# tl_tick_debounce

### config.mk
export PLATFORM = sky130hd
export DESIGN_NAME = tl_tick_debounce
export DESIGN_NICKNAME = d
export VERILOG_FILES = /design/src/rtl/tl_tick_debounce.sv
export SDC_FILE = /design/constraint.sdc
export NUM_CORES = 1
export LEC_CHECK = 0
export CAP_MARGIN = 0
export CORE_MARGIN = 5
export CORE_UTILIZATION = 35
export CTS_CLUSTER_SIZE = 40
export DETAILED_ROUTE_END_ITERATION = 12
export PLACE_DENSITY = 0.56
export SETUP_SLACK_MARGIN = 0.1
export SLEW_MARGIN = 30
export SYNTH_ARGS = -nofsm -noshare
export SYNTH_HDL_FRONTEND = slang
export SYNTH_SLANG_ARGS = --single-unit
### constraint.sdc
create_clock -name clk -period 5.7 [get_ports clk]
set_clock_uncertainty 0.05 [all_clocks]
set_input_delay 0.855 -clock clk [delete_from_list [all_inputs] [get_ports clk]]
set_output_delay 0.855 -clock clk [all_outputs]
set_load 0.005 [all_outputs]
### src/rtl/tl_tick_debounce.sv
// rtl/tl_tick_debounce.sv - programmable time-base tick and start-button debouncer
// Start acceptance re-phases the prescaler so the first interval after a start is a full period.
module tl_tick_debounce #(
  parameter int DIV_W     = 24,
  parameter int DB_CYCLES = 16,
  parameter int DB_W      = 5
) (
  input  logic             clk,
  input  logic             rst,
  input  logic             en,
  input  logic [DIV_W-1:0] div_val,
  input  logic             btn_raw,
  output logic             tick,
  output logic             start_req,
  output logic             btn_level,
  output logic             busy
);

  typedef enum logic [1:0] {
    IDLE_LO   = 2'd0,
    CHK_HI    = 2'd1,
    STABLE_HI = 2'd2,
    CHK_LO    = 2'd3
  } db_state_t;

  localparam logic [DB_W-1:0] DB_LAST = DB_W'(DB_CYCLES - 1);

  logic             r_sync1;
  logic             r_sync2;
  db_state_t        r_state;
  db_state_t        w_state_nxt;
  logic [DB_W-1:0]  r_dbc;
  logic [DB_W-1:0]  w_dbc_nxt;
  logic             w_accept;
  logic             w_level_nxt;
  logic             w_busy_nxt;
  logic             r_btn_level;
  logic             r_start_req;
  logic             r_busy;
  logic [DIV_W-1:0] r_pc;
  logic             r_tick;

  always_ff @(posedge clk or posedge rst) begin
    if (rst) begin
      r_sync1 <= 1'b0;
      r_sync2 <= 1'b0;
    end else begin
      r_sync1 <= btn_raw;
      r_sync2 <= r_sync1;
    end
  end

  always_ff @(posedge clk or posedge rst) begin
    if (rst) begin
      r_state     <= IDLE_LO;
      r_dbc       <= '0;
      r_btn_level <= 1'b0;
      r_start_req <= 1'b0;
      r_busy      <= 1'b0;
    end else begin
      r_state     <= w_state_nxt;
      r_dbc       <= w_dbc_nxt;
      r_btn_level <= w_level_nxt;
      r_start_req <= w_accept;
      r_busy      <= w_busy_nxt;
    end
  end

  // Only a rising acceptance raises w_accept; falling acceptance just drops the level.
  always_comb begin
    w_state_nxt = r_state;
    w_dbc_nxt   = r_dbc;
    w_accept    = 1'b0;
    w_level_nxt = r_btn_level;
    case (r_state)
      IDLE_LO: begin
        if (r_sync2) begin
          w_state_nxt = CHK_HI;
          w_dbc_nxt   = '0;
        end
      end
      CHK_HI: begin
        if (!r_sync2) begin
          w_state_nxt = IDLE_LO;
        end else if (r_dbc == DB_LAST) begin
          w_state_nxt = STABLE_HI;
          w_level_nxt = 1'b1;
          w_accept    = 1'b1;
        end else begin
          w_dbc_nxt = r_dbc + 1'b1;
        end
      end
      STABLE_HI: begin
        if (!r_sync2) begin
          w_state_nxt = CHK_LO;
          w_dbc_nxt   = '0;
        end
      end
      CHK_LO: begin
        if (r_sync2) begin
          w_state_nxt = STABLE_HI;
        end else if (r_dbc == DB_LAST) begin
          w_state_nxt = IDLE_LO;
          w_level_nxt = 1'b0;
        end else begin
          w_dbc_nxt = r_dbc + 1'b1;
        end
      end
      default: begin
        w_state_nxt = IDLE_LO;
        w_dbc_nxt   = '0;
      end
    endcase
    w_busy_nxt = (w_state_nxt == CHK_HI) || (w_state_nxt == CHK_LO);
  end

  // Start re-phase wins over terminal count and applies regardless of en.
  always_ff @(posedge clk or posedge rst) begin
    if (rst) begin
      r_pc   <= '0;
      r_tick <= 1'b0;
    end else if (w_accept || !en) begin
      r_pc   <= '0;
      r_tick <= 1'b0;
    end else if (r_pc >= div_val) begin
      r_pc   <= '0;
      r_tick <= 1'b1;
    end else begin
      r_pc   <= r_pc + 1'b1;
      r_tick <= 1'b0;
    end
  end

  assign tick      = r_tick;
  assign start_req = r_start_req;
  assign btn_level = r_btn_level;
  assign busy      = r_busy;

endmodule

# csr_exec_unit_flat

`src/rtl/csr_exec_unit_if.sv`:
```
// Pipeline and register-file port bundle for the CSR sequencer.
// slave = sequencer side, master = pipeline/register-file side.
interface csr_exec_unit_if #(
    parameter int XLEN = 32
);
    logic            req_valid;
    logic [2:0]      req_funct3;
    logic [11:0]     req_csr;
    logic [XLEN-1:0] req_src;
    logic [4:0]      req_zimm;
    logic            trap_valid;
    logic [XLEN-1:0] trap_cause;
    logic [XLEN-1:0] trap_tval;
    logic [XLEN-1:0] trap_pc;
    logic            mret_valid;
    logic            ready;
    logic            done;
    logic [XLEN-1:0] rd_data;
    logic            illegal;
    logic            redirect_valid;
    logic [XLEN-1:0] redirect_pc;
    logic [11:0]     csr_addr;
    logic [XLEN-1:0] csr_w_data;
    logic            csr_w_en;
    logic [XLEN-1:0] csr_r_data;

    modport slave (
        input  req_valid, req_funct3, req_csr, req_src, req_zimm,
        input  trap_valid, trap_cause, trap_tval, trap_pc,
        input  mret_valid, csr_r_data,
        output ready, done, rd_data, illegal,
        output redirect_valid, redirect_pc,
        output csr_addr, csr_w_data, csr_w_en
    );

    modport master (
        output req_valid, req_funct3, req_csr, req_src, req_zimm,
        output trap_valid, trap_cause, trap_tval, trap_pc,
        output mret_valid, csr_r_data,
        input  ready, done, rd_data, illegal,
        input  redirect_valid, redirect_pc,
        input  csr_addr, csr_w_data, csr_w_en
    );
endinterface

```
`src/rtl/csr_exec_unit.sv`:
```
// Zicsr read-modify-write, trap entry and MRET sequencer.
// Sole owner of the CSR register file address/write port.
module csr_exec_unit #(
    parameter int XLEN        = 32,
    parameter int RST_PC_ZERO = 1
) (
    input logic            clock,
    input logic            reset_n,
    csr_exec_unit_if.slave bus
);

    if (RST_PC_ZERO != 1) begin : g_bad_rst_pc
        $error("csr_exec_unit: only RST_PC_ZERO=1 is supported");
    end

    typedef enum logic [3:0] {
        IDLE,
        CSR_OP,
        T_EPC,
        T_CAUSE,
        T_TVAL,
        T_STAT,
        T_VEC,
        M_STAT,
        M_EPC
    } state_t;

    localparam logic [11:0] A_MSTATUS = 12'h300;
    localparam logic [11:0] A_MTVEC   = 12'h305;
    localparam logic [11:0] A_MEPC    = 12'h341;
    localparam logic [11:0] A_MCAUSE  = 12'h342;
    localparam logic [11:0] A_MTVAL   = 12'h343;

    state_t          state;
    logic            done_q;
    logic            illegal_q;
    logic            redir_v_q;
    logic [XLEN-1:0] rd_data_q;
    logic [XLEN-1:0] redir_pc_q;

    logic [11:0]     op_csr;
    logic [2:0]      op_f3;
    logic [XLEN-1:0] op_src;
    logic [4:0]      op_zimm;
    logic [XLEN-1:0] t_cause;
    logic [XLEN-1:0] t_tval;
    logic [XLEN-1:0] t_pc;

    logic [XLEN-1:0] old_val;
    logic [XLEN-1:0] operand;
    logic [XLEN-1:0] csr_new;
    logic            csr_legal;
    logic            csr_skip;
    logic [XLEN-1:0] stat_trap;
    logic [XLEN-1:0] stat_mret;
    logic [XLEN-1:0] vec_base;
    logic [XLEN-1:0] vec_target;
    logic [XLEN-1:0] epc_masked;
    logic [XLEN-1:0] pc_masked;

    // Operand select, RMW result and trap/MRET value shaping.
    always_comb begin
        old_val = bus.csr_r_data;
        if (op_f3[2]) begin
            operand = {{(XLEN-5){1'b0}}, op_zimm};
        end else begin
            operand = op_src;
        end
        csr_legal = op_f3[1:0] != 2'b00;
        csr_skip  = op_f3[1] && (op_zimm == 5'd0);
        case (op_f3[1:0])
            2'b01:   csr_new = operand;
            2'b10:   csr_new = old_val | operand;
            2'b11:   csr_new = old_val & ~operand;
            default: csr_new = old_val;
        endcase
        stat_trap    = old_val;
        stat_trap[7] = old_val[3];
        stat_trap[3] = 1'b0;
        stat_mret    = old_val;
        stat_mret[3] = old_val[7];
        stat_mret[7] = 1'b1;
        vec_base   = {old_val[XLEN-1:2], 2'b00};
        epc_masked = vec_base;
        pc_masked  = {t_pc[XLEN-1:2], 2'b00};
        if (old_val[1:0] == 2'b01 && t_cause[XLEN-1]) begin
            vec_target = vec_base + {t_cause[XLEN-3:0], 2'b00};
        end else begin
            vec_target = vec_base;
        end
    end

    // Register-file port: one address and at most one write per state.
    always_comb begin
        bus.csr_addr   = 12'h000;
        bus.csr_w_en   = 1'b0;
        bus.csr_w_data = '0;
        case (state)
            CSR_OP: begin
                bus.csr_addr   = op_csr;
                bus.csr_w_en   = csr_legal && !csr_skip;
                bus.csr_w_data = csr_legal ? csr_new : '0;
            end
            T_EPC: begin
                bus.csr_addr   = A_MEPC;
                bus.csr_w_en   = 1'b1;
                bus.csr_w_data = pc_masked;
            end
            T_CAUSE: begin
                bus.csr_addr   = A_MCAUSE;
                bus.csr_w_en   = 1'b1;
                bus.csr_w_data = t_cause;
            end
            T_TVAL: begin
                bus.csr_addr   = A_MTVAL;
                bus.csr_w_en   = 1'b1;
                bus.csr_w_data = t_tval;
            end
            T_STAT: begin
                bus.csr_addr   = A_MSTATUS;
                bus.csr_w_en   = 1'b1;
                bus.csr_w_data = stat_trap;
            end
            T_VEC: bus.csr_addr = A_MTVEC;
            M_STAT: begin
                bus.csr_addr   = A_MSTATUS;
                bus.csr_w_en   = 1'b1;
                bus.csr_w_data = stat_mret;
            end
            M_EPC: bus.csr_addr = A_MEPC;
            default: ;
        endcase
    end

    // Capture request payloads while idle; only the winner is used.
    always_ff @(posedge clock) begin
        if (state == IDLE) begin
            if (bus.trap_valid) begin
                t_cause <= bus.trap_cause;
                t_tval  <= bus.trap_tval;
                t_pc    <= bus.trap_pc;
            end
            if (bus.req_valid) begin
                op_csr  <= bus.req_csr;
                op_f3   <= bus.req_funct3;
                op_src  <= bus.req_src;
                op_zimm <= bus.req_zimm;
            end
        end
    end

    // Sequencer FSM with registered completion and redirect outputs.
    always_ff @(posedge clock) begin
        if (!reset_n) begin
            state      <= IDLE;
            done_q     <= 1'b0;
            illegal_q  <= 1'b0;
            redir_v_q  <= 1'b0;
            rd_data_q  <= '0;
            redir_pc_q <= '0;
        end else begin
            done_q    <= 1'b0;
            illegal_q <= 1'b0;
            redir_v_q <= 1'b0;
            case (state)
                IDLE: begin
                    priority case (1'b1)
                        bus.trap_valid: state <= T_EPC;
                        bus.mret_valid: state <= M_STAT;
                        bus.req_valid:  state <= CSR_OP;
                        default:        state <= IDLE;
                    endcase
                end
                CSR_OP: begin
                    done_q    <= 1'b1;
                    illegal_q <= !csr_legal;
                    rd_data_q <= csr_legal ? old_val : '0;
                    state     <= IDLE;
                end
                T_EPC:   state <= T_CAUSE;
                T_CAUSE: state <= T_TVAL;
                T_TVAL:  state <= T_STAT;
                T_STAT:  state <= T_VEC;
                T_VEC: begin
                    done_q     <= 1'b1;
                    redir_v_q  <= 1'b1;
                    redir_pc_q <= vec_target;
                    state      <= IDLE;
                end
                M_STAT: state <= M_EPC;
                M_EPC: begin
                    done_q     <= 1'b1;
                    redir_v_q  <= 1'b1;
                    redir_pc_q <= epc_masked;
                    state      <= IDLE;
                end
                default: state <= IDLE;
            endcase
        end
    end

    assign bus.ready          = state == IDLE;
    assign bus.done           = done_q;
    assign bus.illegal        = illegal_q;
    assign bus.rd_data        = rd_data_q;
    assign bus.redirect_valid = redir_v_q;
    assign bus.redirect_pc    = redir_pc_q;

endmodule
```
`src/flat_wrapper.sv`:
```
// flat-port wrapper written by rule: the top's interface ports become plain ports
module csr_exec_unit_flat 
#(
    parameter int XLEN        = 32,
    parameter int RST_PC_ZERO = 1
)
  (clock, reset_n, bus_req_valid, bus_req_funct3, bus_req_csr, bus_req_src, bus_req_zimm, bus_trap_valid, bus_trap_cause, bus_trap_tval, bus_trap_pc, bus_mret_valid, bus_csr_r_data, bus_ready, bus_done, bus_rd_data, bus_illegal, bus_redirect_valid, bus_redirect_pc, bus_csr_addr, bus_csr_w_data, bus_csr_w_en);
  csr_exec_unit_if #(.XLEN(XLEN)) bus_i ();
  input logic clock;
  input logic reset_n;
  input wire logic [$bits(bus_i.req_valid)-1:0] bus_req_valid;
  input wire logic [$bits(bus_i.req_funct3)-1:0] bus_req_funct3;
  input wire logic [$bits(bus_i.req_csr)-1:0] bus_req_csr;
  input wire logic [$bits(bus_i.req_src)-1:0] bus_req_src;
  input wire logic [$bits(bus_i.req_zimm)-1:0] bus_req_zimm;
  input wire logic [$bits(bus_i.trap_valid)-1:0] bus_trap_valid;
  input wire logic [$bits(bus_i.trap_cause)-1:0] bus_trap_cause;
  input wire logic [$bits(bus_i.trap_tval)-1:0] bus_trap_tval;
  input wire logic [$bits(bus_i.trap_pc)-1:0] bus_trap_pc;
  input wire logic [$bits(bus_i.mret_valid)-1:0] bus_mret_valid;
  input wire logic [$bits(bus_i.csr_r_data)-1:0] bus_csr_r_data;
  output wire logic [$bits(bus_i.ready)-1:0] bus_ready;
  output wire logic [$bits(bus_i.done)-1:0] bus_done;
  output wire logic [$bits(bus_i.rd_data)-1:0] bus_rd_data;
  output wire logic [$bits(bus_i.illegal)-1:0] bus_illegal;
  output wire logic [$bits(bus_i.redirect_valid)-1:0] bus_redirect_valid;
  output wire logic [$bits(bus_i.redirect_pc)-1:0] bus_redirect_pc;
  output wire logic [$bits(bus_i.csr_addr)-1:0] bus_csr_addr;
  output wire logic [$bits(bus_i.csr_w_data)-1:0] bus_csr_w_data;
  output wire logic [$bits(bus_i.csr_w_en)-1:0] bus_csr_w_en;
  assign bus_i.req_valid = bus_req_valid;
  assign bus_i.req_funct3 = bus_req_funct3;
  assign bus_i.req_csr = bus_req_csr;
  assign bus_i.req_src = bus_req_src;
  assign bus_i.req_zimm = bus_req_zimm;
  assign bus_i.trap_valid = bus_trap_valid;
  assign bus_i.trap_cause = bus_trap_cause;
  assign bus_i.trap_tval = bus_trap_tval;
  assign bus_i.trap_pc = bus_trap_pc;
  assign bus_i.mret_valid = bus_mret_valid;
  assign bus_i.csr_r_data = bus_csr_r_data;
  assign bus_ready = bus_i.ready;
  assign bus_done = bus_i.done;
  assign bus_rd_data = bus_i.rd_data;
  assign bus_illegal = bus_i.illegal;
  assign bus_redirect_valid = bus_i.redirect_valid;
  assign bus_redirect_pc = bus_i.redirect_pc;
  assign bus_csr_addr = bus_i.csr_addr;
  assign bus_csr_w_data = bus_i.csr_w_data;
  assign bus_csr_w_en = bus_i.csr_w_en;
  csr_exec_unit #(.XLEN(XLEN), .RST_PC_ZERO(RST_PC_ZERO)) u_core (.clock(clock), .reset_n(reset_n), .bus(bus_i));
endmodule
```
`config.mk`:
```
export PLATFORM = sky130hd
export DESIGN_NAME = csr_exec_unit_flat
export DESIGN_NICKNAME = d
export VERILOG_FILES = /design/src/rtl/csr_exec_unit_if.sv /design/src/rtl/csr_exec_unit.sv /design/src/flat_wrapper.sv
export SDC_FILE = /design/constraint.sdc
export NUM_CORES = 1
export LEC_CHECK = 0
export CORE_MARGIN = 1.5
export CORE_UTILIZATION = 52
export CTS_CLUSTER_DIAMETER = 120
export DETAILED_ROUTE_END_ITERATION = 10
export GPL_TIMING_DRIVEN = 1
export PLACE_DENSITY_LB_ADDON = 0.15
export SLEW_MARGIN = 20
export SYNTH_ARGS = -nofsm -noshare
export SYNTH_HDL_FRONTEND = slang
export SYNTH_SLANG_ARGS = --single-unit
```
`constraint.sdc`:
```
create_clock -name clock -period 10.1 [get_ports clock]
set_input_delay 3.03 -clock clock [delete_from_list [all_inputs] [get_ports clock]]
set_output_delay 3.03 -clock clock [all_outputs]
set_load 0.01 [all_outputs]
```
# pipe_hazard_ctrl

File: config.mk
export PLATFORM = sky130hd
export DESIGN_NAME = pipe_hazard_ctrl
export DESIGN_NICKNAME = d
export VERILOG_FILES = /design/src/rtl/pipe_hazard_ctrl.sv
export SDC_FILE = /design/constraint.sdc
export NUM_CORES = 1
export LEC_CHECK = 0
export CORE_ASPECT_RATIO = 1.2
export CORE_MARGIN = 2
export CORE_UTILIZATION = 30
export CTS_CLUSTER_SIZE = 24
export DETAILED_ROUTE_END_ITERATION = 16
export HOLD_SLACK_MARGIN = 0.02
export MAX_ROUTING_LAYER = met4
export PLACE_DENSITY_LB_ADDON = 0.3
export SETUP_SLACK_MARGIN = 0.02
export SLEW_MARGIN = 20
export SYNTH_ARGS = -nofsm -noshare
export SYNTH_HDL_FRONTEND = slang
export SYNTH_SLANG_ARGS = --single-unit
export TNS_END_PERCENT = 20
File: constraint.sdc
create_clock -name clk -period 3.4 [get_ports clk]
set_input_delay 0.51 -clock clk [delete_from_list [all_inputs] [get_ports clk]]
set_output_delay 0.51 -clock clk [all_outputs]
set_load 0.01 [all_outputs]
File: src/rtl/pipe_hazard_ctrl.sv
// pipe_hazard_ctrl: interlock and sequencing controller for a 5-stage pipeline
// (IF, ID, EX, MEM, WB).
//
// Purpose:
//   - Selects the forwarding source for each ID operand.
//   - Detects the load-use hazard and inserts a one-cycle stall.
//   - Flushes IF/ID when a taken branch or jump resolves in ID.
//   - Freezes the whole pipeline while data memory is busy.
//   - Runs a timeout FSM that latches a sticky fault when memory stays busy
//     too long.
//   - Keeps saturating counters of stall cycles and of redirect flushes.
//
// Ports:
//   clk, rst                   rising-edge clock, synchronous active-high reset
//   id_rs, id_rt               ID source registers
//   id_use_rs, id_use_rt       ID instruction actually reads rs / rt
//   ex_wreg, ex_m2reg, ex_rn   EX writes regfile / is a load / destination
//   mem_wreg, mem_m2reg, mem_rn  MEM writes regfile / is a load / destination
//   id_redirect                taken branch/jump/jal resolved in ID
//   mem_busy                   data memory not ready this cycle
//   pc_en, ifid_en, idex_en, exmem_en   pipeline register write enables
//   ifid_flush                 IF/ID loads a NOP at the next edge
//   idex_bubble                ID/EX loads a bubble at the next edge
//   fwda, fwdb                 operand selects: 00 regfile, 01 EX ALU,
//                              10 MEM ALU, 11 MEM load data
//   fault                      sticky memory-timeout fault
//   stall_cnt, flush_cnt       saturating performance counters

module pipe_hazard_ctrl #(
  parameter int TIMEOUT = 64,
  parameter int CNT_W   = 16
) (
  input  logic             clk,
  input  logic             rst,
  input  logic [4:0]       id_rs,
  input  logic [4:0]       id_rt,
  input  logic             id_use_rs,
  input  logic             id_use_rt,
  input  logic             ex_wreg,
  input  logic             ex_m2reg,
  input  logic [4:0]       ex_rn,
  input  logic             mem_wreg,
  input  logic             mem_m2reg,
  input  logic [4:0]       mem_rn,
  input  logic             id_redirect,
  input  logic             mem_busy,
  output logic             pc_en,
  output logic             ifid_en,
  output logic             ifid_flush,
  output logic             idex_en,
  output logic             idex_bubble,
  output logic             exmem_en,
  output logic [1:0]       fwda,
  output logic [1:0]       fwdb,
  output logic             fault,
  output logic [CNT_W-1:0] stall_cnt,
  output logic [CNT_W-1:0] flush_cnt
);

  typedef enum logic [1:0] {
    RUN   = 2'd0,
    MWAIT = 2'd1,
    FAULT = 2'd2
  } state_t;

  localparam logic [7:0]       WAIT_LAST = 8'(TIMEOUT - 1);
  localparam logic [CNT_W-1:0] CNT_MAX   = {CNT_W{1'b1}};
  localparam logic [CNT_W-1:0] CNT_ONE   = {{(CNT_W-1){1'b0}}, 1'b1};

  state_t     state;
  logic [7:0] wait_cnt;
  logic       freeze;
  logic       lu;

  // Forwarding source for one ID operand. A load in EX cannot forward yet
  // (its data is not ready); that case falls through to MEM and is covered
  // by the load-use stall whenever the operand is actually used.
  function automatic logic [1:0] fwd_sel(
    input logic [4:0] src,
    input logic       exw,
    input logic       exm,
    input logic [4:0] exrn,
    input logic       mw,
    input logic       mm,
    input logic [4:0] mrn
  );
    logic [1:0] sel;
    sel = 2'b00;
    if (exw && (exrn != 5'd0) && (exrn == src) && !exm) begin
      sel = 2'b01;
    end else if (mw && (mrn != 5'd0) && (mrn == src)) begin
      sel = mm ? 2'b11 : 2'b10;
    end else begin
      sel = 2'b00;
    end
    return sel;
  endfunction

  // Hazard detection: memory freeze and load-use match against EX.
  always_comb begin
    freeze = mem_busy || (state == FAULT);
    lu     = ex_wreg && ex_m2reg && (ex_rn != 5'd0) &&
             ((id_use_rs && (ex_rn == id_rs)) || (id_use_rt && (ex_rn == id_rt)));
  end

  // Pipeline control outputs with priority freeze > load-use > redirect.
  // During reset everything runs and no forwarding is selected.
  always_comb begin
    pc_en       = 1'b1;
    ifid_en     = 1'b1;
    idex_en     = 1'b1;
    exmem_en    = 1'b1;
    ifid_flush  = 1'b0;
    idex_bubble = 1'b0;
    fwda        = 2'b00;
    fwdb        = 2'b00;
    if (rst) begin
      fwda = 2'b00;
      fwdb = 2'b00;
    end else begin
      fwda = fwd_sel(id_rs, ex_wreg, ex_m2reg, ex_rn, mem_wreg, mem_m2reg, mem_rn);
      fwdb = fwd_sel(id_rt, ex_wreg, ex_m2reg, ex_rn, mem_wreg, mem_m2reg, mem_rn);
      if (freeze) begin
        pc_en    = 1'b0;
        ifid_en  = 1'b0;
        idex_en  = 1'b0;
        exmem_en = 1'b0;
      end else if (lu) begin
        // Hold PC and IF/ID, let the load move on, inject a bubble behind it.
        pc_en       = 1'b0;
        ifid_en     = 1'b0;
        idex_bubble = 1'b1;
      end else if (id_redirect) begin
        ifid_flush = 1'b1;
      end else begin
        ifid_flush = 1'b0;
      end
    end
  end

  // Memory-wait timeout FSM, sticky fault and saturating counters.
  always_ff @(posedge clk) begin
    if (rst) begin
      state     <= RUN;
      wait_cnt  <= 8'd0;
      fault     <= 1'b0;
      stall_cnt <= {CNT_W{1'b0}};
      flush_cnt <= {CNT_W{1'b0}};
    end else begin
      case (state)
        RUN: begin
          if (mem_busy) begin
            state    <= MWAIT;
            wait_cnt <= 8'd1;
          end else begin
            wait_cnt <= 8'd0;
          end
        end
        MWAIT: begin
          if (!mem_busy) begin
            state    <= RUN;
            wait_cnt <= 8'd0;
          end else if (wait_cnt == WAIT_LAST) begin
            state <= FAULT;
            fault <= 1'b1;
          end else begin
            wait_cnt <= wait_cnt + 8'd1;
          end
        end
        FAULT: begin
          fault <= 1'b1;
        end
        default: begin
          // Unreachable encoding: treat as corruption and lock up safely.
          state <= FAULT;
          fault <= 1'b1;
        end
      endcase

      if (lu && !freeze && (stall_cnt != CNT_MAX)) begin
        stall_cnt <= stall_cnt + CNT_ONE;
      end else begin
        stall_cnt <= stall_cnt;
      end

      if (ifid_flush && (flush_cnt != CNT_MAX)) begin
        flush_cnt <= flush_cnt + CNT_ONE;
      end else begin
        flush_cnt <= flush_cnt;
      end
    end
  end

endmodule


## Gallery

Nets reached from selected ports.
panel A
(3 px per micron)
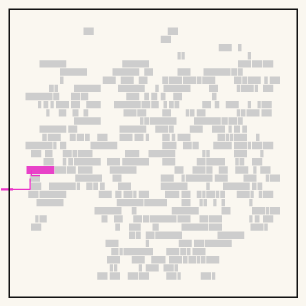
panel B
(2 px per micron)
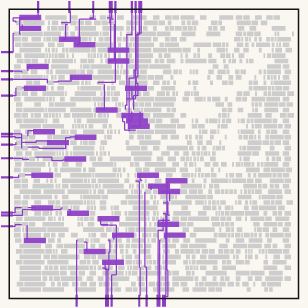
panel C
(3 px per micron)
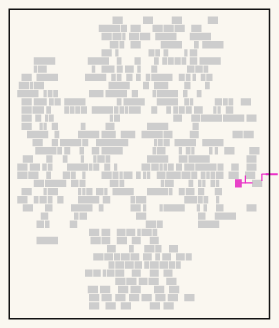
csr_exec_unit_flat -> panel B
pipe_hazard_ctrl -> panel C
tl_tick_debounce -> panel A

Key to panel A:
btn_raw: drawn in magenta, bits 1, direction input, edge west, end cells 1, buffers 1, wire 14.2 microns.

Fig. 1: pipe_hazard_ctrl, placement view
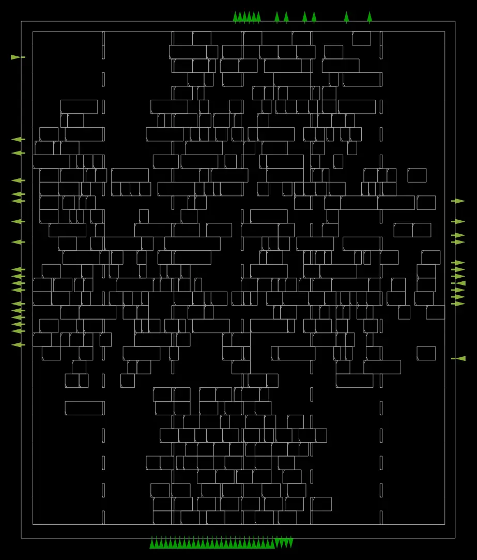
flop share of the area: 25.99%
Fill cells: 816
Non-Filler Instances: 460

==> impl_metrics.tcl, pipe_hazard_ctrl <==
# yosys + openroad results
set metrics [dict create \
    r2r-start "stall_cnt[0]$_SDFFE_PP0P_" \
    most-common-layout-cells "72 x clkdlybuf4s50_1, 43 x dfxtp_1, 29 x nor2_1" \
    hold_path_class "register to register" \
    die_x_microns 86.24 \
    common_cells "43 x dfxtp_1, 29 x nor2_1, 26 x a21oi_1" \
    vdd_drop_max_mv 0.2530 \
    adder_share_pct 1.542 \
    postSynthSeqShare_pct 35.35 \
    logic_gate_count 235 \
    flops 43 \
    drt_iter0_markers 138 \
    synth.top_cell.area_share_pct 35.35 \
    met1_length_mm 2.911 \
    status "finished clean" \
    final-comb-area_sq_um 1470 \
]
==> pipe_hazard_ctrl: through the flow <==
| stage | utilization, % | cells | hold slack (ns) | worst slack [ns] | instance area (sq um) |
|---|---|---|---|---|---|
| final | 41.31 | 460 | 0.4730 | 0.1495 | 3312 |
| after global routing | 41.31 | 460 | 0.5238 | 0.07407 | 3312 |
| after CTS | 41.31 | 460 | 0.4783 | 0.1499 | 3312 |
| after detailed placement | 40.03 | 453 | 0.4588 | 0.1524 | 3209 |
| after global placement | 40.03 | 453 | 0.4577 | 0.1962 | 3209 |
| after floorplan | - | 297 | 0.4722 | 1.150 | 2435 |
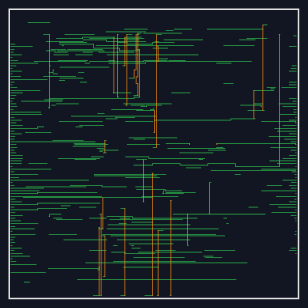
Fig. 2. Routed metal, one color a layer (csr_exec_unit_flat).
(2 px per micron) Two of the layers only.
M3: drawn in green, wire length 3840 microns. M4: drawn in orange, wire length 779 microns.
all-layer global routing usage: 31.80%
via count: 9051

Fig. 3: csr_exec_unit_flat, I/O pins on the die edge
(3 px per micron) Pins as bars across the die edge, other pins in gray.
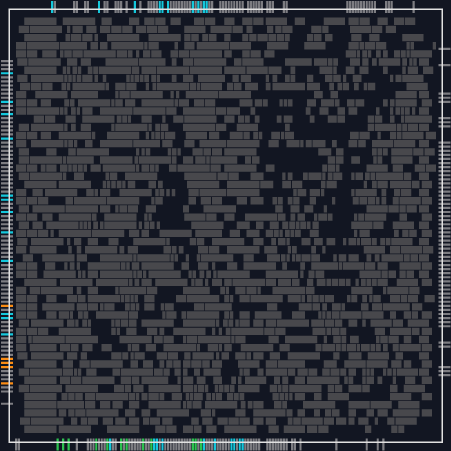
bus_req_zimm: drawn in orange, pins 5, direction input, edge west. bus_req_csr: drawn in green, pins 12, direction input, edge south. bus_trap_tval: drawn in cyan, pins 32, direction input, edge 12 west, 10 south, 10 north.
All pins by edge: 83 south, 83 west, 73 north, 59 east.
IO Port Bufs: 293
Die Ht: 143.8 microns
die x size: 143.8 microns

==> impl_metrics.tcl, csr_exec_unit_flat <==
# yosys + openroad results
set metrics [dict create \
    dp.cells 1486 \
    worst_pin_slew_ns 1.017 \
    status "finished clean" \
    clk_latency_ns 0.51 \
    met1_length_mm 13.60 \
    cp_top_family "buffers and inverters" \
    drc 0 \
    syn_avg_cell_area_sq_um 10.48 \
    area_growth_syn_to_layout_pct 37.38 \
    initCoreUtil_pct 52.99 \
    cts_hold_buf 0 \
    wl_met3_mm 3.841 \
    final-comb-area_sq_um 4279 \
    cp_cell_sequence "clkdlybuf4s50_1 -> a222oi_1 -> o211ai_1 -> clkdlybuf4s50_1" \
    max_cap_violations 0 \
]
csr_exec_unit_flat: metrics by stage:
stage               cell area (sq um)  util, %  hold WS [ns]
finish                          14170    72.80        0.4664
global route                    14170    72.80        0.4850
CTS                             14160    72.74        0.4697
detailed placement              13430    68.98        0.4643
global placement                13430    68.98        0.4529
floorplan                       10320        -        0.4852
csr_exec_unit_flat: worst reg2reg max path, delay by kind of cell, from the launching register on:
kind,cells,cell delay (ns)
xor gates and xnor gates,1,0.21
and+or+nand+nor,2,0.22
DFF,1,0.47
AOI/OAI and AO/OA,6,1.33
adders and majority gates,2,0.70
Fig. 4: tl_tick_debounce, routed metal, one color a layer
(3 px per micron) Two of the layers only.
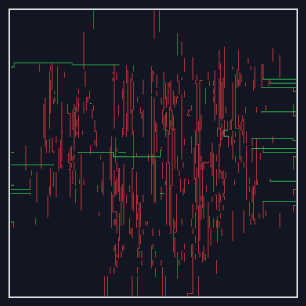
M3: drawn in green, wire length 211 microns. M2: drawn in red, wire length 2250 microns.
all-layer global routing usage: 12.60%
drt wl/cell: 13.16 microns
via count: 1856

==> impl_metrics.tcl, tl_tick_debounce <==
# yosys + openroad results
set metrics [dict create \
    yosysUniqueCellTypes 42 \
    start_kind "primary input" \
    power_leakage_nw 1.333 \
    cp_slowest_cell "clkdlybuf4s50_1" \
    yosys.area_share.simple_pct 26.03 \
    crit_buf_inv 3 \
    max_cap_violations 0 \
    aoi_share_pct 9.295 \
    hp-start "r_sync1$_DFF_PP0_" \
    power_mw 0.5383 \
    hold_depth 0 \
    maxSlewViolCount 0 \
    drt_iter0_markers 71 \
    most-common-layout-cells "37 x dfrtp_1, 33 x inv_1, 31 x clkdlybuf4s50_1" \
    cts_buffers 5 \
    synthMostInstantiatedCell "dfrtp_1" \
    numSynthFlops 37 \
    synth.yosys.warnings 0 \
    pre_cts_ws_ns 2.529 \
    grt_antenna_before_repair 0 \
    antenna_left 0 \
    synth.top_cell.area_share_pct 36.20 \
    dp_hpwl_mm 3.628 \
    status "finished clean" \
    place_area_sq_um 2955 \
    met1_length_mm 2.549 \
    worstSetupPathType "primary input to register" \
    antenna_cells 0 \
    cts_tree "done" \
]
[tl_tick_debounce: power breakdown]
part | total, mW | switching (mW) | internal (mW)
registers | 0.283 | 0.0113 | 0.271
logic | 0.0693 | 0.0307 | 0.0386
clock network | 0.186 | 0.0907 | 0.0956
[tl_tick_debounce: layout make-up]
class | count | area, sq um
Multi-Input combinational cell | 176 | 1456
Inverter | 33 | 123.9
Clock buffer | 6 | 82.58
Timing Repair Buffer | 33 | 325.3
Sequential cell | 37 | 925.9
Tap cell | 99 | 123.9
Fill cell | 712 | 4130
Clock inverter | 1 | 7.507

# approx_err_monitor

Fig. 5: approx_err_monitor, the metal 2 layer
(1.5 px per micron)
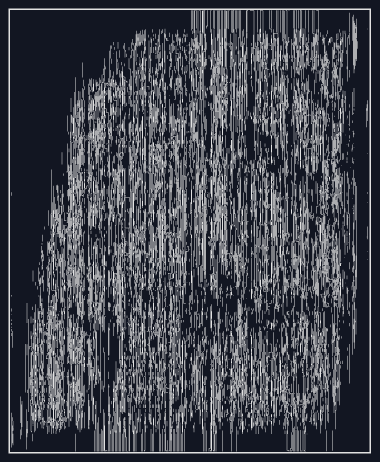

**config.mk**
```make
export PLATFORM = sky130hd
export DESIGN_NAME = approx_err_monitor
export DESIGN_NICKNAME = d
export VERILOG_FILES = /design/src/rtl/approx_err_monitor.sv
export SDC_FILE = /design/constraint.sdc
export NUM_CORES = 1
export LEC_CHECK = 0
export ABC_AREA = 1
export CAP_MARGIN = 20
export CORE_ASPECT_RATIO = 1.25
export CORE_MARGIN = 10
export CORE_UTILIZATION = 53
export CTS_BUF_LIST = sky130_fd_sc_hd__clkbuf_4 sky130_fd_sc_hd__clkbuf_8
export CTS_CLUSTER_SIZE = 24
export DETAILED_ROUTE_END_ITERATION = 10
export PLACE_DENSITY = 0.82
export SLEW_MARGIN = 20
export SYNTH_ARGS = -nofsm -noshare
export SYNTH_HDL_FRONTEND = slang
export SYNTH_SLANG_ARGS = --single-unit
```
**constraint.sdc**
```tcl
create_clock -name clk -period 5.9 [get_ports clk]
set_input_delay 1.77 -clock clk [delete_from_list [all_inputs] [get_ports clk]]
set_output_delay 1.77 -clock clk [all_outputs]
set_load 0.01 [all_outputs]
```
**src/rtl/approx_err_monitor.sv**
```systemverilog
// Streaming error-statistics engine for an approximate W-bit adder: computes the signed
// error per accepted sample and accumulates count, max |err|, sum err, sum |err|, sum err^2.
module approx_err_monitor #(
  parameter int W     = 16,
  parameter int CNT_W = 24
) (
  input  logic                      clk,
  input  logic                      rst,
  input  logic                      start,
  input  logic [CNT_W-1:0]          num_samples,
  input  logic                      in_valid,
  output logic                      in_ready,
  input  logic [W-1:0]              IN1,
  input  logic [W-1:0]              IN2,
  input  logic [W:0]                APPROX,
  output logic                      busy,
  output logic                      done,
  output logic [CNT_W-1:0]          sample_cnt,
  output logic [CNT_W-1:0]          err_cnt,
  output logic [W:0]                max_abs_err,
  output logic [W+2+CNT_W-1:0]      sum_err,
  output logic [W+1+CNT_W-1:0]      sum_abs_err,
  output logic [2*(W+1)+CNT_W-1:0]  sum_sq_err
);

  localparam int SE_W = W + 2 + CNT_W;
  localparam int SA_W = W + 1 + CNT_W;
  localparam int SQ_W = 2 * (W + 1);
  localparam int SS_W = SQ_W + CNT_W;

  typedef enum logic [1:0] {IDLE, RUN, DRAIN, DONE} state_t;

  state_t              state_q, state_d;
  logic [CNT_W-1:0]    remaining_q, remaining_d;
  logic                in_ready_q, in_ready_d;
  logic                busy_q, busy_d;
  logic                done_q, done_d;
  logic [CNT_W-1:0]    sample_cnt_q, sample_cnt_d;
  logic [CNT_W-1:0]    err_cnt_q, err_cnt_d;
  logic [W:0]          max_abs_q, max_abs_d;
  logic [SE_W-1:0]     sum_err_q, sum_err_d;
  logic [SA_W-1:0]     sum_abs_q, sum_abs_d;
  logic [SS_W-1:0]     sum_sq_q, sum_sq_d;

  logic                s1_valid_q, s1_valid_d;
  logic signed [W+1:0] s1_err_q, s1_err_d;
  logic [W:0]          s1_abs_q, s1_abs_d;
  logic                s2_valid_q, s2_valid_d;
  logic signed [W+1:0] s2_err_q, s2_err_d;
  logic [W:0]          s2_abs_q, s2_abs_d;
  logic [SQ_W-1:0]     s2_sq_q, s2_sq_d;
  logic                s2_nz_q, s2_nz_d;

  logic [W:0]          exact;
  logic signed [W+1:0] err;
  logic [W+1:0]        err_mag;
  logic                accept;
  logic                clear;

  always_comb begin
    exact   = {1'b0, IN1} + {1'b0, IN2};
    err     = $signed({1'b0, APPROX}) - $signed({1'b0, exact});
    err_mag = err[W+1] ? (~err + 1'b1) : err;
    accept  = in_valid && in_ready_q;
    clear   = 1'b0;

    state_d      = state_q;
    remaining_d  = remaining_q;
    sample_cnt_d = sample_cnt_q;
    done_d       = 1'b0;

    s1_valid_d = accept;
    s1_err_d   = accept ? err : s1_err_q;
    s1_abs_d   = accept ? err_mag[W:0] : s1_abs_q;

    s2_valid_d = s1_valid_q;
    s2_err_d   = s1_valid_q ? s1_err_q : s2_err_q;
    s2_abs_d   = s1_valid_q ? s1_abs_q : s2_abs_q;
    s2_sq_d    = s1_valid_q ? SQ_W'(s1_abs_q) * SQ_W'(s1_abs_q) : s2_sq_q;
    s2_nz_d    = s1_valid_q ? (s1_abs_q != '0) : s2_nz_q;

    err_cnt_d = err_cnt_q;
    max_abs_d = max_abs_q;
    sum_err_d = sum_err_q;
    sum_abs_d = sum_abs_q;
    sum_sq_d  = sum_sq_q;
    if (s2_valid_q) begin
      err_cnt_d = err_cnt_q + CNT_W'(s2_nz_q);
      if (s2_abs_q >= max_abs_q) max_abs_d = s2_abs_q;
      sum_err_d = sum_err_q + {{CNT_W{s2_err_q[W+1]}}, s2_err_q};
      sum_abs_d = sum_abs_q + SA_W'(s2_abs_q);
      sum_sq_d  = sum_sq_q + SS_W'(s2_sq_q);
    end

    case (state_q)
      IDLE, DONE: begin
        if (start) begin
          clear       = 1'b1;
          remaining_d = num_samples;
          if (num_samples == '0) begin
            state_d = DONE;
            done_d  = 1'b1;
          end else begin
            state_d = RUN;
          end
        end
      end
      RUN: begin
        if (accept) begin
          remaining_d  = remaining_q - CNT_W'(1);
          sample_cnt_d = sample_cnt_q + CNT_W'(1);
          if (remaining_q == CNT_W'(1)) state_d = DRAIN;
        end
      end
      DRAIN: begin
        if (!s1_valid_q && !s2_valid_q) begin
          state_d = DONE;
          done_d  = 1'b1;
        end
      end
      default: state_d = IDLE;
    endcase

    // Pipeline is empty whenever start is honoured, so clearing cannot drop a sample.
    if (clear) begin
      sample_cnt_d = '0;
      err_cnt_d    = '0;
      max_abs_d    = '0;
      sum_err_d    = '0;
      sum_abs_d    = '0;
      sum_sq_d     = '0;
    end

    in_ready_d = (state_d == RUN) && (remaining_d != '0);
    busy_d     = (state_d == RUN) || (state_d == DRAIN);
  end

  always_ff @(posedge clk) begin
    if (rst) begin
      state_q      <= IDLE;
      remaining_q  <= '0;
      in_ready_q   <= 1'b0;
      busy_q       <= 1'b0;
      done_q       <= 1'b0;
      sample_cnt_q <= '0;
      err_cnt_q    <= '0;
      max_abs_q    <= '0;
      sum_err_q    <= '0;
      sum_abs_q    <= '0;
      sum_sq_q     <= '0;
      s1_valid_q   <= 1'b0;
      s1_err_q     <= '0;
      s1_abs_q     <= '0;
      s2_valid_q   <= 1'b0;
      s2_err_q     <= '0;
      s2_abs_q     <= '0;
      s2_sq_q      <= '0;
      s2_nz_q      <= 1'b0;
    end else begin
      state_q      <= state_d;
      remaining_q  <= remaining_d;
      in_ready_q   <= in_ready_d;
      busy_q       <= busy_d;
      done_q       <= done_d;
      sample_cnt_q <= sample_cnt_d;
      err_cnt_q    <= err_cnt_d;
      max_abs_q    <= max_abs_d;
      sum_err_q    <= sum_err_d;
      sum_abs_q    <= sum_abs_d;
      sum_sq_q     <= sum_sq_d;
      s1_valid_q   <= s1_valid_d;
      s1_err_q     <= s1_err_d;
      s1_abs_q     <= s1_abs_d;
      s2_valid_q   <= s2_valid_d;
      s2_err_q     <= s2_err_d;
      s2_abs_q     <= s2_abs_d;
      s2_sq_q      <= s2_sq_d;
      s2_nz_q      <= s2_nz_d;
    end
  end

  assign in_ready    = in_ready_q;
  assign busy        = busy_q;
  assign done        = done_q;
  assign sample_cnt  = sample_cnt_q;
  assign err_cnt     = err_cnt_q;
  assign max_abs_err = max_abs_q;
  assign sum_err     = sum_err_q;
  assign sum_abs_err = sum_abs_q;
  assign sum_sq_err  = sum_sq_q;

endmodule

```
# carrier_detector

File: src/rtl/carrier_detector.sv
// rtl/carrier_detector.sv - windowed I/Q square-wave carrier detector with magnitude and on/off DETECT
// Define CARRIER_DETECTOR_HYST_EN for a two-threshold (THRESH/THRESH_LO) hysteretic DETECT decision.
module carrier_detector #(
  parameter int unsigned CLK_FREQ  = 100000000,
  parameter int unsigned BIN_STEP  = 10000,
  parameter int unsigned WINDOW    = 100000,
  parameter int unsigned THRESH    = 50000,
  parameter int unsigned THRESH_LO = 30000,
  localparam int unsigned W        = $clog2(WINDOW) + 1
) (
  input  logic       clk,
  input  logic       rst_n,
  input  logic       en_i,
  input  logic [6:0] bin_i,
  input  logic       rx_i,
  output logic [W:0] mag_o,
  output logic       valid_o,
  output logic       detect_o
);

  localparam int unsigned CW = $clog2(WINDOW);
  localparam logic [63:0] STEP_INC_WIDE = ((64'(BIN_STEP) << 32) + 64'(CLK_FREQ / 2)) / 64'(CLK_FREQ);
  localparam logic [31:0] STEP_INC = STEP_INC_WIDE[31:0];
  localparam logic [CW-1:0] CNT_LAST = CW'(WINDOW - 1);
  localparam logic signed [W:0] ACC_P1 = {{W{1'b0}}, 1'b1};
  localparam logic signed [W:0] ACC_M1 = {(W+1){1'b1}};
  localparam logic [W:0] TH_SET = (W+1)'(THRESH);
`ifdef CARRIER_DETECTOR_HYST_EN
  localparam logic [W:0] TH_CLR = (W+1)'(THRESH_LO);
`endif

  if (WINDOW < 16 || THRESH_LO > THRESH) begin : g_param_check
    $error("carrier_detector: WINDOW must be >= 16 and THRESH_LO <= THRESH");
  end

  typedef enum logic [1:0] {S_IDLE, S_LOAD, S_RUN, S_DUMP} state_e;

  state_e                state_q, state_d;
  logic [1:0]            rst_sync_q;
  logic [1:0]            rx_sync_q;
  logic [31:0]           inc_q, inc_d;
  logic [31:0]           phase_q, phase_d;
  logic signed [W:0]     acc_i_q, acc_i_d;
  logic signed [W:0]     acc_q_q, acc_q_d;
  logic [CW-1:0]         cnt_q, cnt_d;
  logic [W:0]            mag_q, mag_d;
  logic                  detect_q, detect_d;

  logic                  x_s, iref, qref, last_sample;
  logic signed [W:0]     neg_i, neg_q;
  logic [W-1:0]          abs_i, abs_q;
  logic [W:0]            mag_sum;

  // Synchronisers: reset release and the raw comparator pin.
  always_ff @(posedge clk or negedge rst_n) begin
    if (!rst_n) begin
      rst_sync_q <= 2'b00;
      rx_sync_q  <= 2'b00;
    end else begin
      rst_sync_q <= {rst_sync_q[0], 1'b1};
      rx_sync_q  <= {rx_sync_q[0], rx_i};
    end
  end

  assign x_s         = rx_sync_q[1];
  assign iref        = phase_q[31];
  assign qref        = phase_q[31] ^ phase_q[30];
  assign last_sample = (state_q == S_RUN) && en_i && (cnt_q == CNT_LAST);

  always_ff @(posedge clk or negedge rst_n) begin
    if (!rst_n) begin
      state_q <= S_IDLE;
    end else begin
      state_q <= state_d;
    end
  end

  always_comb begin
    state_d = state_q;
    case (state_q)
      S_IDLE:  if (en_i && rst_sync_q[1]) state_d = S_LOAD;
      S_LOAD:  state_d = en_i ? S_RUN : S_IDLE;
      S_RUN: begin
        if (!en_i)                  state_d = S_IDLE;
        else if (cnt_q == CNT_LAST) state_d = S_DUMP;
      end
      S_DUMP:  state_d = en_i ? S_LOAD : S_IDLE;
      default: state_d = S_IDLE;
    endcase
  end

  always_comb begin
    valid_o = (state_q == S_DUMP);
  end

  always_comb begin
    inc_d   = inc_q;
    phase_d = phase_q;
    acc_i_d = acc_i_q;
    acc_q_d = acc_q_q;
    cnt_d   = cnt_q;
    if (state_q == S_LOAD) begin
      inc_d   = ({25'd0, bin_i} + 32'd1) * STEP_INC;
      phase_d = 32'd0;
      acc_i_d = '0;
      acc_q_d = '0;
      cnt_d   = '0;
    end else if (state_q == S_RUN) begin
      acc_i_d = acc_i_q + ((x_s == iref) ? ACC_P1 : ACC_M1);
      acc_q_d = acc_q_q + ((x_s == qref) ? ACC_P1 : ACC_M1);
      phase_d = phase_q + inc_q;
      cnt_d   = cnt_q + 1'b1;
    end
  end

  // Magnitude uses the post-last-sample accumulators so MAG is fresh while VALID is high.
  always_comb begin
    neg_i    = -acc_i_d;
    neg_q    = -acc_q_d;
    abs_i    = acc_i_d[W] ? neg_i[W-1:0] : acc_i_d[W-1:0];
    abs_q    = acc_q_d[W] ? neg_q[W-1:0] : acc_q_d[W-1:0];
    mag_sum  = {1'b0, abs_i} + {1'b0, abs_q};
    mag_d    = mag_q;
    detect_d = detect_q;
    if (last_sample) begin
      mag_d = mag_sum;
`ifdef CARRIER_DETECTOR_HYST_EN
      if (mag_sum >= TH_SET)      detect_d = 1'b1;
      else if (mag_sum < TH_CLR)  detect_d = 1'b0;
`else
      detect_d = (mag_sum >= TH_SET);
`endif
    end
  end

  always_ff @(posedge clk or negedge rst_n) begin
    if (!rst_n) begin
      inc_q    <= 32'd0;
      phase_q  <= 32'd0;
      acc_i_q  <= '0;
      acc_q_q  <= '0;
      cnt_q    <= '0;
      mag_q    <= '0;
      detect_q <= 1'b0;
    end else begin
      inc_q    <= inc_d;
      phase_q  <= phase_d;
      acc_i_q  <= acc_i_d;
      acc_q_q  <= acc_q_d;
      cnt_q    <= cnt_d;
      mag_q    <= mag_d;
      detect_q <= detect_d;
    end
  end

  assign mag_o    = mag_q;
  assign detect_o = detect_q;

endmodule

File: config.mk
export PLATFORM = sky130hd
export DESIGN_NAME = carrier_detector
export DESIGN_NICKNAME = d
export VERILOG_FILES = /design/src/rtl/carrier_detector.sv
export SDC_FILE = /design/constraint.sdc
export NUM_CORES = 1
export LEC_CHECK = 0
export ABC_AREA = 1
export ABC_CLOCK_PERIOD_IN_PS = 4760
export CORE_UTILIZATION = 35
export DETAILED_ROUTE_END_ITERATION = 16
export GPL_TIMING_DRIVEN = 0
export HOLD_SLACK_MARGIN = 0.03
export SYNTH_ARGS = -nofsm -noshare
export SYNTH_HDL_FRONTEND = slang
export SYNTH_SLANG_ARGS = --single-unit
File: constraint.sdc
create_clock -name clk -period 4.76 [get_ports clk]
set_input_delay 0.952 -clock clk [delete_from_list [all_inputs] [get_ports clk]]
set_output_delay 0.952 -clock clk [all_outputs]
set_load 0.03 [all_outputs]
# mem_bus_arbiter_flat

==> src/rtl/mem_bus_pkg.sv <==
// mem_bus_pkg
//   Shared definitions for the mem_bus upstream arbiter: transfer size
//   encodings, FSM state type, IO/RAM select bit positions (counted down
//   from the top of the bus address), and the size-to-byte-count helper.
package mem_bus_pkg;

  // ls_size encodings; the fourth code is reserved and behaves as a word
  localparam logic [1:0] SZ_BYTE = 2'd0;
  localparam logic [1:0] SZ_HALF = 2'd1;
  localparam logic [1:0] SZ_WORD = 2'd2;

  // Select bits sit at bus_addr[ADDR_SIZE - <offset>]
  localparam int IO_SEL_FROM_TOP  = 1;
  localparam int RAM_SEL_FROM_TOP = 2;

  typedef enum logic [1:0] {
    ST_IDLE    = 2'd0,
    ST_REQ     = 2'd1,
    ST_RELEASE = 2'd2
  } state_e;

  // Byte count driven on bus_num_bytes for a given size code
  function automatic logic [2:0] size_to_bytes(input logic [1:0] size);
    logic [2:0] n;
    case (size)
      SZ_BYTE: n = 3'd1;
      SZ_HALF: n = 3'd2;
      default: n = 3'd4;
    endcase
    return n;
  endfunction

endpackage

==> src/rtl/mem_bus_arbiter_if.sv <==
// mem_bus_arbiter_if
//   The level-held request port of mem_bus.
//   master modport: the arbiter (drives address/size/strobe/data/start).
//   slave modport : mem_bus (drives done and read data).
//   Signals: bus_addr[ADDR_SIZE], bus_num_bytes[3], bus_is_write, bus_wdata[32],
//            bus_start, bus_done, bus_rdata[32].
interface mem_bus_arbiter_if #(
  parameter int ADDR_SIZE = 18
);
  logic [ADDR_SIZE-1:0] bus_addr;
  logic [2:0]           bus_num_bytes;
  logic                 bus_is_write;
  logic [31:0]          bus_wdata;
  logic                 bus_start;
  logic                 bus_done;
  logic [31:0]          bus_rdata;

  modport master (
    output bus_addr, bus_num_bytes, bus_is_write, bus_wdata, bus_start,
    input  bus_done, bus_rdata
  );

  modport slave (
    input  bus_addr, bus_num_bytes, bus_is_write, bus_wdata, bus_start,
    output bus_done, bus_rdata
  );
endinterface

==> src/rtl/mem_bus_arbiter_load_extend.sv <==
// load_extend
//   Combinational size/sign extension of right-justified load data.
//   Ports: data_i[32] raw data, size_i[2] size code, unsigned_i 1 = zero-extend,
//          data_o[32] extended data. Word and reserved sizes pass through.
module load_extend
  import mem_bus_pkg::*;
(
  input  logic [31:0] data_i,
  input  logic [1:0]  size_i,
  input  logic        unsigned_i,
  output logic [31:0] data_o
);

  // Replicate the top bit of the addressed width unless zero-extending
  always_comb begin
    data_o = data_i;
    case (size_i)
      SZ_BYTE: data_o = {{24{~unsigned_i & data_i[7]}},  data_i[7:0]};
      SZ_HALF: data_o = {{16{~unsigned_i & data_i[15]}}, data_i[15:0]};
      default: data_o = data_i;
    endcase
  end

endmodule

==> src/rtl/mem_bus_arbiter.sv <==
// mem_bus_arbiter
//   Upstream master for mem_bus. Arbitrates load/store (fixed priority) and
//   instruction fetch onto the single level-held request port, sizes the
//   transfer, extends load data and forces one start-low RELEASE cycle
//   between transactions so mem_bus can return to its parse state.
//   Optional build macro: BUS_TIMEOUT_EN (abort a request after
//   TIMEOUT_CYCLES cycles in REQ with bus_err pulsed alongside the ack).
//   Ports: clk, rst_n (synchronous, active-low);
//          fetch side  if_req/if_addr -> if_ack/if_rdata;
//          data side   ls_req/ls_addr/ls_we/ls_size/ls_unsigned/ls_wdata -> ls_ack/ls_rdata;
//          bus_err; bus (mem_bus_arbiter_if.master) towards mem_bus.
module mem_bus_arbiter
  import mem_bus_pkg::*;
#(
  parameter int ADDR_SIZE      = 18,
  parameter int TIMEOUT_CYCLES = 4096
) (
  input  logic        clk,
  input  logic        rst_n,
  input  logic        if_req,
  input  logic [31:0] if_addr,
  output logic        if_ack,
  output logic [31:0] if_rdata,
  input  logic        ls_req,
  input  logic [31:0] ls_addr,
  input  logic        ls_we,
  input  logic [1:0]  ls_size,
  input  logic        ls_unsigned,
  input  logic [31:0] ls_wdata,
  output logic        ls_ack,
  output logic [31:0] ls_rdata,
  output logic        bus_err,
  mem_bus_arbiter_if.master bus
);

  state_e               state_q, state_d;
  logic                 start_q, start_d;
  logic [ADDR_SIZE-1:0] addr_q, addr_d;
  logic [2:0]           nbytes_q, nbytes_d;
  logic                 we_q, we_d;
  logic [31:0]          wdata_q, wdata_d;
  logic                 is_fetch_q, is_fetch_d;
  logic [1:0]           size_q, size_d;
  logic                 unsigned_q, unsigned_d;
  logic                 if_ack_q, if_ack_d;
  logic                 ls_ack_q, ls_ack_d;
  logic [31:0]          if_rdata_q, if_rdata_d;
  logic [31:0]          ls_rdata_q, ls_rdata_d;
  logic [31:0]          ext_s;
  logic                 timeout_s;
  logic                 unused_s;

  // Address bits above the bus width are dropped on purpose
  assign unused_s = ^{if_addr[31:ADDR_SIZE], ls_addr[31:ADDR_SIZE]};

  load_extend u_load_extend (
    .data_i     (bus.bus_rdata),
    .size_i     (size_q),
    .unsigned_i (unsigned_q),
    .data_o     (ext_s)
  );

`ifdef BUS_TIMEOUT_EN
  localparam int CNT_W = $clog2(TIMEOUT_CYCLES + 1);
  logic [CNT_W-1:0] cnt_q;
  logic             err_q;

  // Last REQ cycle of the budget: abort unless done arrives in it
  assign timeout_s = (cnt_q == CNT_W'(TIMEOUT_CYCLES - 1));

  // Cycle counter, zero outside REQ so it is clear on every REQ entry
  always_ff @(posedge clk) begin
    if (!rst_n) begin
      cnt_q <= {CNT_W{1'b0}};
      err_q <= 1'b0;
    end else begin
      if (state_q == ST_REQ) begin
        cnt_q <= cnt_q + {{(CNT_W-1){1'b0}}, 1'b1};
      end else begin
        cnt_q <= {CNT_W{1'b0}};
      end
      err_q <= (state_q == ST_REQ) && !bus.bus_done && timeout_s;
    end
  end

  assign bus_err = err_q;
`else
  localparam int UNUSED_TIMEOUT_CYCLES = TIMEOUT_CYCLES;
  assign timeout_s = 1'b0;
  assign bus_err   = 1'b0;
`endif

  // State and output registers
  always_ff @(posedge clk) begin
    if (!rst_n) begin
      state_q    <= ST_IDLE;
      start_q    <= 1'b0;
      addr_q     <= {ADDR_SIZE{1'b0}};
      nbytes_q   <= 3'd4;
      we_q       <= 1'b0;
      wdata_q    <= 32'd0;
      is_fetch_q <= 1'b0;
      size_q     <= SZ_WORD;
      unsigned_q <= 1'b0;
      if_ack_q   <= 1'b0;
      ls_ack_q   <= 1'b0;
      if_rdata_q <= 32'd0;
      ls_rdata_q <= 32'd0;
    end else begin
      state_q    <= state_d;
      start_q    <= start_d;
      addr_q     <= addr_d;
      nbytes_q   <= nbytes_d;
      we_q       <= we_d;
      wdata_q    <= wdata_d;
      is_fetch_q <= is_fetch_d;
      size_q     <= size_d;
      unsigned_q <= unsigned_d;
      if_ack_q   <= if_ack_d;
      ls_ack_q   <= ls_ack_d;
      if_rdata_q <= if_rdata_d;
      ls_rdata_q <= ls_rdata_d;
    end
  end

  // Next-state logic: grant in IDLE, wait for done/timeout in REQ, one RELEASE cycle
  always_comb begin
    state_d    = state_q;
    start_d    = start_q;
    addr_d     = addr_q;
    nbytes_d   = nbytes_q;
    we_d       = we_q;
    wdata_d    = wdata_q;
    is_fetch_d = is_fetch_q;
    size_d     = size_q;
    unsigned_d = unsigned_q;
    if_ack_d   = 1'b0;
    ls_ack_d   = 1'b0;
    if_rdata_d = if_rdata_q;
    ls_rdata_d = ls_rdata_q;

    case (state_q)
      ST_IDLE: begin
        if (ls_req) begin
          addr_d     = ls_addr[ADDR_SIZE-1:0];
          nbytes_d   = size_to_bytes(ls_size);
          we_d       = ls_we;
          wdata_d    = ls_wdata;
          is_fetch_d = 1'b0;
          size_d     = ls_size;
          unsigned_d = ls_unsigned;
          start_d    = 1'b1;
          state_d    = ST_REQ;
        end else if (if_req) begin
          addr_d     = if_addr[ADDR_SIZE-1:0];
          nbytes_d   = 3'd4;
          we_d       = 1'b0;
          wdata_d    = 32'd0;
          is_fetch_d = 1'b1;
          size_d     = SZ_WORD;
          unsigned_d = 1'b1;
          start_d    = 1'b1;
          state_d    = ST_REQ;
        end else begin
          state_d = ST_IDLE;
        end
      end

      ST_REQ: begin
        if (bus.bus_done) begin
          start_d = 1'b0;
          state_d = ST_RELEASE;
          if (is_fetch_q) begin
            if_ack_d   = 1'b1;
            if_rdata_d = bus.bus_rdata;
          end else begin
            ls_ack_d   = 1'b1;
            ls_rdata_d = we_q ? 32'd0 : ext_s;
          end
        end else if (timeout_s) begin
          // Aborted transfer: ack with zero data so the requester does not hang
          start_d = 1'b0;
          state_d = ST_RELEASE;
          if (is_fetch_q) begin
            if_ack_d   = 1'b1;
            if_rdata_d = 32'd0;
          end else begin
            ls_ack_d   = 1'b1;
            ls_rdata_d = 32'd0;
          end
        end else begin
          state_d = ST_REQ;
        end
      end

      ST_RELEASE: begin
        start_d = 1'b0;
        state_d = ST_IDLE;
      end

      default: begin
        start_d = 1'b0;
        state_d = ST_IDLE;
      end
    endcase
  end

  assign bus.bus_addr      = addr_q;
  assign bus.bus_num_bytes = nbytes_q;
  assign bus.bus_is_write  = we_q;
  assign bus.bus_wdata     = wdata_q;
  assign bus.bus_start     = start_q;
  assign if_ack            = if_ack_q;
  assign ls_ack            = ls_ack_q;
  assign if_rdata          = if_rdata_q;
  assign ls_rdata          = ls_rdata_q;

endmodule
==> src/flat_wrapper.sv <==
// flat-port wrapper written by rule: the top's interface ports become plain ports
module mem_bus_arbiter_flat import mem_bus_pkg::*;
#(
  parameter int ADDR_SIZE      = 18,
  parameter int TIMEOUT_CYCLES = 4096
)
  (clk, rst_n, if_req, if_addr, if_ack, if_rdata, ls_req, ls_addr, ls_we, ls_size, ls_unsigned, ls_wdata, ls_ack, ls_rdata, bus_err, bus_bus_addr, bus_bus_num_bytes, bus_bus_is_write, bus_bus_wdata, bus_bus_start, bus_bus_done, bus_bus_rdata);
  mem_bus_arbiter_if #(.ADDR_SIZE(ADDR_SIZE)) bus_i ();
  input  logic clk;
  input  logic rst_n;
  input  logic if_req;
  input  logic [31:0] if_addr;
  output logic if_ack;
  output logic [31:0] if_rdata;
  input  logic ls_req;
  input  logic [31:0] ls_addr;
  input  logic ls_we;
  input  logic [1:0] ls_size;
  input  logic ls_unsigned;
  input  logic [31:0] ls_wdata;
  output logic ls_ack;
  output logic [31:0] ls_rdata;
  output logic bus_err;
  output wire logic [$bits(bus_i.bus_addr)-1:0] bus_bus_addr;
  output wire logic [$bits(bus_i.bus_num_bytes)-1:0] bus_bus_num_bytes;
  output wire logic [$bits(bus_i.bus_is_write)-1:0] bus_bus_is_write;
  output wire logic [$bits(bus_i.bus_wdata)-1:0] bus_bus_wdata;
  output wire logic [$bits(bus_i.bus_start)-1:0] bus_bus_start;
  input wire logic [$bits(bus_i.bus_done)-1:0] bus_bus_done;
  input wire logic [$bits(bus_i.bus_rdata)-1:0] bus_bus_rdata;
  assign bus_bus_addr = bus_i.bus_addr;
  assign bus_bus_num_bytes = bus_i.bus_num_bytes;
  assign bus_bus_is_write = bus_i.bus_is_write;
  assign bus_bus_wdata = bus_i.bus_wdata;
  assign bus_bus_start = bus_i.bus_start;
  assign bus_i.bus_done = bus_bus_done;
  assign bus_i.bus_rdata = bus_bus_rdata;
  mem_bus_arbiter #(.ADDR_SIZE(ADDR_SIZE), .TIMEOUT_CYCLES(TIMEOUT_CYCLES)) u_core (.clk(clk), .rst_n(rst_n), .if_req(if_req), .if_addr(if_addr), .if_ack(if_ack), .if_rdata(if_rdata), .ls_req(ls_req), .ls_addr(ls_addr), .ls_we(ls_we), .ls_size(ls_size), .ls_unsigned(ls_unsigned), .ls_wdata(ls_wdata), .ls_ack(ls_ack), .ls_rdata(ls_rdata), .bus_err(bus_err), .bus(bus_i));
endmodule
==> config.mk <==
export PLATFORM = sky130hd
export DESIGN_NAME = mem_bus_arbiter_flat
export DESIGN_NICKNAME = d
export VERILOG_FILES = /design/src/rtl/mem_bus_pkg.sv /design/src/rtl/mem_bus_arbiter_if.sv /design/src/rtl/mem_bus_arbiter_load_extend.sv /design/src/rtl/mem_bus_arbiter.sv /design/src/flat_wrapper.sv
export SDC_FILE = /design/constraint.sdc
export NUM_CORES = 1
export LEC_CHECK = 0
export CORE_ASPECT_RATIO = 1.75
export CORE_MARGIN = 1
export CORE_UTILIZATION = 42
export CTS_BUF_LIST = sky130_fd_sc_hd__clkbuf_2 sky130_fd_sc_hd__clkbuf_4 sky130_fd_sc_hd__clkbuf_8
export DETAILED_ROUTE_END_ITERATION = 12
export GPL_ROUTABILITY_DRIVEN = 1
export GPL_TIMING_DRIVEN = 0
export PLACE_DENSITY = 0.9
export SYNTH_ARGS = -nofsm -noshare
export SYNTH_HDL_FRONTEND = slang
export SYNTH_SLANG_ARGS = --single-unit
==> constraint.sdc <==
create_clock -name clk -period 1.74 [get_ports clk]
set_input_delay 0.435 -clock clk [delete_from_list [all_inputs] [get_ports clk]]
set_output_delay 0.435 -clock clk [all_outputs]
set_load 0.02 [all_outputs]
# serial_subtractor_ctrl

$ cat src/rtl/serial_subtractor_ctrl.sv
// Bit-serial WIDTH-bit unsigned subtractor: a single 1-bit full-subtractor cell
// is time-multiplexed LSB first over WIDTH cycles behind a start/done handshake.
module serial_subtractor_ctrl #(
    parameter int WIDTH = 8
) (
    input  logic             clk,
    input  logic             rst_n,
    input  logic             start,
    input  logic [WIDTH-1:0] a,
    input  logic [WIDTH-1:0] b,
    output logic             busy,
    output logic             done,
    output logic [WIDTH-1:0] diff,
    output logic             borrow_out
);

    localparam int CNT_W = (WIDTH > 1) ? $clog2(WIDTH) : 1;
    localparam logic [CNT_W-1:0] CNT_LAST = CNT_W'(WIDTH - 1);

    typedef enum logic [1:0] {
        IDLE = 2'd0,
        RUN  = 2'd1,
        DONE = 2'd2
    } state_t;

    state_t state, next_state;

    logic             load;
    logic             shift;
    logic             last;
    logic [WIDTH-1:0] a_sh;
    logic [WIDTH-1:0] b_sh;
    logic [WIDTH-1:0] res_sh;
    logic [WIDTH-1:0] res_next;
    logic             borrow_ff;
    logic [CNT_W-1:0] cnt;
    logic             cell_diff;
    logic             cell_bout;

    // Full-subtractor cell: returns {bout, diff} for x - y - bin.
    function automatic logic [1:0] full_subtractor(input logic x, input logic y,
                                                   input logic bin);
        logic d;
        logic bo;
        d  = x ^ y ^ bin;
        bo = (~x & y) | (~(x ^ y) & bin);
        return {bo, d};
    endfunction

    assign {cell_bout, cell_diff} = full_subtractor(a_sh[0], b_sh[0], borrow_ff);
    assign res_next = {cell_diff, res_sh[WIDTH-1:1]};

    always_ff @(posedge clk or negedge rst_n) begin
        if (!rst_n) begin
            state <= IDLE;
        end else begin
            state <= next_state;
        end
    end

    always_comb begin
        next_state = state;
        case (state)
            IDLE:    if (start) next_state = RUN;
            RUN:     if (cnt == CNT_LAST) next_state = DONE;
            DONE:    next_state = IDLE;
            default: next_state = IDLE;
        endcase
    end

    always_comb begin
        load  = 1'b0;
        shift = 1'b0;
        last  = 1'b0;
        case (state)
            IDLE: load = start;
            RUN: begin
                shift = 1'b1;
                last  = (cnt == CNT_LAST);
            end
            default: ;
        endcase
    end

    // Handshake outputs are registered from the next state so they line up with it.
    always_ff @(posedge clk or negedge rst_n) begin
        if (!rst_n) begin
            busy <= 1'b0;
            done <= 1'b0;
        end else begin
            busy <= (next_state == RUN);
            done <= (next_state == DONE);
        end
    end

    always_ff @(posedge clk or negedge rst_n) begin
        if (!rst_n) begin
            a_sh      <= '0;
            b_sh      <= '0;
            res_sh    <= '0;
            borrow_ff <= 1'b0;
            cnt       <= '0;
        end else if (load) begin
            a_sh      <= a;
            b_sh      <= b;
            borrow_ff <= 1'b0;
            cnt       <= '0;
        end else if (shift) begin
            a_sh      <= a_sh >> 1;
            b_sh      <= b_sh >> 1;
            res_sh    <= res_next;
            borrow_ff <= cell_bout;
            cnt       <= cnt + CNT_W'(1);
        end
    end

    // Result holds the previous value until the last bit lands.
    always_ff @(posedge clk or negedge rst_n) begin
        if (!rst_n) begin
            diff       <= '0;
            borrow_out <= 1'b0;
        end else if (last) begin
            diff       <= res_next;
            borrow_out <= cell_bout;
        end
    end

endmodule

$ cat config.mk
export PLATFORM = sky130hd
export DESIGN_NAME = serial_subtractor_ctrl
export DESIGN_NICKNAME = d
export VERILOG_FILES = /design/src/rtl/serial_subtractor_ctrl.sv
export SDC_FILE = /design/constraint.sdc
export NUM_CORES = 1
export LEC_CHECK = 0
export ABC_AREA = 1
export ABC_CLOCK_PERIOD_IN_PS = 1510
export CORE_MARGIN = 5
export CORE_UTILIZATION = 45
export CTS_CLUSTER_DIAMETER = 120
export DETAILED_ROUTE_END_ITERATION = 8
export HOLD_SLACK_MARGIN = 0.03
export PLACE_DENSITY = 0.7
export SYNTH_ARGS = -nofsm -noshare
export SYNTH_HDL_FRONTEND = slang
export SYNTH_SLANG_ARGS = --single-unit
$ cat constraint.sdc
create_clock -name clk -period 1.51 [get_ports clk]
set_clock_uncertainty 0.1 [all_clocks]
set_input_delay 0.453 -clock clk [delete_from_list [all_inputs] [get_ports clk]]
set_output_delay 0.453 -clock clk [all_outputs]
set_load 0.05 [all_outputs]

==> notes/layouts.md <==
Pictures saved along the way, in no particular order.

The metal 2 layer.
picture 1
(2 px per micron)
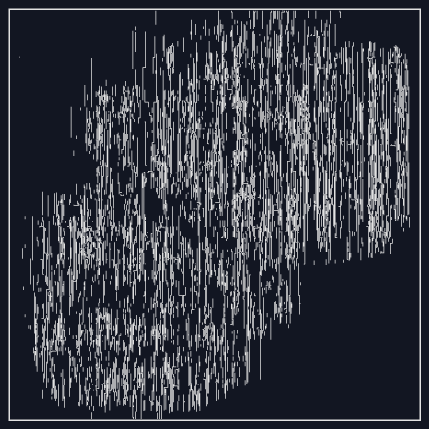
picture 2
(4 px per micron)
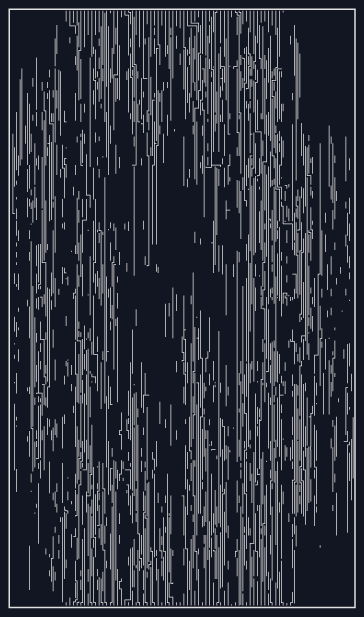
picture 3
(6 px per micron)
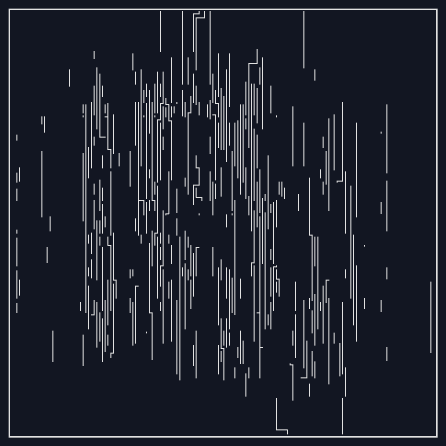
Of these, smallest die: picture 3
Of these, largest die: picture 1
picture 3: serial_subtractor_ctrl
picture 1: carrier_detector
picture 2: mem_bus_arbiter_flat

Fig. 6: serial_subtractor_ctrl, I/O pins on the die edge
(6 px per micron) Pins as bars across the die edge, other pins in gray.
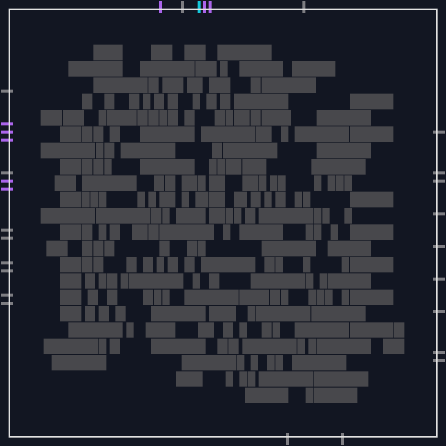
b: drawn in purple, pins 8, direction input, edge 5 west, 3 north. start: drawn in cyan, pins 1, direction input, edge north.
die x size: 71.02 microns
IO Port Bufs: 29
Die Ht: 71.02 microns

==> impl_metrics.tcl, serial_subtractor_ctrl <==
# yosys + openroad results
set metrics [dict create \
    numSynthFlops 40 \
    reg2reg_slack_ns 0.08 \
    hp-start "res_sh[1]$_DFFE_PN0P_" \
    core_area_sq_um 3633 \
    grt_remaining_overflow 0 \
    status "finished clean" \
    first_global_vias 1457 \
    cts_hold_buf 1 \
    end_kind "register" \
    cts_buffers 5 \
    n_all_inverters 8 \
    clk_pin_slew_ns 0.07 \
    synthMuxAreaShare_pct 0 \
    r2r-start "cnt[1]$_DFFE_PN0P_" \
    drive_gt1_share_pct 16.00 \
]
[serial_subtractor_ctrl: flip-flops by register name, indices dropped and copies added (netlist names)]
| register | count |
|---|---|
| a_sh | 8 |
| b_sh | 8 |
| diff | 8 |
| res_sh | 7 |
| cnt | 3 |
| state | 2 |
| borrow_ff | 1 |
| borrow_out | 1 |
| busy | 1 |
| done | 1 |
[serial_subtractor_ctrl: worst reg2reg max path, cell delays in order, from the launching register on]
cell and delay [ns]:
dfrtp_1 0.40, ha_1 0.19, ha_1 0.20, nand2_2 0.10, nor2_4 0.05, buf_4 0.17, nand2_1 0.06, nand2_1 0.06
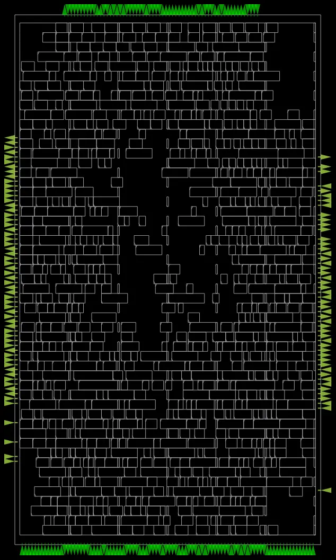
Fig. 7. Placement view (mem_bus_arbiter_flat).
Flops: 127
Fill cells: 1001
# rows: 53
final core occ: 66.50%

==> impl_metrics.tcl, mem_bus_arbiter_flat <==
# yosys + openroad results
set metrics [dict create \
    status "finished clean" \
    io_buffers 227 \
    max_cap_violations 0 \
    crit_fanout 10 \
    worstSetupPathType "primary input to register" \
    ys_sh_xor_pct 0 \
    worstPathArrival_ns 1.94 \
    synth.yosys.warnings 0 \
    synthesis.nets 726 \
    crit_start "bus_bus_rdata[7]" \
    dr_wl_met2_mm 8.955 \
    grtUsageMet2_pct 48.21 \
    cts_tree "done" \
    drt-total-wl_mm 16.39 \
    logic_family "AND-OR/OR-AND gates" \
    maxSlewViolCount 0 \
]
==> mem_bus_arbiter_flat: area by class of cell <==
type,count,area (sq um),share of cell area [%]
sequential,127,2542,31.85
multi-input combinational,404,2426,30.40
timing repair buffer,227,2120,26.56
buffer,56,251.5,3.151
clock buffer,18,241.5,3.026
tap,165,206.4,2.587
clock inverter,14,190.2,2.383
inverter,1,3.754,0.04703
==> mem_bus_arbiter_flat: critical path: stages <==
cell and delay [ns]:
clkdlybuf4s50_1 0.50, mux2i_1 0.17, o31a_1 0.28, clkbuf_1 0.37
o21ai_0 0.18
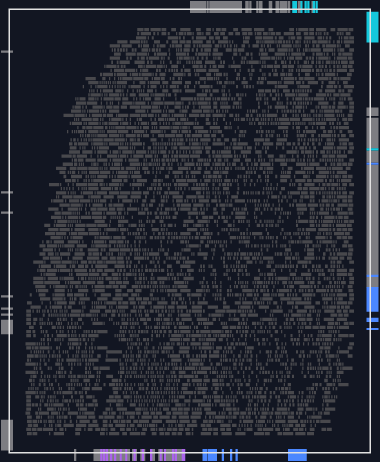
Fig. 8. I/O pins on the die edge (approx_err_monitor).
(1.5 px per micron) Pins as bars across the die edge, other pins in gray.
err_cnt: drawn in cyan, pins 24, direction output, edge 16 east, 8 north. IN1: drawn in purple, pins 16, direction input, edge south. sum_err: drawn in blue, pins 42, direction output, edge 25 south, 17 east.
All pins by edge: 117 east, 79 south, 62 north, 28 west.
IO Port Bufs: 285
Die Ht: 294.6 microns
die x size: 239.7 microns

Notes on Fig. 5 above:
The layer holds 49% of the routed length. The longest straight run is 85.8 microns. 4637 nets have wire on it. The layer carries 50.3 mm of wire. The wires run mostly vertical.
wirelength, routed: 102.5 mm
via count: 32255
met2 track demand over resource: 50.49%

==> impl_metrics.tcl, approx_err_monitor <==
# yosys + openroad results
set metrics [dict create \
    syn_avg_cell_area_sq_um 6.596 \
    antenna_cells 2 \
    pre_cts_ws_ns 0.09036 \
    clk_share_pct 3.650 \
    drc 0 \
    skew_ns 0.04984 \
    fin_ws_ns 0.2284 \
    yosys_cells 4847 \
    ios 286 \
    clk_pin_slew_ns 0.07 \
    grtUsageMet3_pct 4.121 \
    cts_buffers 59 \
    dp_hpwl_mm 82.90 \
    crit_buf_inv 7 \
    status "finished clean" \
    worstPathArrival_ns 6.32 \
]
-- approx_err_monitor: worst min-delay path, delay by kind of cell, from the launching register on --
kind | cells | cell delay [ns]
flops | 1 | 0.32
simple gates | 2 | 0.13
-- approx_err_monitor: Yosys cell counts, types with 63 or more instances --
master,count,area (sq um)
nand2_1,986,3701
inv_1,911,3420
nor2_1,662,2485
dfxtp_1,338,6766
o21ai_0,315,1577
a21oi_1,312,1562
ha_1,248,3103
nand3_1,244,1221
fa_1,210,4204
clkbuf_1,107,401.6
nor3_1,92,460.4
nand4_1,64,400.4
xor2_1,63,551.8
Fig. 9: carrier_detector, placement view
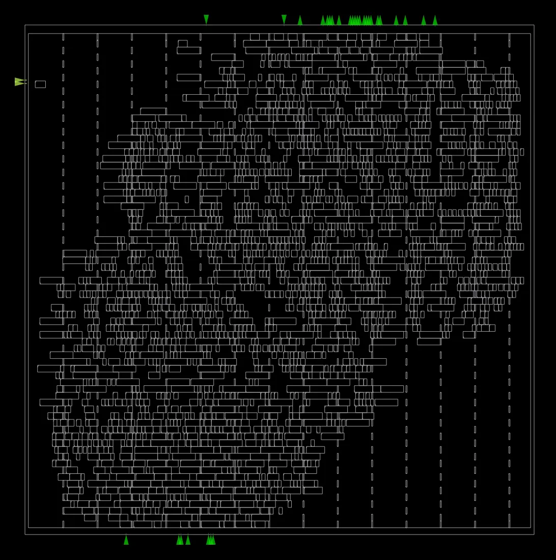
final core occ: 42.75%
flop share of the area: 20.44%

Fig. 10: carrier_detector, routed metal, one color a layer
(1.5 px per micron) Two of the layers only.
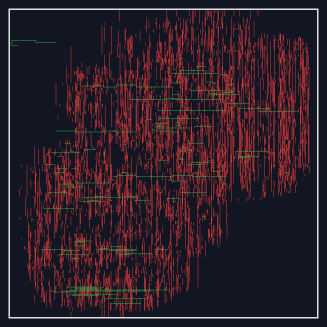
M2: drawn in red, wire length 19100 microns. M3: drawn in green, wire length 1480 microns.
via count: 13939
all-layer global routing usage: 20.03%

==> impl_metrics.tcl, carrier_detector <==
# yosys + openroad results
set metrics [dict create \
    cts_buffers 17 \
    pre_cts_ws_ns -1.699 \
    cp_cell_sequence "buf_12 -> ha_4 -> nand3_4 -> nor2_4 -> nand2_2 -> xor2_4 -> clkinv_4 -> fa_1 -> fa_2 -> fa_1 -> inv_1 -> fa_2 -> ha_4 -> nand2_4 -> nor2_1 -> nand2_1 -> nand2_1 -> nand2_1 -> nand3_2 -> buf_4 -> or2_2 -> nand3_2 -> nand2_1" \
    holdPathEnd "rst_sync_q[1]$_DFF_PN0_" \
    crit_start "bin_i[0]" \
    adder_share_pct 18.75 \
    fin_ws_ns -0.1278 \
    hold_ws_ns 0.3489 \
    largest_class "multi-input combinational cells" \
    aoi_share_pct 12.28 \
    core_area_sq_um 40100 \
    synth.top_cell.area_share_pct 24.35 \
    common_cells "629 x nand2_1, 311 x inv_1, 222 x nor2_1" \
    skew_ns 0.01600 \
    clockBufferDepth 2 \
    fin_cells 2778 \
    fp.dieH_microns 204.7 \
    cts_tree "done" \
    yosys.area_share.simple_pct 32.07 \
    synthMuxAreaShare_pct 0 \
    ys_sh_xor_pct 2.801 \
    setup_viol 8 \
    violations "setup timing" \
    status "finished with violations" \
    clk_latency_ns 0.44 \
    place_area_sq_um 15490 \
    nonClkBufAreaFrac_pct 4.788 \
    fin_setup_tns_ns -0.7114 \
]
[carrier_detector: state kept, by name, summed over array words and instances (netlist names)]
signal and cells:
mag_o 19, acc_i_q 19, cnt_q 17, rst_sync_q 2, acc_q_q 19, inc_q 27
rx_sync_q 2, detect_o 1, state_q 2, phase_q 32
[carrier_detector: metal layers]
metal | vias up | part of all wire (%) | routed length [microns]
met1 | 6552 | 49 | 20030
met4 | 0 | 0.98 | 401
met3 | 41 | 3.6 | 1481
met2 | 249 | 47 | 19110
li1 | 7097 | - | -
met5 | - | 0 | 0

# spi_slave

Fig. 11: spi_slave, I/O pins on the die edge
(8 px per micron) Pins as bars across the die edge, other pins in gray.
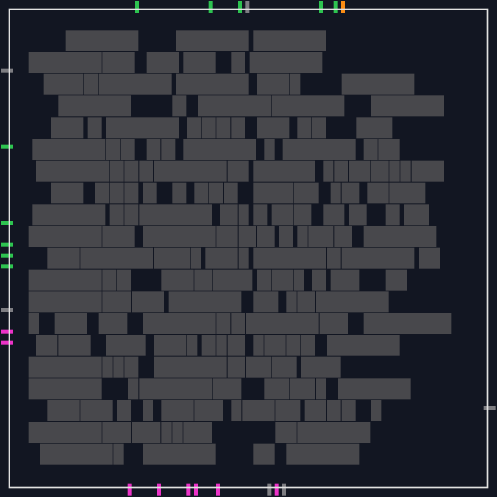

==> src/rtl/spi_pkg.sv <==
// Shared constants and types for the SPI slave.
// Holds the FSM encoding, command codes and bit counts.
package spi_pkg;

   localparam int DATA_WIDTH_DEF = 10;
   localparam int RX_BITS        = 10;
   localparam int TX_BITS        = 8;

   localparam logic [1:0] WR_ADDR = 2'b00;
   localparam logic [1:0] WR_DATA = 2'b01;
   localparam logic [1:0] RD_ADDR = 2'b10;
   localparam logic [1:0] RD_DATA = 2'b11;

   typedef enum logic [2:0] {
      ST_IDLE,
      ST_CHK_CMD,
      ST_WRITE,
      ST_READ_ADD,
      ST_READ_DATA
   } state_t;

endpackage

==> src/rtl/spi_shift_counter.sv <==
// Loadable down-counter that saturates at zero.
// tc flags the terminal count (counter at zero).
module spi_shift_counter #(
   parameter int W = 4
) (
   input  logic         clk,
   input  logic         rst,
   input  logic         clr,
   input  logic         load,
   input  logic         en,
   input  logic [W-1:0] load_val,
   output logic         tc
);

   logic [W-1:0] cnt_q;
   logic [W-1:0] cnt_d;

   always_comb begin
      cnt_d = cnt_q;
      if (clr) begin
         cnt_d = '0;
      end else if (load) begin
         cnt_d = load_val;
      end else if (en && (cnt_q != '0)) begin
         cnt_d = cnt_q - 1'b1;
      end
   end

   always_ff @(posedge clk or posedge rst) begin
      if (rst) begin
         cnt_q <= '0;
      end else begin
         cnt_q <= cnt_d;
      end
   end

   assign tc = (cnt_q == '0);

endmodule

==> src/rtl/spi_slave.sv <==
// SPI slave: deserializes command/payload words from MOSI and
// serializes RAM read data back on MISO after a read-data command.
module spi_slave
   import spi_pkg::*;
#(
   parameter int DATA_WIDTH = DATA_WIDTH_DEF
) (
   input  logic                  clk,
   input  logic                  rst,
   input  logic                  MOSI,
   input  logic                  SS_n,
   input  logic                  tx_valid,
   input  logic [DATA_WIDTH-3:0] tx_data,
   output logic                  MISO,
   output logic [DATA_WIDTH-1:0] rx_data,
   output logic                  rx_valid
);

   localparam int TXW = DATA_WIDTH - 2;
   localparam int CW  = $clog2(DATA_WIDTH);

   state_t                state_q, state_d;
   logic [DATA_WIDTH-2:0] rx_shift_q, rx_shift_d;
   logic [DATA_WIDTH-1:0] rx_data_q, rx_data_d;
   logic                  rx_valid_q, rx_valid_d;
   logic                  rd_addr_flag_q, rd_addr_flag_d;
   logic                  done_q, done_d;
   logic                  pend_q, pend_d;
   logic                  active_q, active_d;
   logic [TXW-1:0]        tx_shift_q, tx_shift_d;
   logic                  miso_q, miso_d;

   logic rx_clr, rx_load, rx_en, rx_tc;
   logic tx_clr, tx_load, tx_en, tx_tc;

   spi_shift_counter #(.W(CW)) u_rx_cnt (
      .clk      (clk),
      .rst      (rst),
      .clr      (rx_clr),
      .load     (rx_load),
      .en       (rx_en),
      .load_val (CW'(DATA_WIDTH - 2)),
      .tc       (rx_tc)
   );

   spi_shift_counter #(.W(CW)) u_tx_cnt (
      .clk      (clk),
      .rst      (rst),
      .clr      (tx_clr),
      .load     (tx_load),
      .en       (tx_en),
      .load_val (CW'(TXW - 1)),
      .tc       (tx_tc)
   );

   always_comb begin
      state_d        = state_q;
      rx_shift_d     = rx_shift_q;
      rx_data_d      = rx_data_q;
      rx_valid_d     = 1'b0;
      rd_addr_flag_d = rd_addr_flag_q;
      done_d         = done_q;
      pend_d         = pend_q;
      active_d       = active_q;
      tx_shift_d     = tx_shift_q;
      miso_d         = miso_q;
      rx_clr         = 1'b0;
      rx_load        = 1'b0;
      rx_en          = 1'b0;
      tx_clr         = 1'b0;
      tx_load        = 1'b0;
      tx_en          = 1'b0;
      if (SS_n) begin
         state_d    = ST_IDLE;
         rx_shift_d = '0;
         tx_shift_d = '0;
         miso_d     = 1'b0;
         done_d     = 1'b0;
         pend_d     = 1'b0;
         active_d   = 1'b0;
         rx_clr     = 1'b1;
         tx_clr     = 1'b1;
      end else begin
         unique case (state_q)
            ST_IDLE: begin
               state_d = ST_CHK_CMD;
            end
            ST_CHK_CMD: begin
               rx_shift_d = {rx_shift_q[DATA_WIDTH-3:0], MOSI};
               rx_load    = 1'b1;
               if (!MOSI) begin
                  state_d = ST_WRITE;
               end else if (rd_addr_flag_q) begin
                  state_d = ST_READ_DATA;
               end else begin
                  state_d = ST_READ_ADD;
               end
            end
            default: begin
               // Once the word is in, further MOSI bits are ignored.
               if (!done_q) begin
                  rx_shift_d = {rx_shift_q[DATA_WIDTH-3:0], MOSI};
                  if (rx_tc) begin
                     rx_data_d  = {rx_shift_q, MOSI};
                     rx_valid_d = 1'b1;
                     done_d     = 1'b1;
                     if (state_q == ST_READ_ADD) begin
                        rd_addr_flag_d = 1'b1;
                     end
                     if (state_q == ST_READ_DATA) begin
                        pend_d = 1'b1;
                     end
                  end else begin
                     rx_en = 1'b1;
                  end
               end
            end
         endcase
         if (active_q) begin
            if (tx_tc) begin
               miso_d         = 1'b0;
               active_d       = 1'b0;
               rd_addr_flag_d = 1'b0;
            end else begin
               miso_d     = tx_shift_q[TXW-1];
               tx_shift_d = {tx_shift_q[TXW-2:0], 1'b0};
               tx_en      = 1'b1;
            end
         end else if (pend_q && tx_valid) begin
            tx_load    = 1'b1;
            miso_d     = tx_data[TXW-1];
            tx_shift_d = {tx_data[TXW-2:0], 1'b0};
            active_d   = 1'b1;
            pend_d     = 1'b0;
         end
      end
   end

   always_ff @(posedge clk or posedge rst) begin
      if (rst) begin
         state_q        <= ST_IDLE;
         rx_shift_q     <= '0;
         rx_data_q      <= '0;
         rx_valid_q     <= 1'b0;
         rd_addr_flag_q <= 1'b0;
         done_q         <= 1'b0;
         pend_q         <= 1'b0;
         active_q       <= 1'b0;
         tx_shift_q     <= '0;
         miso_q         <= 1'b0;
      end else begin
         state_q        <= state_d;
         rx_shift_q     <= rx_shift_d;
         rx_data_q      <= rx_data_d;
         rx_valid_q     <= rx_valid_d;
         rd_addr_flag_q <= rd_addr_flag_d;
         done_q         <= done_d;
         pend_q         <= pend_d;
         active_q       <= active_d;
         tx_shift_q     <= tx_shift_d;
         miso_q         <= miso_d;
      end
   end

   assign MISO     = miso_q;
   assign rx_data  = rx_data_q;
   assign rx_valid = rx_valid_q;

endmodule
==> config.mk <==
export PLATFORM = sky130hd
export DESIGN_NAME = spi_slave
export DESIGN_NICKNAME = d
export VERILOG_FILES = /design/src/rtl/spi_pkg.sv /design/src/rtl/spi_shift_counter.sv /design/src/rtl/spi_slave.sv
export SDC_FILE = /design/constraint.sdc
export NUM_CORES = 1
export LEC_CHECK = 0
export CAP_MARGIN = 20
export CORE_MARGIN = 2
export CORE_UTILIZATION = 67
export CTS_BUF_LIST = sky130_fd_sc_hd__clkbuf_8 sky130_fd_sc_hd__clkbuf_16
export DETAILED_ROUTE_END_ITERATION = 7
export DONT_BUFFER_PORTS = 1
export PLACE_DENSITY = 0.92
export SYNTH_ARGS = -nofsm -noshare
export SYNTH_HDL_FRONTEND = slang
export SYNTH_SLANG_ARGS = --single-unit
==> constraint.sdc <==
create_clock -name clk -period 5.93 [get_ports clk]
set_input_delay 1.186 -clock clk [delete_from_list [all_inputs] [get_ports clk]]
set_output_delay 1.186 -clock clk [all_outputs]
set_load 0.05 [all_outputs]
# dram_result_reader

<file path="config.mk">
export PLATFORM = sky130hd
export DESIGN_NAME = dram_result_reader
export DESIGN_NICKNAME = d
export VERILOG_FILES = /design/src/rtl/dram_result_reader_pkg.sv /design/src/rtl/dram_result_reader_uart_tx_core.sv /design/src/rtl/dram_result_reader.sv
export SDC_FILE = /design/constraint.sdc
export NUM_CORES = 1
export LEC_CHECK = 0
export CAP_MARGIN = 20
export CORE_ASPECT_RATIO = 0.6
export CORE_MARGIN = 2
export CORE_UTILIZATION = 50
export CTS_BUF_LIST = sky130_fd_sc_hd__clkbuf_4 sky130_fd_sc_hd__clkbuf_8
export CTS_CLUSTER_SIZE = 40
export DETAILED_ROUTE_END_ITERATION = 10
export PLACE_DENSITY = 0.74
export RECOVER_POWER = 50
export SLEW_MARGIN = 20
export SYNTH_ARGS = -nofsm -noshare
export SYNTH_HDL_FRONTEND = slang
export SYNTH_SLANG_ARGS = --single-unit
</file>
<file path="constraint.sdc">
create_clock -name clock -period 3.05 [get_ports clock]
set_input_delay 0.4575 -clock clock [delete_from_list [all_inputs] [get_ports clock]]
set_output_delay 0.4575 -clock clock [all_outputs]
set_load 0.005 [all_outputs]
</file>
<file path="src/rtl/dram_result_reader_pkg.sv">
// Shared definitions for the DRAM result reader: FSM state encoding and
// UART 8N1 frame constants.
package dram_result_reader_pkg;

    typedef enum logic [3:0] {
        ST_IDLE,
        ST_FETCH,
        ST_WAIT,
        ST_LOAD,
        ST_START,
        ST_DATA,
        ST_STOP,
        ST_NEXT,
        ST_DONE
    } state_t;

    localparam logic START_LVL  = 1'b0;
    localparam logic STOP_LVL   = 1'b1;
    localparam int   FRAME_BITS = 10;

endpackage

</file>
<file path="src/rtl/dram_result_reader_uart_tx_core.sv">
// UART 8N1 transmitter: one frame per load pulse, LSB first, with a
// registered tx line that idles high.
module uart_tx_core
    import dram_result_reader_pkg::*;
#(
    parameter int CLKS_PER_BIT = 434
) (
    input  logic       clock,
    input  logic       rst_n,
    input  logic       i_load,
    input  logic       i_abort,
    input  logic [7:0] i_data,
    output logic       o_tx,
    output logic [3:0] o_bit_idx,
    output logic       o_bit_last,
    output logic       o_tx_done
);

    localparam int                BAUD_W        = $clog2(CLKS_PER_BIT);
    localparam logic [BAUD_W-1:0] BAUD_ONE      = BAUD_W'(1);
    localparam logic [BAUD_W-1:0] BAUD_LAST     = BAUD_W'(CLKS_PER_BIT - 1);
    localparam logic [BAUD_W-1:0] BAUD_PRE      = BAUD_W'(CLKS_PER_BIT - 2);
    localparam logic [3:0]        BIT_STOP      = 4'(FRAME_BITS - 1);
    localparam logic [3:0]        BIT_LAST_DATA = 4'(FRAME_BITS - 2);

    logic              r_active;
    logic              r_tx;
    logic [BAUD_W-1:0] r_baud;
    logic [3:0]        r_bit;
    logic [7:0]        r_shift;
    logic              w_bit_last;

    assign w_bit_last = r_active && (r_baud == BAUD_LAST);

    // NOTE: sequential state uses non-blocking assignments so every register samples pre-edge values.
    always_ff @(posedge clock or negedge rst_n) begin
        if (!rst_n) begin
            r_active <= 1'b0;
            r_tx     <= STOP_LVL;
            r_baud   <= '0;
            r_bit    <= '0;
            r_shift  <= '0;
        end else if (i_abort) begin
            r_active <= 1'b0;
            r_tx     <= STOP_LVL;
        end else if (i_load) begin
            r_active <= 1'b1;
            r_tx     <= START_LVL;
            r_baud   <= '0;
            r_bit    <= '0;
            r_shift  <= i_data;
        end else if (w_bit_last) begin
            r_baud <= '0;
            if (r_bit == BIT_STOP) begin
                r_active <= 1'b0;
            end else begin
                r_bit <= r_bit + 4'd1;
                if (r_bit == BIT_LAST_DATA) begin
                    r_tx <= STOP_LVL;
                end else begin
                    r_tx    <= r_shift[0];
                    r_shift <= r_shift >> 1;
                end
            end
        end else if (r_active) begin
            r_baud <= r_baud + BAUD_ONE;
        end
    end

    // Completion is flagged one cycle early so the caller's bookkeeping
    // cycle overlaps the final stop-bit cycle.
    assign o_tx_done  = r_active && (r_bit == BIT_STOP) && (r_baud == BAUD_PRE);
    assign o_tx       = r_tx;
    assign o_bit_idx  = r_bit;
    assign o_bit_last = w_bit_last;

endmodule

</file>
<file path="src/rtl/dram_result_reader.sv">
// Dumps byte_count bytes from DRAM starting at base_addr onto a UART line
// after a start edge; owns the DRAM read port only while fetching.
module dram_result_reader
    import dram_result_reader_pkg::*;
#(
    parameter int ADDR_W       = 16,
    parameter int DATA_W       = 8,
    parameter int CLKS_PER_BIT = 434,
    parameter int READ_LATENCY = 1
) (
    input  logic              clock,
    input  logic              rst_n,
    input  logic              start,
    input  logic              abort,
    input  logic [ADDR_W-1:0] base_addr,
    input  logic [ADDR_W-1:0] byte_count,
    input  logic [DATA_W-1:0] dm_q,
    output logic [ADDR_W-1:0] dm_addr,
    output logic              mem_own,
    output logic              tx,
    output logic              busy,
    output logic              done,
    output logic [ADDR_W-1:0] sent_cnt
);

    localparam logic [ADDR_W-1:0] ADDR_ONE      = ADDR_W'(1);
    localparam logic [1:0]        LAT_LAST      = 2'(READ_LATENCY - 1);
    localparam logic [3:0]        BIT_LAST_DATA = 4'(FRAME_BITS - 2);

    state_t            r_state, w_state_nxt;
    logic              r_start_d;
    logic [ADDR_W-1:0] r_addr, w_addr_nxt;
    logic [ADDR_W-1:0] r_dm_addr;
    logic [ADDR_W-1:0] r_rem, w_rem_nxt;
    logic [ADDR_W-1:0] r_sent, w_sent_nxt;
    logic [1:0]        r_wait, w_wait_nxt;
    logic              r_busy, w_busy_nxt;
    logic              w_start_edge, w_abort, w_load;
    logic              w_tx, w_bit_last, w_tx_done;
    logic [3:0]        w_bit_idx;

    assign w_start_edge = start && !r_start_d;
    assign w_abort      = abort && (r_state != ST_IDLE);

    always_ff @(posedge clock or negedge rst_n) begin
        if (!rst_n) begin
            r_state   <= ST_IDLE;
            r_start_d <= 1'b0;
            r_addr    <= '0;
            r_dm_addr <= '0;
            r_rem     <= '0;
            r_sent    <= '0;
            r_wait    <= '0;
            r_busy    <= 1'b0;
        end else begin
            r_state   <= w_state_nxt;
            r_start_d <= start;
            r_addr    <= w_addr_nxt;
            r_rem     <= w_rem_nxt;
            r_sent    <= w_sent_nxt;
            r_wait    <= w_wait_nxt;
            r_busy    <= w_busy_nxt;
            // The DRAM address only moves when a fetch begins.
            if (w_state_nxt == ST_FETCH) r_dm_addr <= w_addr_nxt;
        end
    end

    // NOTE: every always_comb output gets a default first so no latch is inferred.
    always_comb begin
        w_state_nxt = r_state;
        w_addr_nxt  = r_addr;
        w_rem_nxt   = r_rem;
        w_sent_nxt  = r_sent;
        w_wait_nxt  = r_wait;
        w_busy_nxt  = r_busy;
        w_load      = 1'b0;
        if (w_abort) begin
            w_state_nxt = ST_IDLE;
            w_busy_nxt  = 1'b0;
        end else begin
            case (r_state)
                ST_IDLE: begin
                    w_busy_nxt = 1'b0;
                    if (w_start_edge && !abort) begin
                        w_busy_nxt  = 1'b1;
                        w_addr_nxt  = base_addr;
                        w_rem_nxt   = byte_count;
                        w_sent_nxt  = '0;
                        w_state_nxt = (byte_count == '0) ? ST_DONE : ST_FETCH;
                    end
                end
                ST_FETCH: begin
                    w_wait_nxt  = '0;
                    w_state_nxt = ST_WAIT;
                end
                ST_WAIT: begin
                    if (r_wait == LAT_LAST) w_state_nxt = ST_LOAD;
                    else                    w_wait_nxt  = r_wait + 2'd1;
                end
                ST_LOAD: begin
                    w_load      = 1'b1;
                    w_state_nxt = ST_START;
                end
                ST_START: if (w_bit_last) w_state_nxt = ST_DATA;
                ST_DATA:  if (w_bit_last && (w_bit_idx == BIT_LAST_DATA)) w_state_nxt = ST_STOP;
                ST_STOP:  if (w_tx_done) w_state_nxt = ST_NEXT;
                ST_NEXT: begin
                    w_sent_nxt  = r_sent + ADDR_ONE;
                    w_addr_nxt  = r_addr + ADDR_ONE;
                    w_rem_nxt   = r_rem - ADDR_ONE;
                    w_state_nxt = (r_rem == ADDR_ONE) ? ST_DONE : ST_FETCH;
                end
                ST_DONE:  w_state_nxt = ST_IDLE;
                default:  w_state_nxt = ST_IDLE;
            endcase
        end
    end

    uart_tx_core #(
        .CLKS_PER_BIT(CLKS_PER_BIT)
    ) u_uart_tx_core (
        .clock     (clock),
        .rst_n     (rst_n),
        .i_load    (w_load),
        .i_abort   (w_abort),
        .i_data    (dm_q),
        .o_tx      (w_tx),
        .o_bit_idx (w_bit_idx),
        .o_bit_last(w_bit_last),
        .o_tx_done (w_tx_done)
    );

    assign dm_addr  = r_dm_addr;
    assign mem_own  = (r_state == ST_FETCH) || (r_state == ST_WAIT) || (r_state == ST_LOAD);
    assign tx       = w_tx;
    assign busy     = r_busy;
    assign done     = (r_state == ST_DONE);
    assign sent_cnt = r_sent;

endmodule

</file>
# dbg_led_mux_flat

$ cat config.mk
export PLATFORM = sky130hd
export DESIGN_NAME = dbg_led_mux_flat
export DESIGN_NICKNAME = d
export VERILOG_FILES = /design/src/rtl/dbg_led_mux_if.sv /design/src/rtl/dbg_led_mux.sv /design/src/flat_wrapper.sv
export SDC_FILE = /design/constraint.sdc
export NUM_CORES = 1
export LEC_CHECK = 0
export ABC_AREA = 1
export CAP_MARGIN = 25
export CORE_MARGIN = 2
export CORE_UTILIZATION = 45
export DETAILED_ROUTE_END_ITERATION = 6
export PLACE_DENSITY = 0.82
export SLEW_MARGIN = 20
export SYNTH_ARGS = -nofsm -noshare
export SYNTH_HDL_FRONTEND = slang
export SYNTH_SLANG_ARGS = --single-unit
$ cat constraint.sdc
create_clock -name clk -period 2.7 [get_ports clk]
set_clock_uncertainty 0.15 [all_clocks]
set_input_delay 0.54 -clock clk [delete_from_list [all_inputs] [get_ports clk]]
set_output_delay 0.54 -clock clk [all_outputs]
set_load 0.02 [all_outputs]
$ cat src/rtl/dbg_led_mux_if.sv
// Signal bundle between the debug taps / board controls and the LED display selector.
// The master side drives the taps and controls; the slave side is the selector itself.
interface dbg_led_mux_if #(
    parameter int unsigned DATA_W = 32,
    parameter int unsigned NUM_CH = 4,
    parameter int unsigned LED_W  = 32
);
    localparam int unsigned PAGES = DATA_W / LED_W;
    localparam int unsigned CH_W  = (NUM_CH > 1) ? $clog2(NUM_CH) : 1;
    localparam int unsigned PG_W  = (PAGES > 1) ? $clog2(PAGES) : 1;

    logic [NUM_CH*DATA_W-1:0] ch_data;
    logic [NUM_CH-1:0]        sel;
    logic [1:0]               mode;
    logic                     step_btn;
    logic                     freeze;
    logic [PG_W-1:0]          page;
    logic [LED_W-1:0]         led;
    logic [CH_W-1:0]          cur_ch;
    logic                     led_valid;

    modport master (
        output ch_data, sel, mode, step_btn, freeze, page,
        input  led, cur_ch, led_valid
    );

    modport slave (
        input  ch_data, sel, mode, step_btn, freeze, page,
        output led, cur_ch, led_valid
    );
endinterface

$ cat src/rtl/dbg_led_mux.sv
// Debug display selector: picks one of NUM_CH debug words (manual, button-step or auto-scan),
// pages it onto a narrower LED bank, and can freeze a snapshot. All outputs are registered.
module dbg_led_mux #(
    parameter int unsigned DATA_W    = 32,
    parameter int unsigned NUM_CH    = 4,
    parameter int unsigned LED_W     = 32,
    parameter int unsigned SCAN_DIV  = 50000000,
    parameter int unsigned DB_CYCLES = 16
) (
    input logic           clk,
    input logic           rst,
    dbg_led_mux_if.slave  bus
);
    localparam int unsigned PAGES = DATA_W / LED_W;
    localparam int unsigned CH_W  = (NUM_CH > 1) ? $clog2(NUM_CH) : 1;
    localparam int unsigned PG_W  = (PAGES > 1) ? $clog2(PAGES) : 1;
    localparam int unsigned SC_W  = $clog2(SCAN_DIV);
    localparam int unsigned DB_W  = $clog2(DB_CYCLES);

    localparam logic [CH_W-1:0] CH_LAST = CH_W'(NUM_CH - 1);
    localparam logic [SC_W-1:0] SC_LAST = SC_W'(SCAN_DIV - 1);
    localparam logic [DB_W-1:0] DB_LAST = DB_W'(DB_CYCLES - 1);

    typedef enum logic [1:0] {
        StIdle,
        StPressWait,
        StHeld,
        StReleaseWait
    } db_state_e;

    db_state_e         db_state_q, db_state_d;
    logic [DB_W-1:0]   db_cnt_q, db_cnt_d;
    logic              sync1_q, sync2_q;
    logic              step_pulse;

    logic [CH_W-1:0]   ptr_q, ptr_d, ptr_next;
    logic [SC_W-1:0]   scan_cnt_q, scan_cnt_d;
    logic              mode_step, mode_auto, mode_manual;

    logic [CH_W-1:0]   man_ch, sel_ch;
    logic              sel_valid;
    logic [DATA_W-1:0] sel_word, live_word, show_word;
    logic [LED_W-1:0]  led_d;

    logic              frozen_q, hold, capture;
    logic [DATA_W-1:0] snap_q;
    logic [LED_W-1:0]  led_q;
    logic [CH_W-1:0]   cur_ch_q;
    logic              led_valid_q;

    assign mode_step   = (bus.mode == 2'b01);
    assign mode_auto   = (bus.mode == 2'b10);
    assign mode_manual = !mode_step && !mode_auto;

    always_comb begin
        db_state_d = db_state_q;
        db_cnt_d   = db_cnt_q;
        step_pulse = 1'b0;
        case (db_state_q)
            StIdle: begin
                if (sync2_q) begin
                    db_state_d = StPressWait;
                    db_cnt_d   = '0;
                end
            end
            StPressWait: begin
                if (!sync2_q) begin
                    db_state_d = StIdle;
                end else if (db_cnt_q == DB_LAST) begin
                    db_state_d = StHeld;
                    step_pulse = 1'b1;
                end else begin
                    db_cnt_d = db_cnt_q + 1'b1;
                end
            end
            StHeld: begin
                if (!sync2_q) begin
                    db_state_d = StReleaseWait;
                    db_cnt_d   = '0;
                end
            end
            StReleaseWait: begin
                if (sync2_q) begin
                    db_state_d = StHeld;
                end else if (db_cnt_q == DB_LAST) begin
                    db_state_d = StIdle;
                end else begin
                    db_cnt_d = db_cnt_q + 1'b1;
                end
            end
            default: db_state_d = StIdle;
        endcase
    end

    assign ptr_next = (ptr_q == CH_LAST) ? '0 : ptr_q + 1'b1;

    // A scan tick and a step pulse landing together still advance by exactly one.
    always_comb begin
        ptr_d      = ptr_q;
        scan_cnt_d = '0;
        if (mode_auto) begin
            if (scan_cnt_q == SC_LAST || step_pulse) begin
                ptr_d = ptr_next;
            end else begin
                scan_cnt_d = scan_cnt_q + 1'b1;
            end
        end else if (mode_step && step_pulse) begin
            ptr_d = ptr_next;
        end
    end

    always_comb begin
        man_ch = '0;
        for (int i = int'(NUM_CH) - 1; i >= 0; i--) begin
            if (bus.sel[i]) begin
                man_ch = CH_W'(i);
            end
        end
        sel_ch    = mode_manual ? man_ch : ptr_q;
        sel_valid = mode_manual ? |bus.sel : 1'b1;
        sel_word  = '0;
        for (int i = 0; i < int'(NUM_CH); i++) begin
            if (sel_ch == CH_W'(i)) begin
                sel_word = bus.ch_data[i*DATA_W +: DATA_W];
            end
        end
        live_word = sel_valid ? sel_word : '0;
    end

    // hold uses the live freeze level so release shows the live word one cycle later.
    assign hold      = frozen_q && bus.freeze;
    assign capture   = bus.freeze && !frozen_q;
    assign show_word = hold ? snap_q : live_word;

    always_comb begin
        led_d = '0;
        for (int p = 0; p < int'(PAGES); p++) begin
            if (PAGES == 1 || bus.page == PG_W'(p)) begin
                led_d = show_word[p*LED_W +: LED_W];
            end
        end
    end

    always_ff @(posedge clk) begin
        if (rst) begin
            sync1_q     <= 1'b0;
            sync2_q     <= 1'b0;
            db_state_q  <= StIdle;
            db_cnt_q    <= '0;
            ptr_q       <= '0;
            scan_cnt_q  <= '0;
            frozen_q    <= 1'b0;
            snap_q      <= '0;
            led_q       <= '0;
            cur_ch_q    <= '0;
            led_valid_q <= 1'b0;
        end else begin
            sync1_q    <= bus.step_btn;
            sync2_q    <= sync1_q;
            db_state_q <= db_state_d;
            db_cnt_q   <= db_cnt_d;
            ptr_q      <= ptr_d;
            scan_cnt_q <= scan_cnt_d;
            frozen_q   <= bus.freeze;
            if (capture) begin
                snap_q <= live_word;
            end
            led_q <= led_d;
            if (!hold) begin
                led_valid_q <= sel_valid;
                if (sel_valid) begin
                    cur_ch_q <= sel_ch;
                end
            end
        end
    end

    assign bus.led       = led_q;
    assign bus.cur_ch    = cur_ch_q;
    assign bus.led_valid = led_valid_q;
endmodule

$ cat src/flat_wrapper.sv
// flat-port wrapper written by rule: the top's interface ports become plain ports
module dbg_led_mux_flat 
#(
    parameter int unsigned DATA_W    = 32,
    parameter int unsigned NUM_CH    = 4,
    parameter int unsigned LED_W     = 32,
    parameter int unsigned SCAN_DIV  = 50000000,
    parameter int unsigned DB_CYCLES = 16
)
  (clk, rst, bus_ch_data, bus_sel, bus_mode, bus_step_btn, bus_freeze, bus_page, bus_led, bus_cur_ch, bus_led_valid);
  dbg_led_mux_if #(.DATA_W(DATA_W), .NUM_CH(NUM_CH), .LED_W(LED_W)) bus_i ();
  input logic clk;
  input logic rst;
  input wire logic [$bits(bus_i.ch_data)-1:0] bus_ch_data;
  input wire logic [$bits(bus_i.sel)-1:0] bus_sel;
  input wire logic [$bits(bus_i.mode)-1:0] bus_mode;
  input wire logic [$bits(bus_i.step_btn)-1:0] bus_step_btn;
  input wire logic [$bits(bus_i.freeze)-1:0] bus_freeze;
  input wire logic [$bits(bus_i.page)-1:0] bus_page;
  output wire logic [$bits(bus_i.led)-1:0] bus_led;
  output wire logic [$bits(bus_i.cur_ch)-1:0] bus_cur_ch;
  output wire logic [$bits(bus_i.led_valid)-1:0] bus_led_valid;
  assign bus_i.ch_data = bus_ch_data;
  assign bus_i.sel = bus_sel;
  assign bus_i.mode = bus_mode;
  assign bus_i.step_btn = bus_step_btn;
  assign bus_i.freeze = bus_freeze;
  assign bus_i.page = bus_page;
  assign bus_led = bus_i.led;
  assign bus_cur_ch = bus_i.cur_ch;
  assign bus_led_valid = bus_i.led_valid;
  dbg_led_mux #(.DATA_W(DATA_W), .NUM_CH(NUM_CH), .LED_W(LED_W), .SCAN_DIV(SCAN_DIV), .DB_CYCLES(DB_CYCLES)) u_core (.clk(clk), .rst(rst), .bus(bus_i));
endmodule
# gray_counter_srff

`config.mk`:
```
export PLATFORM = sky130hd
export DESIGN_NAME = gray_counter_srff
export DESIGN_NICKNAME = d
export VERILOG_FILES = /design/src/rtl/gray_cnt_pkg.sv /design/src/rtl/gray_counter_srff_cell.sv /design/src/rtl/gray_counter_srff.sv
export SDC_FILE = /design/constraint.sdc
export NUM_CORES = 1
export LEC_CHECK = 0
export CAP_MARGIN = 20
export CORE_UTILIZATION = 50
export CTS_BUF_LIST = sky130_fd_sc_hd__clkbuf_4
export DETAILED_ROUTE_END_ITERATION = 12
export PLACE_DENSITY = 0.89
export SKIP_CTS_REPAIR_TIMING = 1
export SLEW_MARGIN = 15
export SYNTH_ARGS = -nofsm -noshare
export SYNTH_HDL_FRONTEND = slang
export SYNTH_SLANG_ARGS = --single-unit
export TNS_END_PERCENT = 100
```
`constraint.sdc`:
```
create_clock -name clk -period 6.94 [get_ports clk]
set_input_delay 1.041 -clock clk [delete_from_list [all_inputs] [get_ports clk]]
set_output_delay 1.041 -clock clk [all_outputs]
set_load 0.01 [all_outputs]
```
`src/rtl/gray_cnt_pkg.sv`:
```
// Shared definitions for the Gray-code SR flip-flop counter: SR cell drive
// encoding and binary/Gray conversion helpers sized for the widest counter.
package gray_cnt_pkg;

    localparam int unsigned GRAY_MAX_W = 16;

    // Cell drive encoding, packed as {S, R}
    typedef enum logic [1:0] {
        SR_HOLD = 2'b00,
        SR_RST  = 2'b01,
        SR_SET  = 2'b10,
        SR_ILL  = 2'b11
    } sr_code_t;

    function automatic logic [GRAY_MAX_W-1:0] bin2gray(input logic [GRAY_MAX_W-1:0] b);
        return b ^ (b >> 1);
    endfunction

    // Narrower counters zero-extend, so their decoded low bits stay exact
    function automatic logic [GRAY_MAX_W-1:0] gray2bin(input logic [GRAY_MAX_W-1:0] g);
        logic [GRAY_MAX_W-1:0] b;
        b[GRAY_MAX_W-1] = g[GRAY_MAX_W-1];
        for (int unsigned i = GRAY_MAX_W - 1; i > 0; i--) begin
            b[i-1] = b[i] ^ g[i-1];
        end
        return b;
    endfunction

endpackage

```
`src/rtl/gray_counter_srff_cell.sv`:
```
// Clocked SR flip-flop with synchronous active-high reset; S=R=1 holds.
module sr_ff_cell
    import gray_cnt_pkg::*;
(
    input  logic clk,
    input  logic rst,
    input  logic S,
    input  logic R,
    output logic Q,
    output logic Qb
);

    always_ff @(posedge clk) begin
        if (rst) begin
            Q <= 1'b0;
        end else begin
            case (sr_code_t'({S, R}))
                SR_SET:  Q <= 1'b1;
                SR_RST:  Q <= 1'b0;
                default: Q <= Q;
            endcase
        end
    end

    assign Qb = ~Q;

endmodule

```
`src/rtl/gray_counter_srff.sv`:
```
// W-bit Gray-code up/down counter with one SR flip-flop cell per bit.
// Define GRAY_CNT_SR_CHECK_EN to add the sticky sr_err integrity flag.
module gray_counter_srff
    import gray_cnt_pkg::*;
#(
    parameter int unsigned W    = 4,
    parameter bit          WRAP = 1'b1
) (
    input  logic         clk,
    input  logic         rst,
    input  logic         en,
    input  logic         up,
    input  logic         load,
    input  logic [W-1:0] load_val,
    output logic [W-1:0] q_gray,
    output logic [W-1:0] q_bin,
    output logic         tc
`ifdef GRAY_CNT_SR_CHECK_EN
    ,
    output logic         sr_err
`endif
);

    logic [W-1:0] g;
    logic [W-1:0] qb;
    logic [W-1:0] bn;
    logic [W-1:0] gn;
    logic [W-1:0] s;
    logic [W-1:0] r;
    logic         at_max;
    logic         at_min;

    for (genvar i = 0; i < W; i++) begin : g_cell
        sr_ff_cell u_cell (
            .clk (clk),
            .rst (rst),
            .S   (s[i]),
            .R   (r[i]),
            .Q   (g[i]),
            .Qb  (qb[i])
        );
    end

    assign q_gray = g;
    assign q_bin  = W'(gray2bin(GRAY_MAX_W'(g)));
    assign at_max = &q_bin;
    assign at_min = ~|q_bin;
    assign tc     = en & ~load & (up ? at_max : at_min);

    always_comb begin
        bn = q_bin;
        if (load) begin
            bn = load_val;
        end else if (en) begin
            if (up) begin
                if (!at_max || WRAP) bn = q_bin + W'(1);
            end else begin
                if (!at_min || WRAP) bn = q_bin - W'(1);
            end
        end
    end

    assign gn = W'(bin2gray(GRAY_MAX_W'(bn)));

    // Qb stands in for ~Q, so each cell is driven only on the bits that move
    always_comb begin
        s = '0;
        r = '1;
        if (!rst) begin
            s = qb & gn;
            r = g & ~gn;
        end
    end

`ifdef GRAY_CNT_SR_CHECK_EN
    logic [W-1:0] diff;
    logic         multi_flip;

    assign diff       = g ^ gn;
    assign multi_flip = |(diff & (diff - W'(1)));

    always_ff @(posedge clk) begin
        if (rst) begin
            sr_err <= 1'b0;
        end else if ((|(s & r)) || (en && !load && multi_flip)) begin
            sr_err <= 1'b1;
        end
    end
`endif

endmodule
```
Fig. 12: gray_counter_srff, routed metal, one color a layer
(6 px per micron) Two of the layers only.
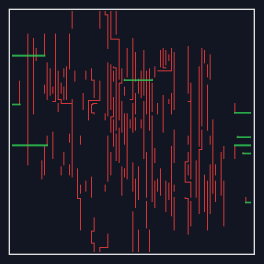
M2: drawn in red, wire length 698 microns. M3: drawn in green, wire length 25.8 microns.
drt wl/cell: 11.30 microns
via count: 667
all-layer global routing usage: 19.07%
wirelength, routed: 1.345 mm

==> impl_metrics.tcl, gray_counter_srff <==
# yosys + openroad results
set metrics [dict create \
    area_leaders "ha_1 17%, dfxtp_1 11%, xnor2_1 9.4%" \
    status "finished clean" \
    lay_top_count "clkdlybuf4s50_1" \
    via_per_inst 5.605 \
    n_all_inverters 7 \
    max_cap_violations 0 \
    nWellTaps 15 \
    fp.dieH_microns 40.59 \
    io_buffers 17 \
    final-comb-area_sq_um 561.8 \
    drive_gt1_share_pct 9.615 \
    holdPathEnd "g_cell[2].u_cell.Q$_SDFFE_PP0P_" \
    antenna_cells 0 \
    common_cells "10 x ha_1, 9 x nor2_1, 8 x xnor2_1" \
    die_x_microns 40.59 \
    grt_antenna_before_repair 0 \
]
==> gray_counter_srff: metrics by stage <==
| step | power, mW | hold WS (ns) | util, % | cell area (sq um) |
|---|---|---|---|---|
| after floorplan | 0.2361 | 0.5156 | - | 744.5 |
| after global placement | 0.2957 | 0.5396 | 63.48 | 857.1 |
| after detailed placement | 0.3061 | 0.5488 | 63.48 | 857.1 |
| after CTS | 0.3371 | 0.5598 | 65.15 | 879.6 |
| after global routing | 0.3694 | 0.5788 | 65.15 | 879.6 |
| final | 0.3331 | 0.5547 | 65.15 | 879.6 |
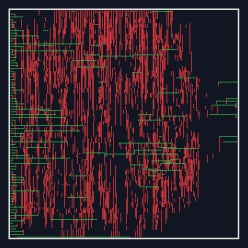
Fig. 13. Routed metal, one color a layer (dbg_led_mux_flat).
(2 px per micron) Two of the layers only.
M3: drawn in green, wire length 1050 microns. M2: drawn in red, wire length 7300 microns.
via count: 5589
drt wl/cell: 13.38 microns

==> impl_metrics.tcl, dbg_led_mux_flat <==
# yosys + openroad results
set metrics [dict create \
    status "finished clean" \
    comb_power_share_pct 20.5 \
    ios 174 \
    syn-cell-area_sq_um 5433 \
    die-area_sq_um 12970 \
    clk_share_pct 4.119 \
    hold_violations 0 \
    worstPathArrival_ns 2.63 \
    grt_pass1_wl_mm 24.52 \
    sequentialPower_mw 1.67 \
    yosys_cells 795 \
    r2r-start "u_core.scan_cnt_q[0]$_SDFF_PP0_" \
    gr-usage-all-layers_pct 23.72 \
    fp-row-count 40 \
    antenna_left 0 \
    clkbuf_count 12 \
    drt_iter0_markers 277 \
    clk-power_mw 1.36 \
    wl_met3_mm 1.053 \
]
## dbg_led_mux_flat: tightest hold or removal path: cells and delay by family (launching register included)
kind / cells / cell delay, ns
flip-flops: 1 / 0.30
AND/OR/NAND/NOR: 1 / 0.03
buffers and inverters: 1 / 0.04
## dbg_led_mux_flat: cells by family after synthesis
kind of cell | share of synthesized area (%)
adders and majority gates | 1.152
AOI/OAI and AO/OA | 19.97
and+or+nand+nor | 27.61
DFF | 38.32
xor gates and xnor gates | 1.773
buffers and inverters | 11.17
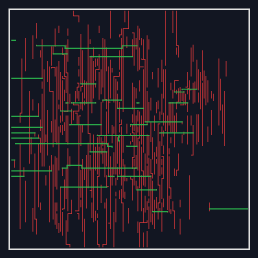
Fig. 14. Routed metal, one color a layer (spi_slave).
(4 px per micron) Two of the layers only.
M2: drawn in red, wire length 2080 microns. M3: drawn in green, wire length 258 microns.
wirelength, routed: 4.075 mm
via count: 1521
all-layer global routing usage: 26.10%
drt wl/cell: 18.27 microns

Fig. 15: spi_slave, placement view
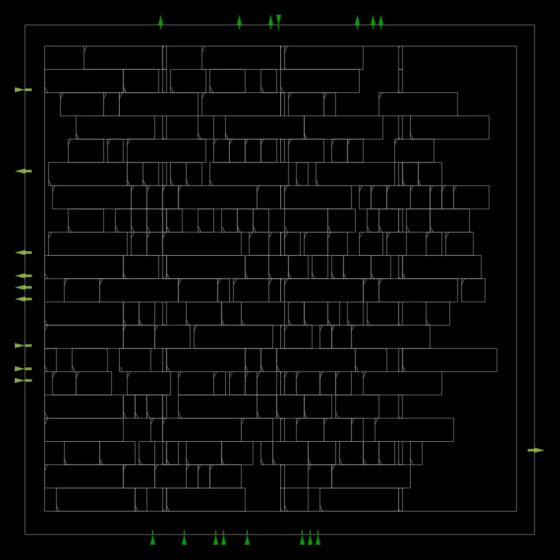
Non-Filler Instances: 223
Fill cells: 199
final core occ: 72.75%

## Picture notes: Fig. 11
tx_data: drawn in magenta, pins 8, direction input, edge 6 south, 2 west. rx_data: drawn in green, pins 10, direction output, edge 5 west, 5 north. rx_valid: drawn in orange, pins 1, direction output, edge north.
All pins by edge: 9 west, 8 south, 7 north, 1 east.
die x size: 59.60 microns
IO Port Bufs: 0
Die Ht: 59.60 microns

==> impl_metrics.tcl, spi_slave <==
# yosys + openroad results
set metrics [dict create \
    skew_ns 0.009354 \
    power_leakage_nw 0.9627 \
    synthCells 190 \
    yosysUniqueCellTypes 41 \
    grtUsageMet3_pct 8.952 \
    maxSlewViolCount 0 \
    synthArstFlopShare_pct 100.0 \
    crit_fanout 12 \
    top_layer_used "met4" \
    yosys_cells 190 \
    fin_area_sq_um 2185 \
    crit_start "u_rx_cnt.cnt_q[0]$_DFFE_PP0P_" \
    antenna_left 0 \
    dr.pass1.iters 7 \
    status "finished clean" \
    setup_viol 0 \
    area_leaders "dfrtp_1 52%, mux2_2 9.8%, a21oi_1 3.9%" \
    end_kind "register" \
    cts_setup_buffers 0 \
]
==> spi_slave: kinds of logic after synthesis <==
| group | count (synthesis) | synth area share (%) |
|---|---|---|
| AND/OR/NAND/NOR | 52 | 15.17 |
| AND-OR/OR-AND | 47 | 13.54 |
| flip-flops | 43 | 51.96 |
| multiplexers | 26 | 13.66 |
| buffers and inverters | 19 | 3.867 |
| adder cells (fa/ha/maj) | 3 | 1.813 |
==> spi_slave: power by group <==
group          internal, mW  switching [mW]
Combinational         0.114           0.134
Sequential            0.340          0.0949
Clock                 0.122          0.0943
Total                 0.576           0.324
Fig. 16: dram_result_reader, routed metal, one color a layer
(3 px per micron) Two of the layers only.
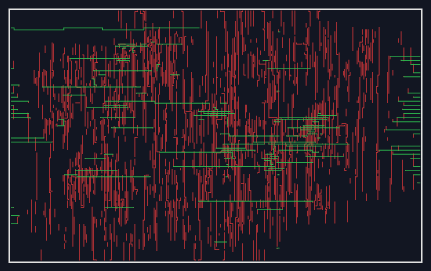
M2: drawn in red, wire length 5700 microns. M3: drawn in green, wire length 963 microns.
all-layer global routing usage: 24.16%
via count: 4673

Fig. 17: dram_result_reader, placement view
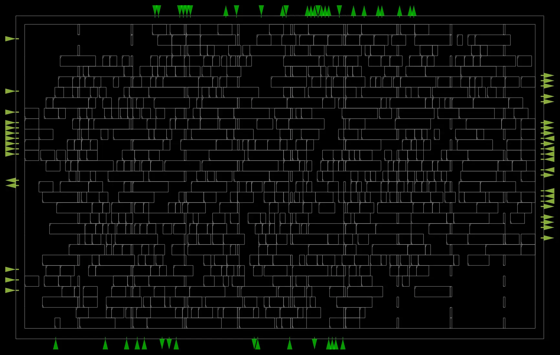
# rows: 29
Non-Filler Instances: 779
final core occ: 61.42%

==> impl_metrics.tcl, dram_result_reader <==
# yosys + openroad results
set metrics [dict create \
    fin_area_sq_um 6419 \
    maxSlewViolCount 44 \
    max_cap_violations 1 \
    cp_cell_sequence "or4_1 -> nand2_1 -> nand4_1 -> nand2b_1 -> o21ai_0" \
    clk_share_pct 3.158 \
    grtUsageMet3_pct 6.072 \
    status "finished with violations" \
    nonClkBufAreaFrac_pct 14.35 \
    p_seq_share_pct 43.9 \
    cts.repair.resized 0 \
    flops 95 \
    synthesis.nets 615 \
    grt_max_degree 53 \
    powerComb_mw 1.71 \
    fin_ws_ns 0.4270 \
    violations "capacitance limit, slew limit" \
    nNetsFinal 690 \
    wl_per_cell_microns 16.94 \
    first_global_vias 4337 \
    skew_ns 0.01315 \
]
[dram_result_reader: worst max-delay path: cells and delay by family (launching register included)]
| family | cells | cell delay [ns] |
|---|---|---|
| simple gates | 4 | 1.84 |
| flops | 1 | 0.52 |
| compound gates | 1 | 0.18 |
[dram_result_reader: sequential cells by signal, summed over array words and instances (netlist names)]
name                      flops
r_wait                        2
u_uart_tx_core.r_shift        8
u_uart_tx_core.o_bit_idx      4
r_start_d                     1
u_uart_tx_core.r_active       1
u_uart_tx_core.o_tx           1
u_uart_tx_core.r_baud         9
r_rem                        16
dm_addr                      16
busy                          1
r_addr                       16
sent_cnt                     16
r_state                       4

==> screenshots <==
The metal 2 layer.
image #1
(4 px per micron)
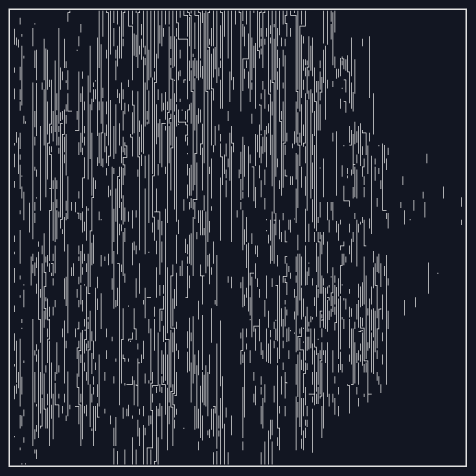
image #2
(8 px per micron)
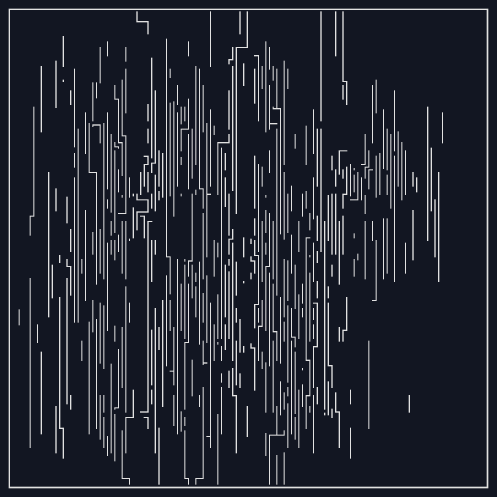
image #3
(4 px per micron)
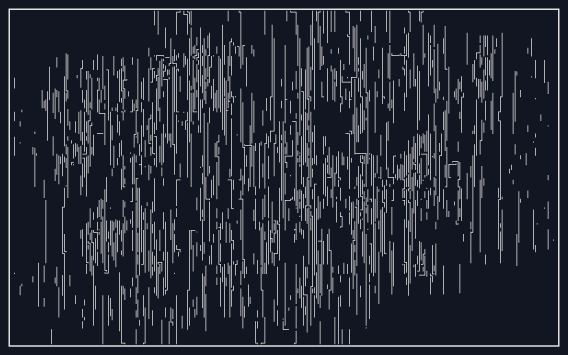
image #4
(12 px per micron)
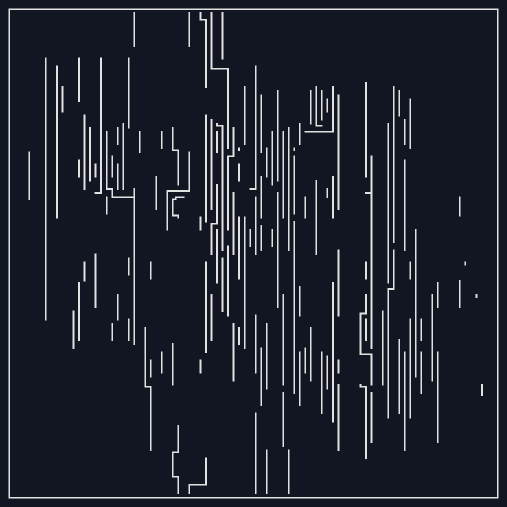
Of these, smallest die: image #4
- image #3 = dram_result_reader
- image #4 = gray_counter_srff
- image #2 = spi_slave
- image #1 = dbg_led_mux_flat

Key to image #4:
The wires run mostly vertical. The longest straight run is 21.8 microns. The layer holds 52% of the routed length. The layer carries 698 microns of wire. 99 nets have wire on it.



## Gallery

Placement view.
Plate I
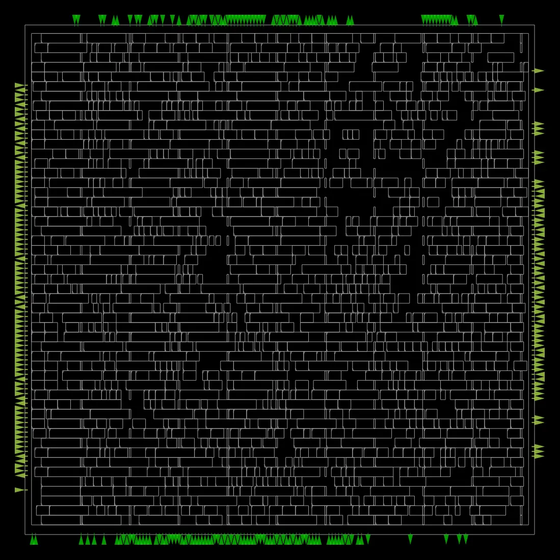
Plate II
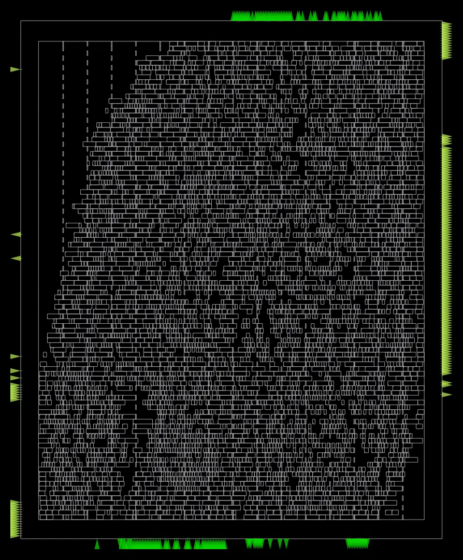
Plate III
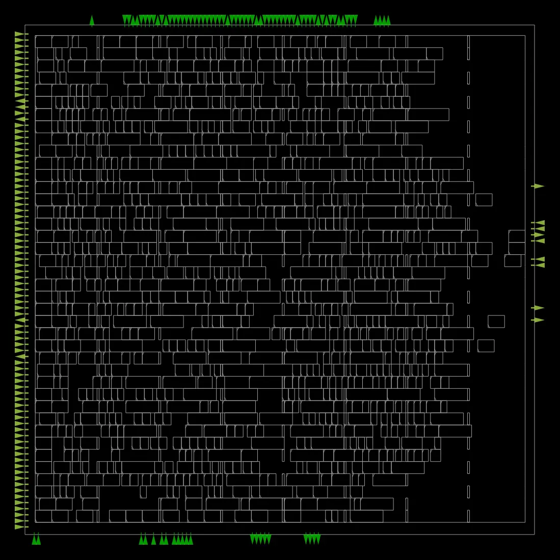
Plate IV
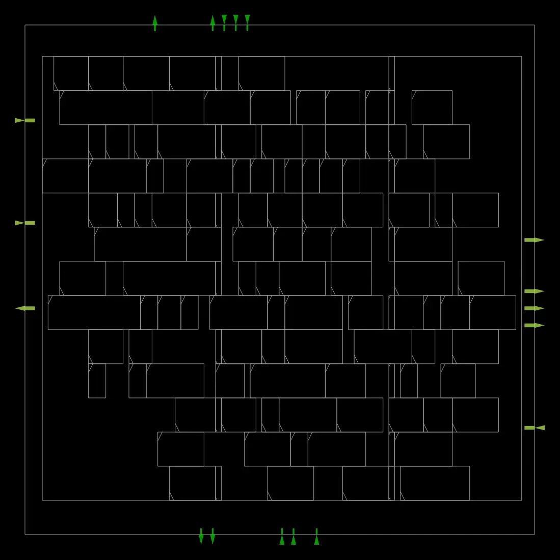
Plate V
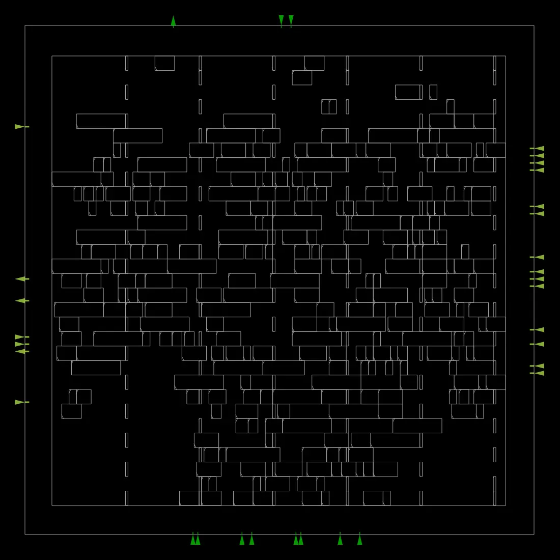
Plate VI
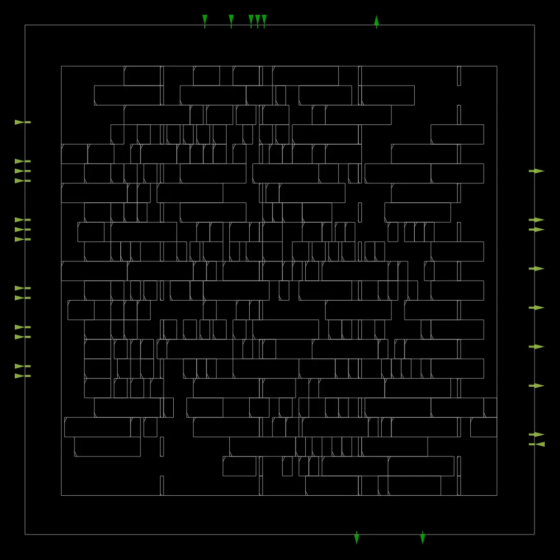
The one with the fewest sequential cells is Plate IV.
The one with the most cells is Plate II.
dbg_led_mux_flat: Plate III
tl_tick_debounce: Plate V
gray_counter_srff: Plate IV
approx_err_monitor: Plate II
csr_exec_unit_flat: Plate I
serial_subtractor_ctrl: Plate VI


==> notes/layouts.md <==
Pictures saved along the way, in no particular order.

Nets reached from selected ports.
shot_01.png
(2 px per micron)
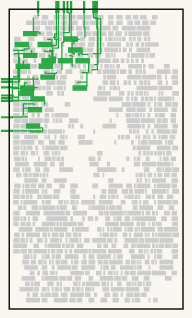
shot_02.png
(2 px per micron)
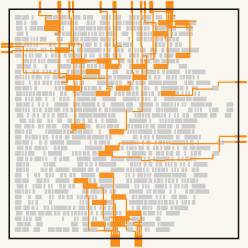
shot_03.png
(4 px per micron)
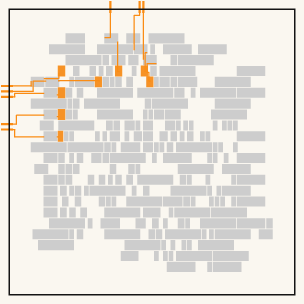
shot_04.png
(1.5 px per micron)
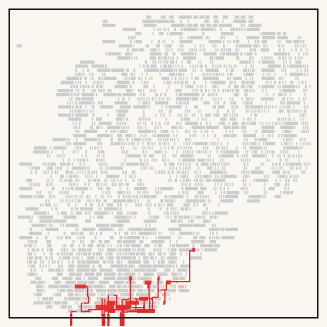
shot_05.png
(3 px per micron)
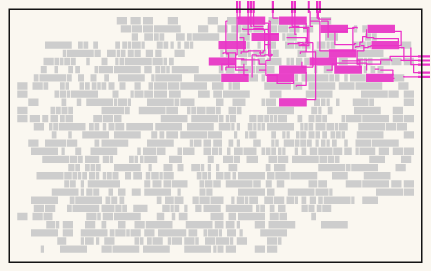
shot_06.png
(1 px per micron)
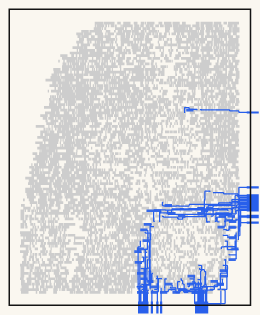
shot_03.png is serial_subtractor_ctrl.
shot_06.png is approx_err_monitor.
shot_01.png is mem_bus_arbiter_flat.
shot_04.png is carrier_detector.
shot_02.png is dbg_led_mux_flat.
shot_05.png is dram_result_reader.
The one with the smallest die is shot_03.png.
The one with the fewest cells is shot_03.png.

Power and IR drop assume default switching activity.
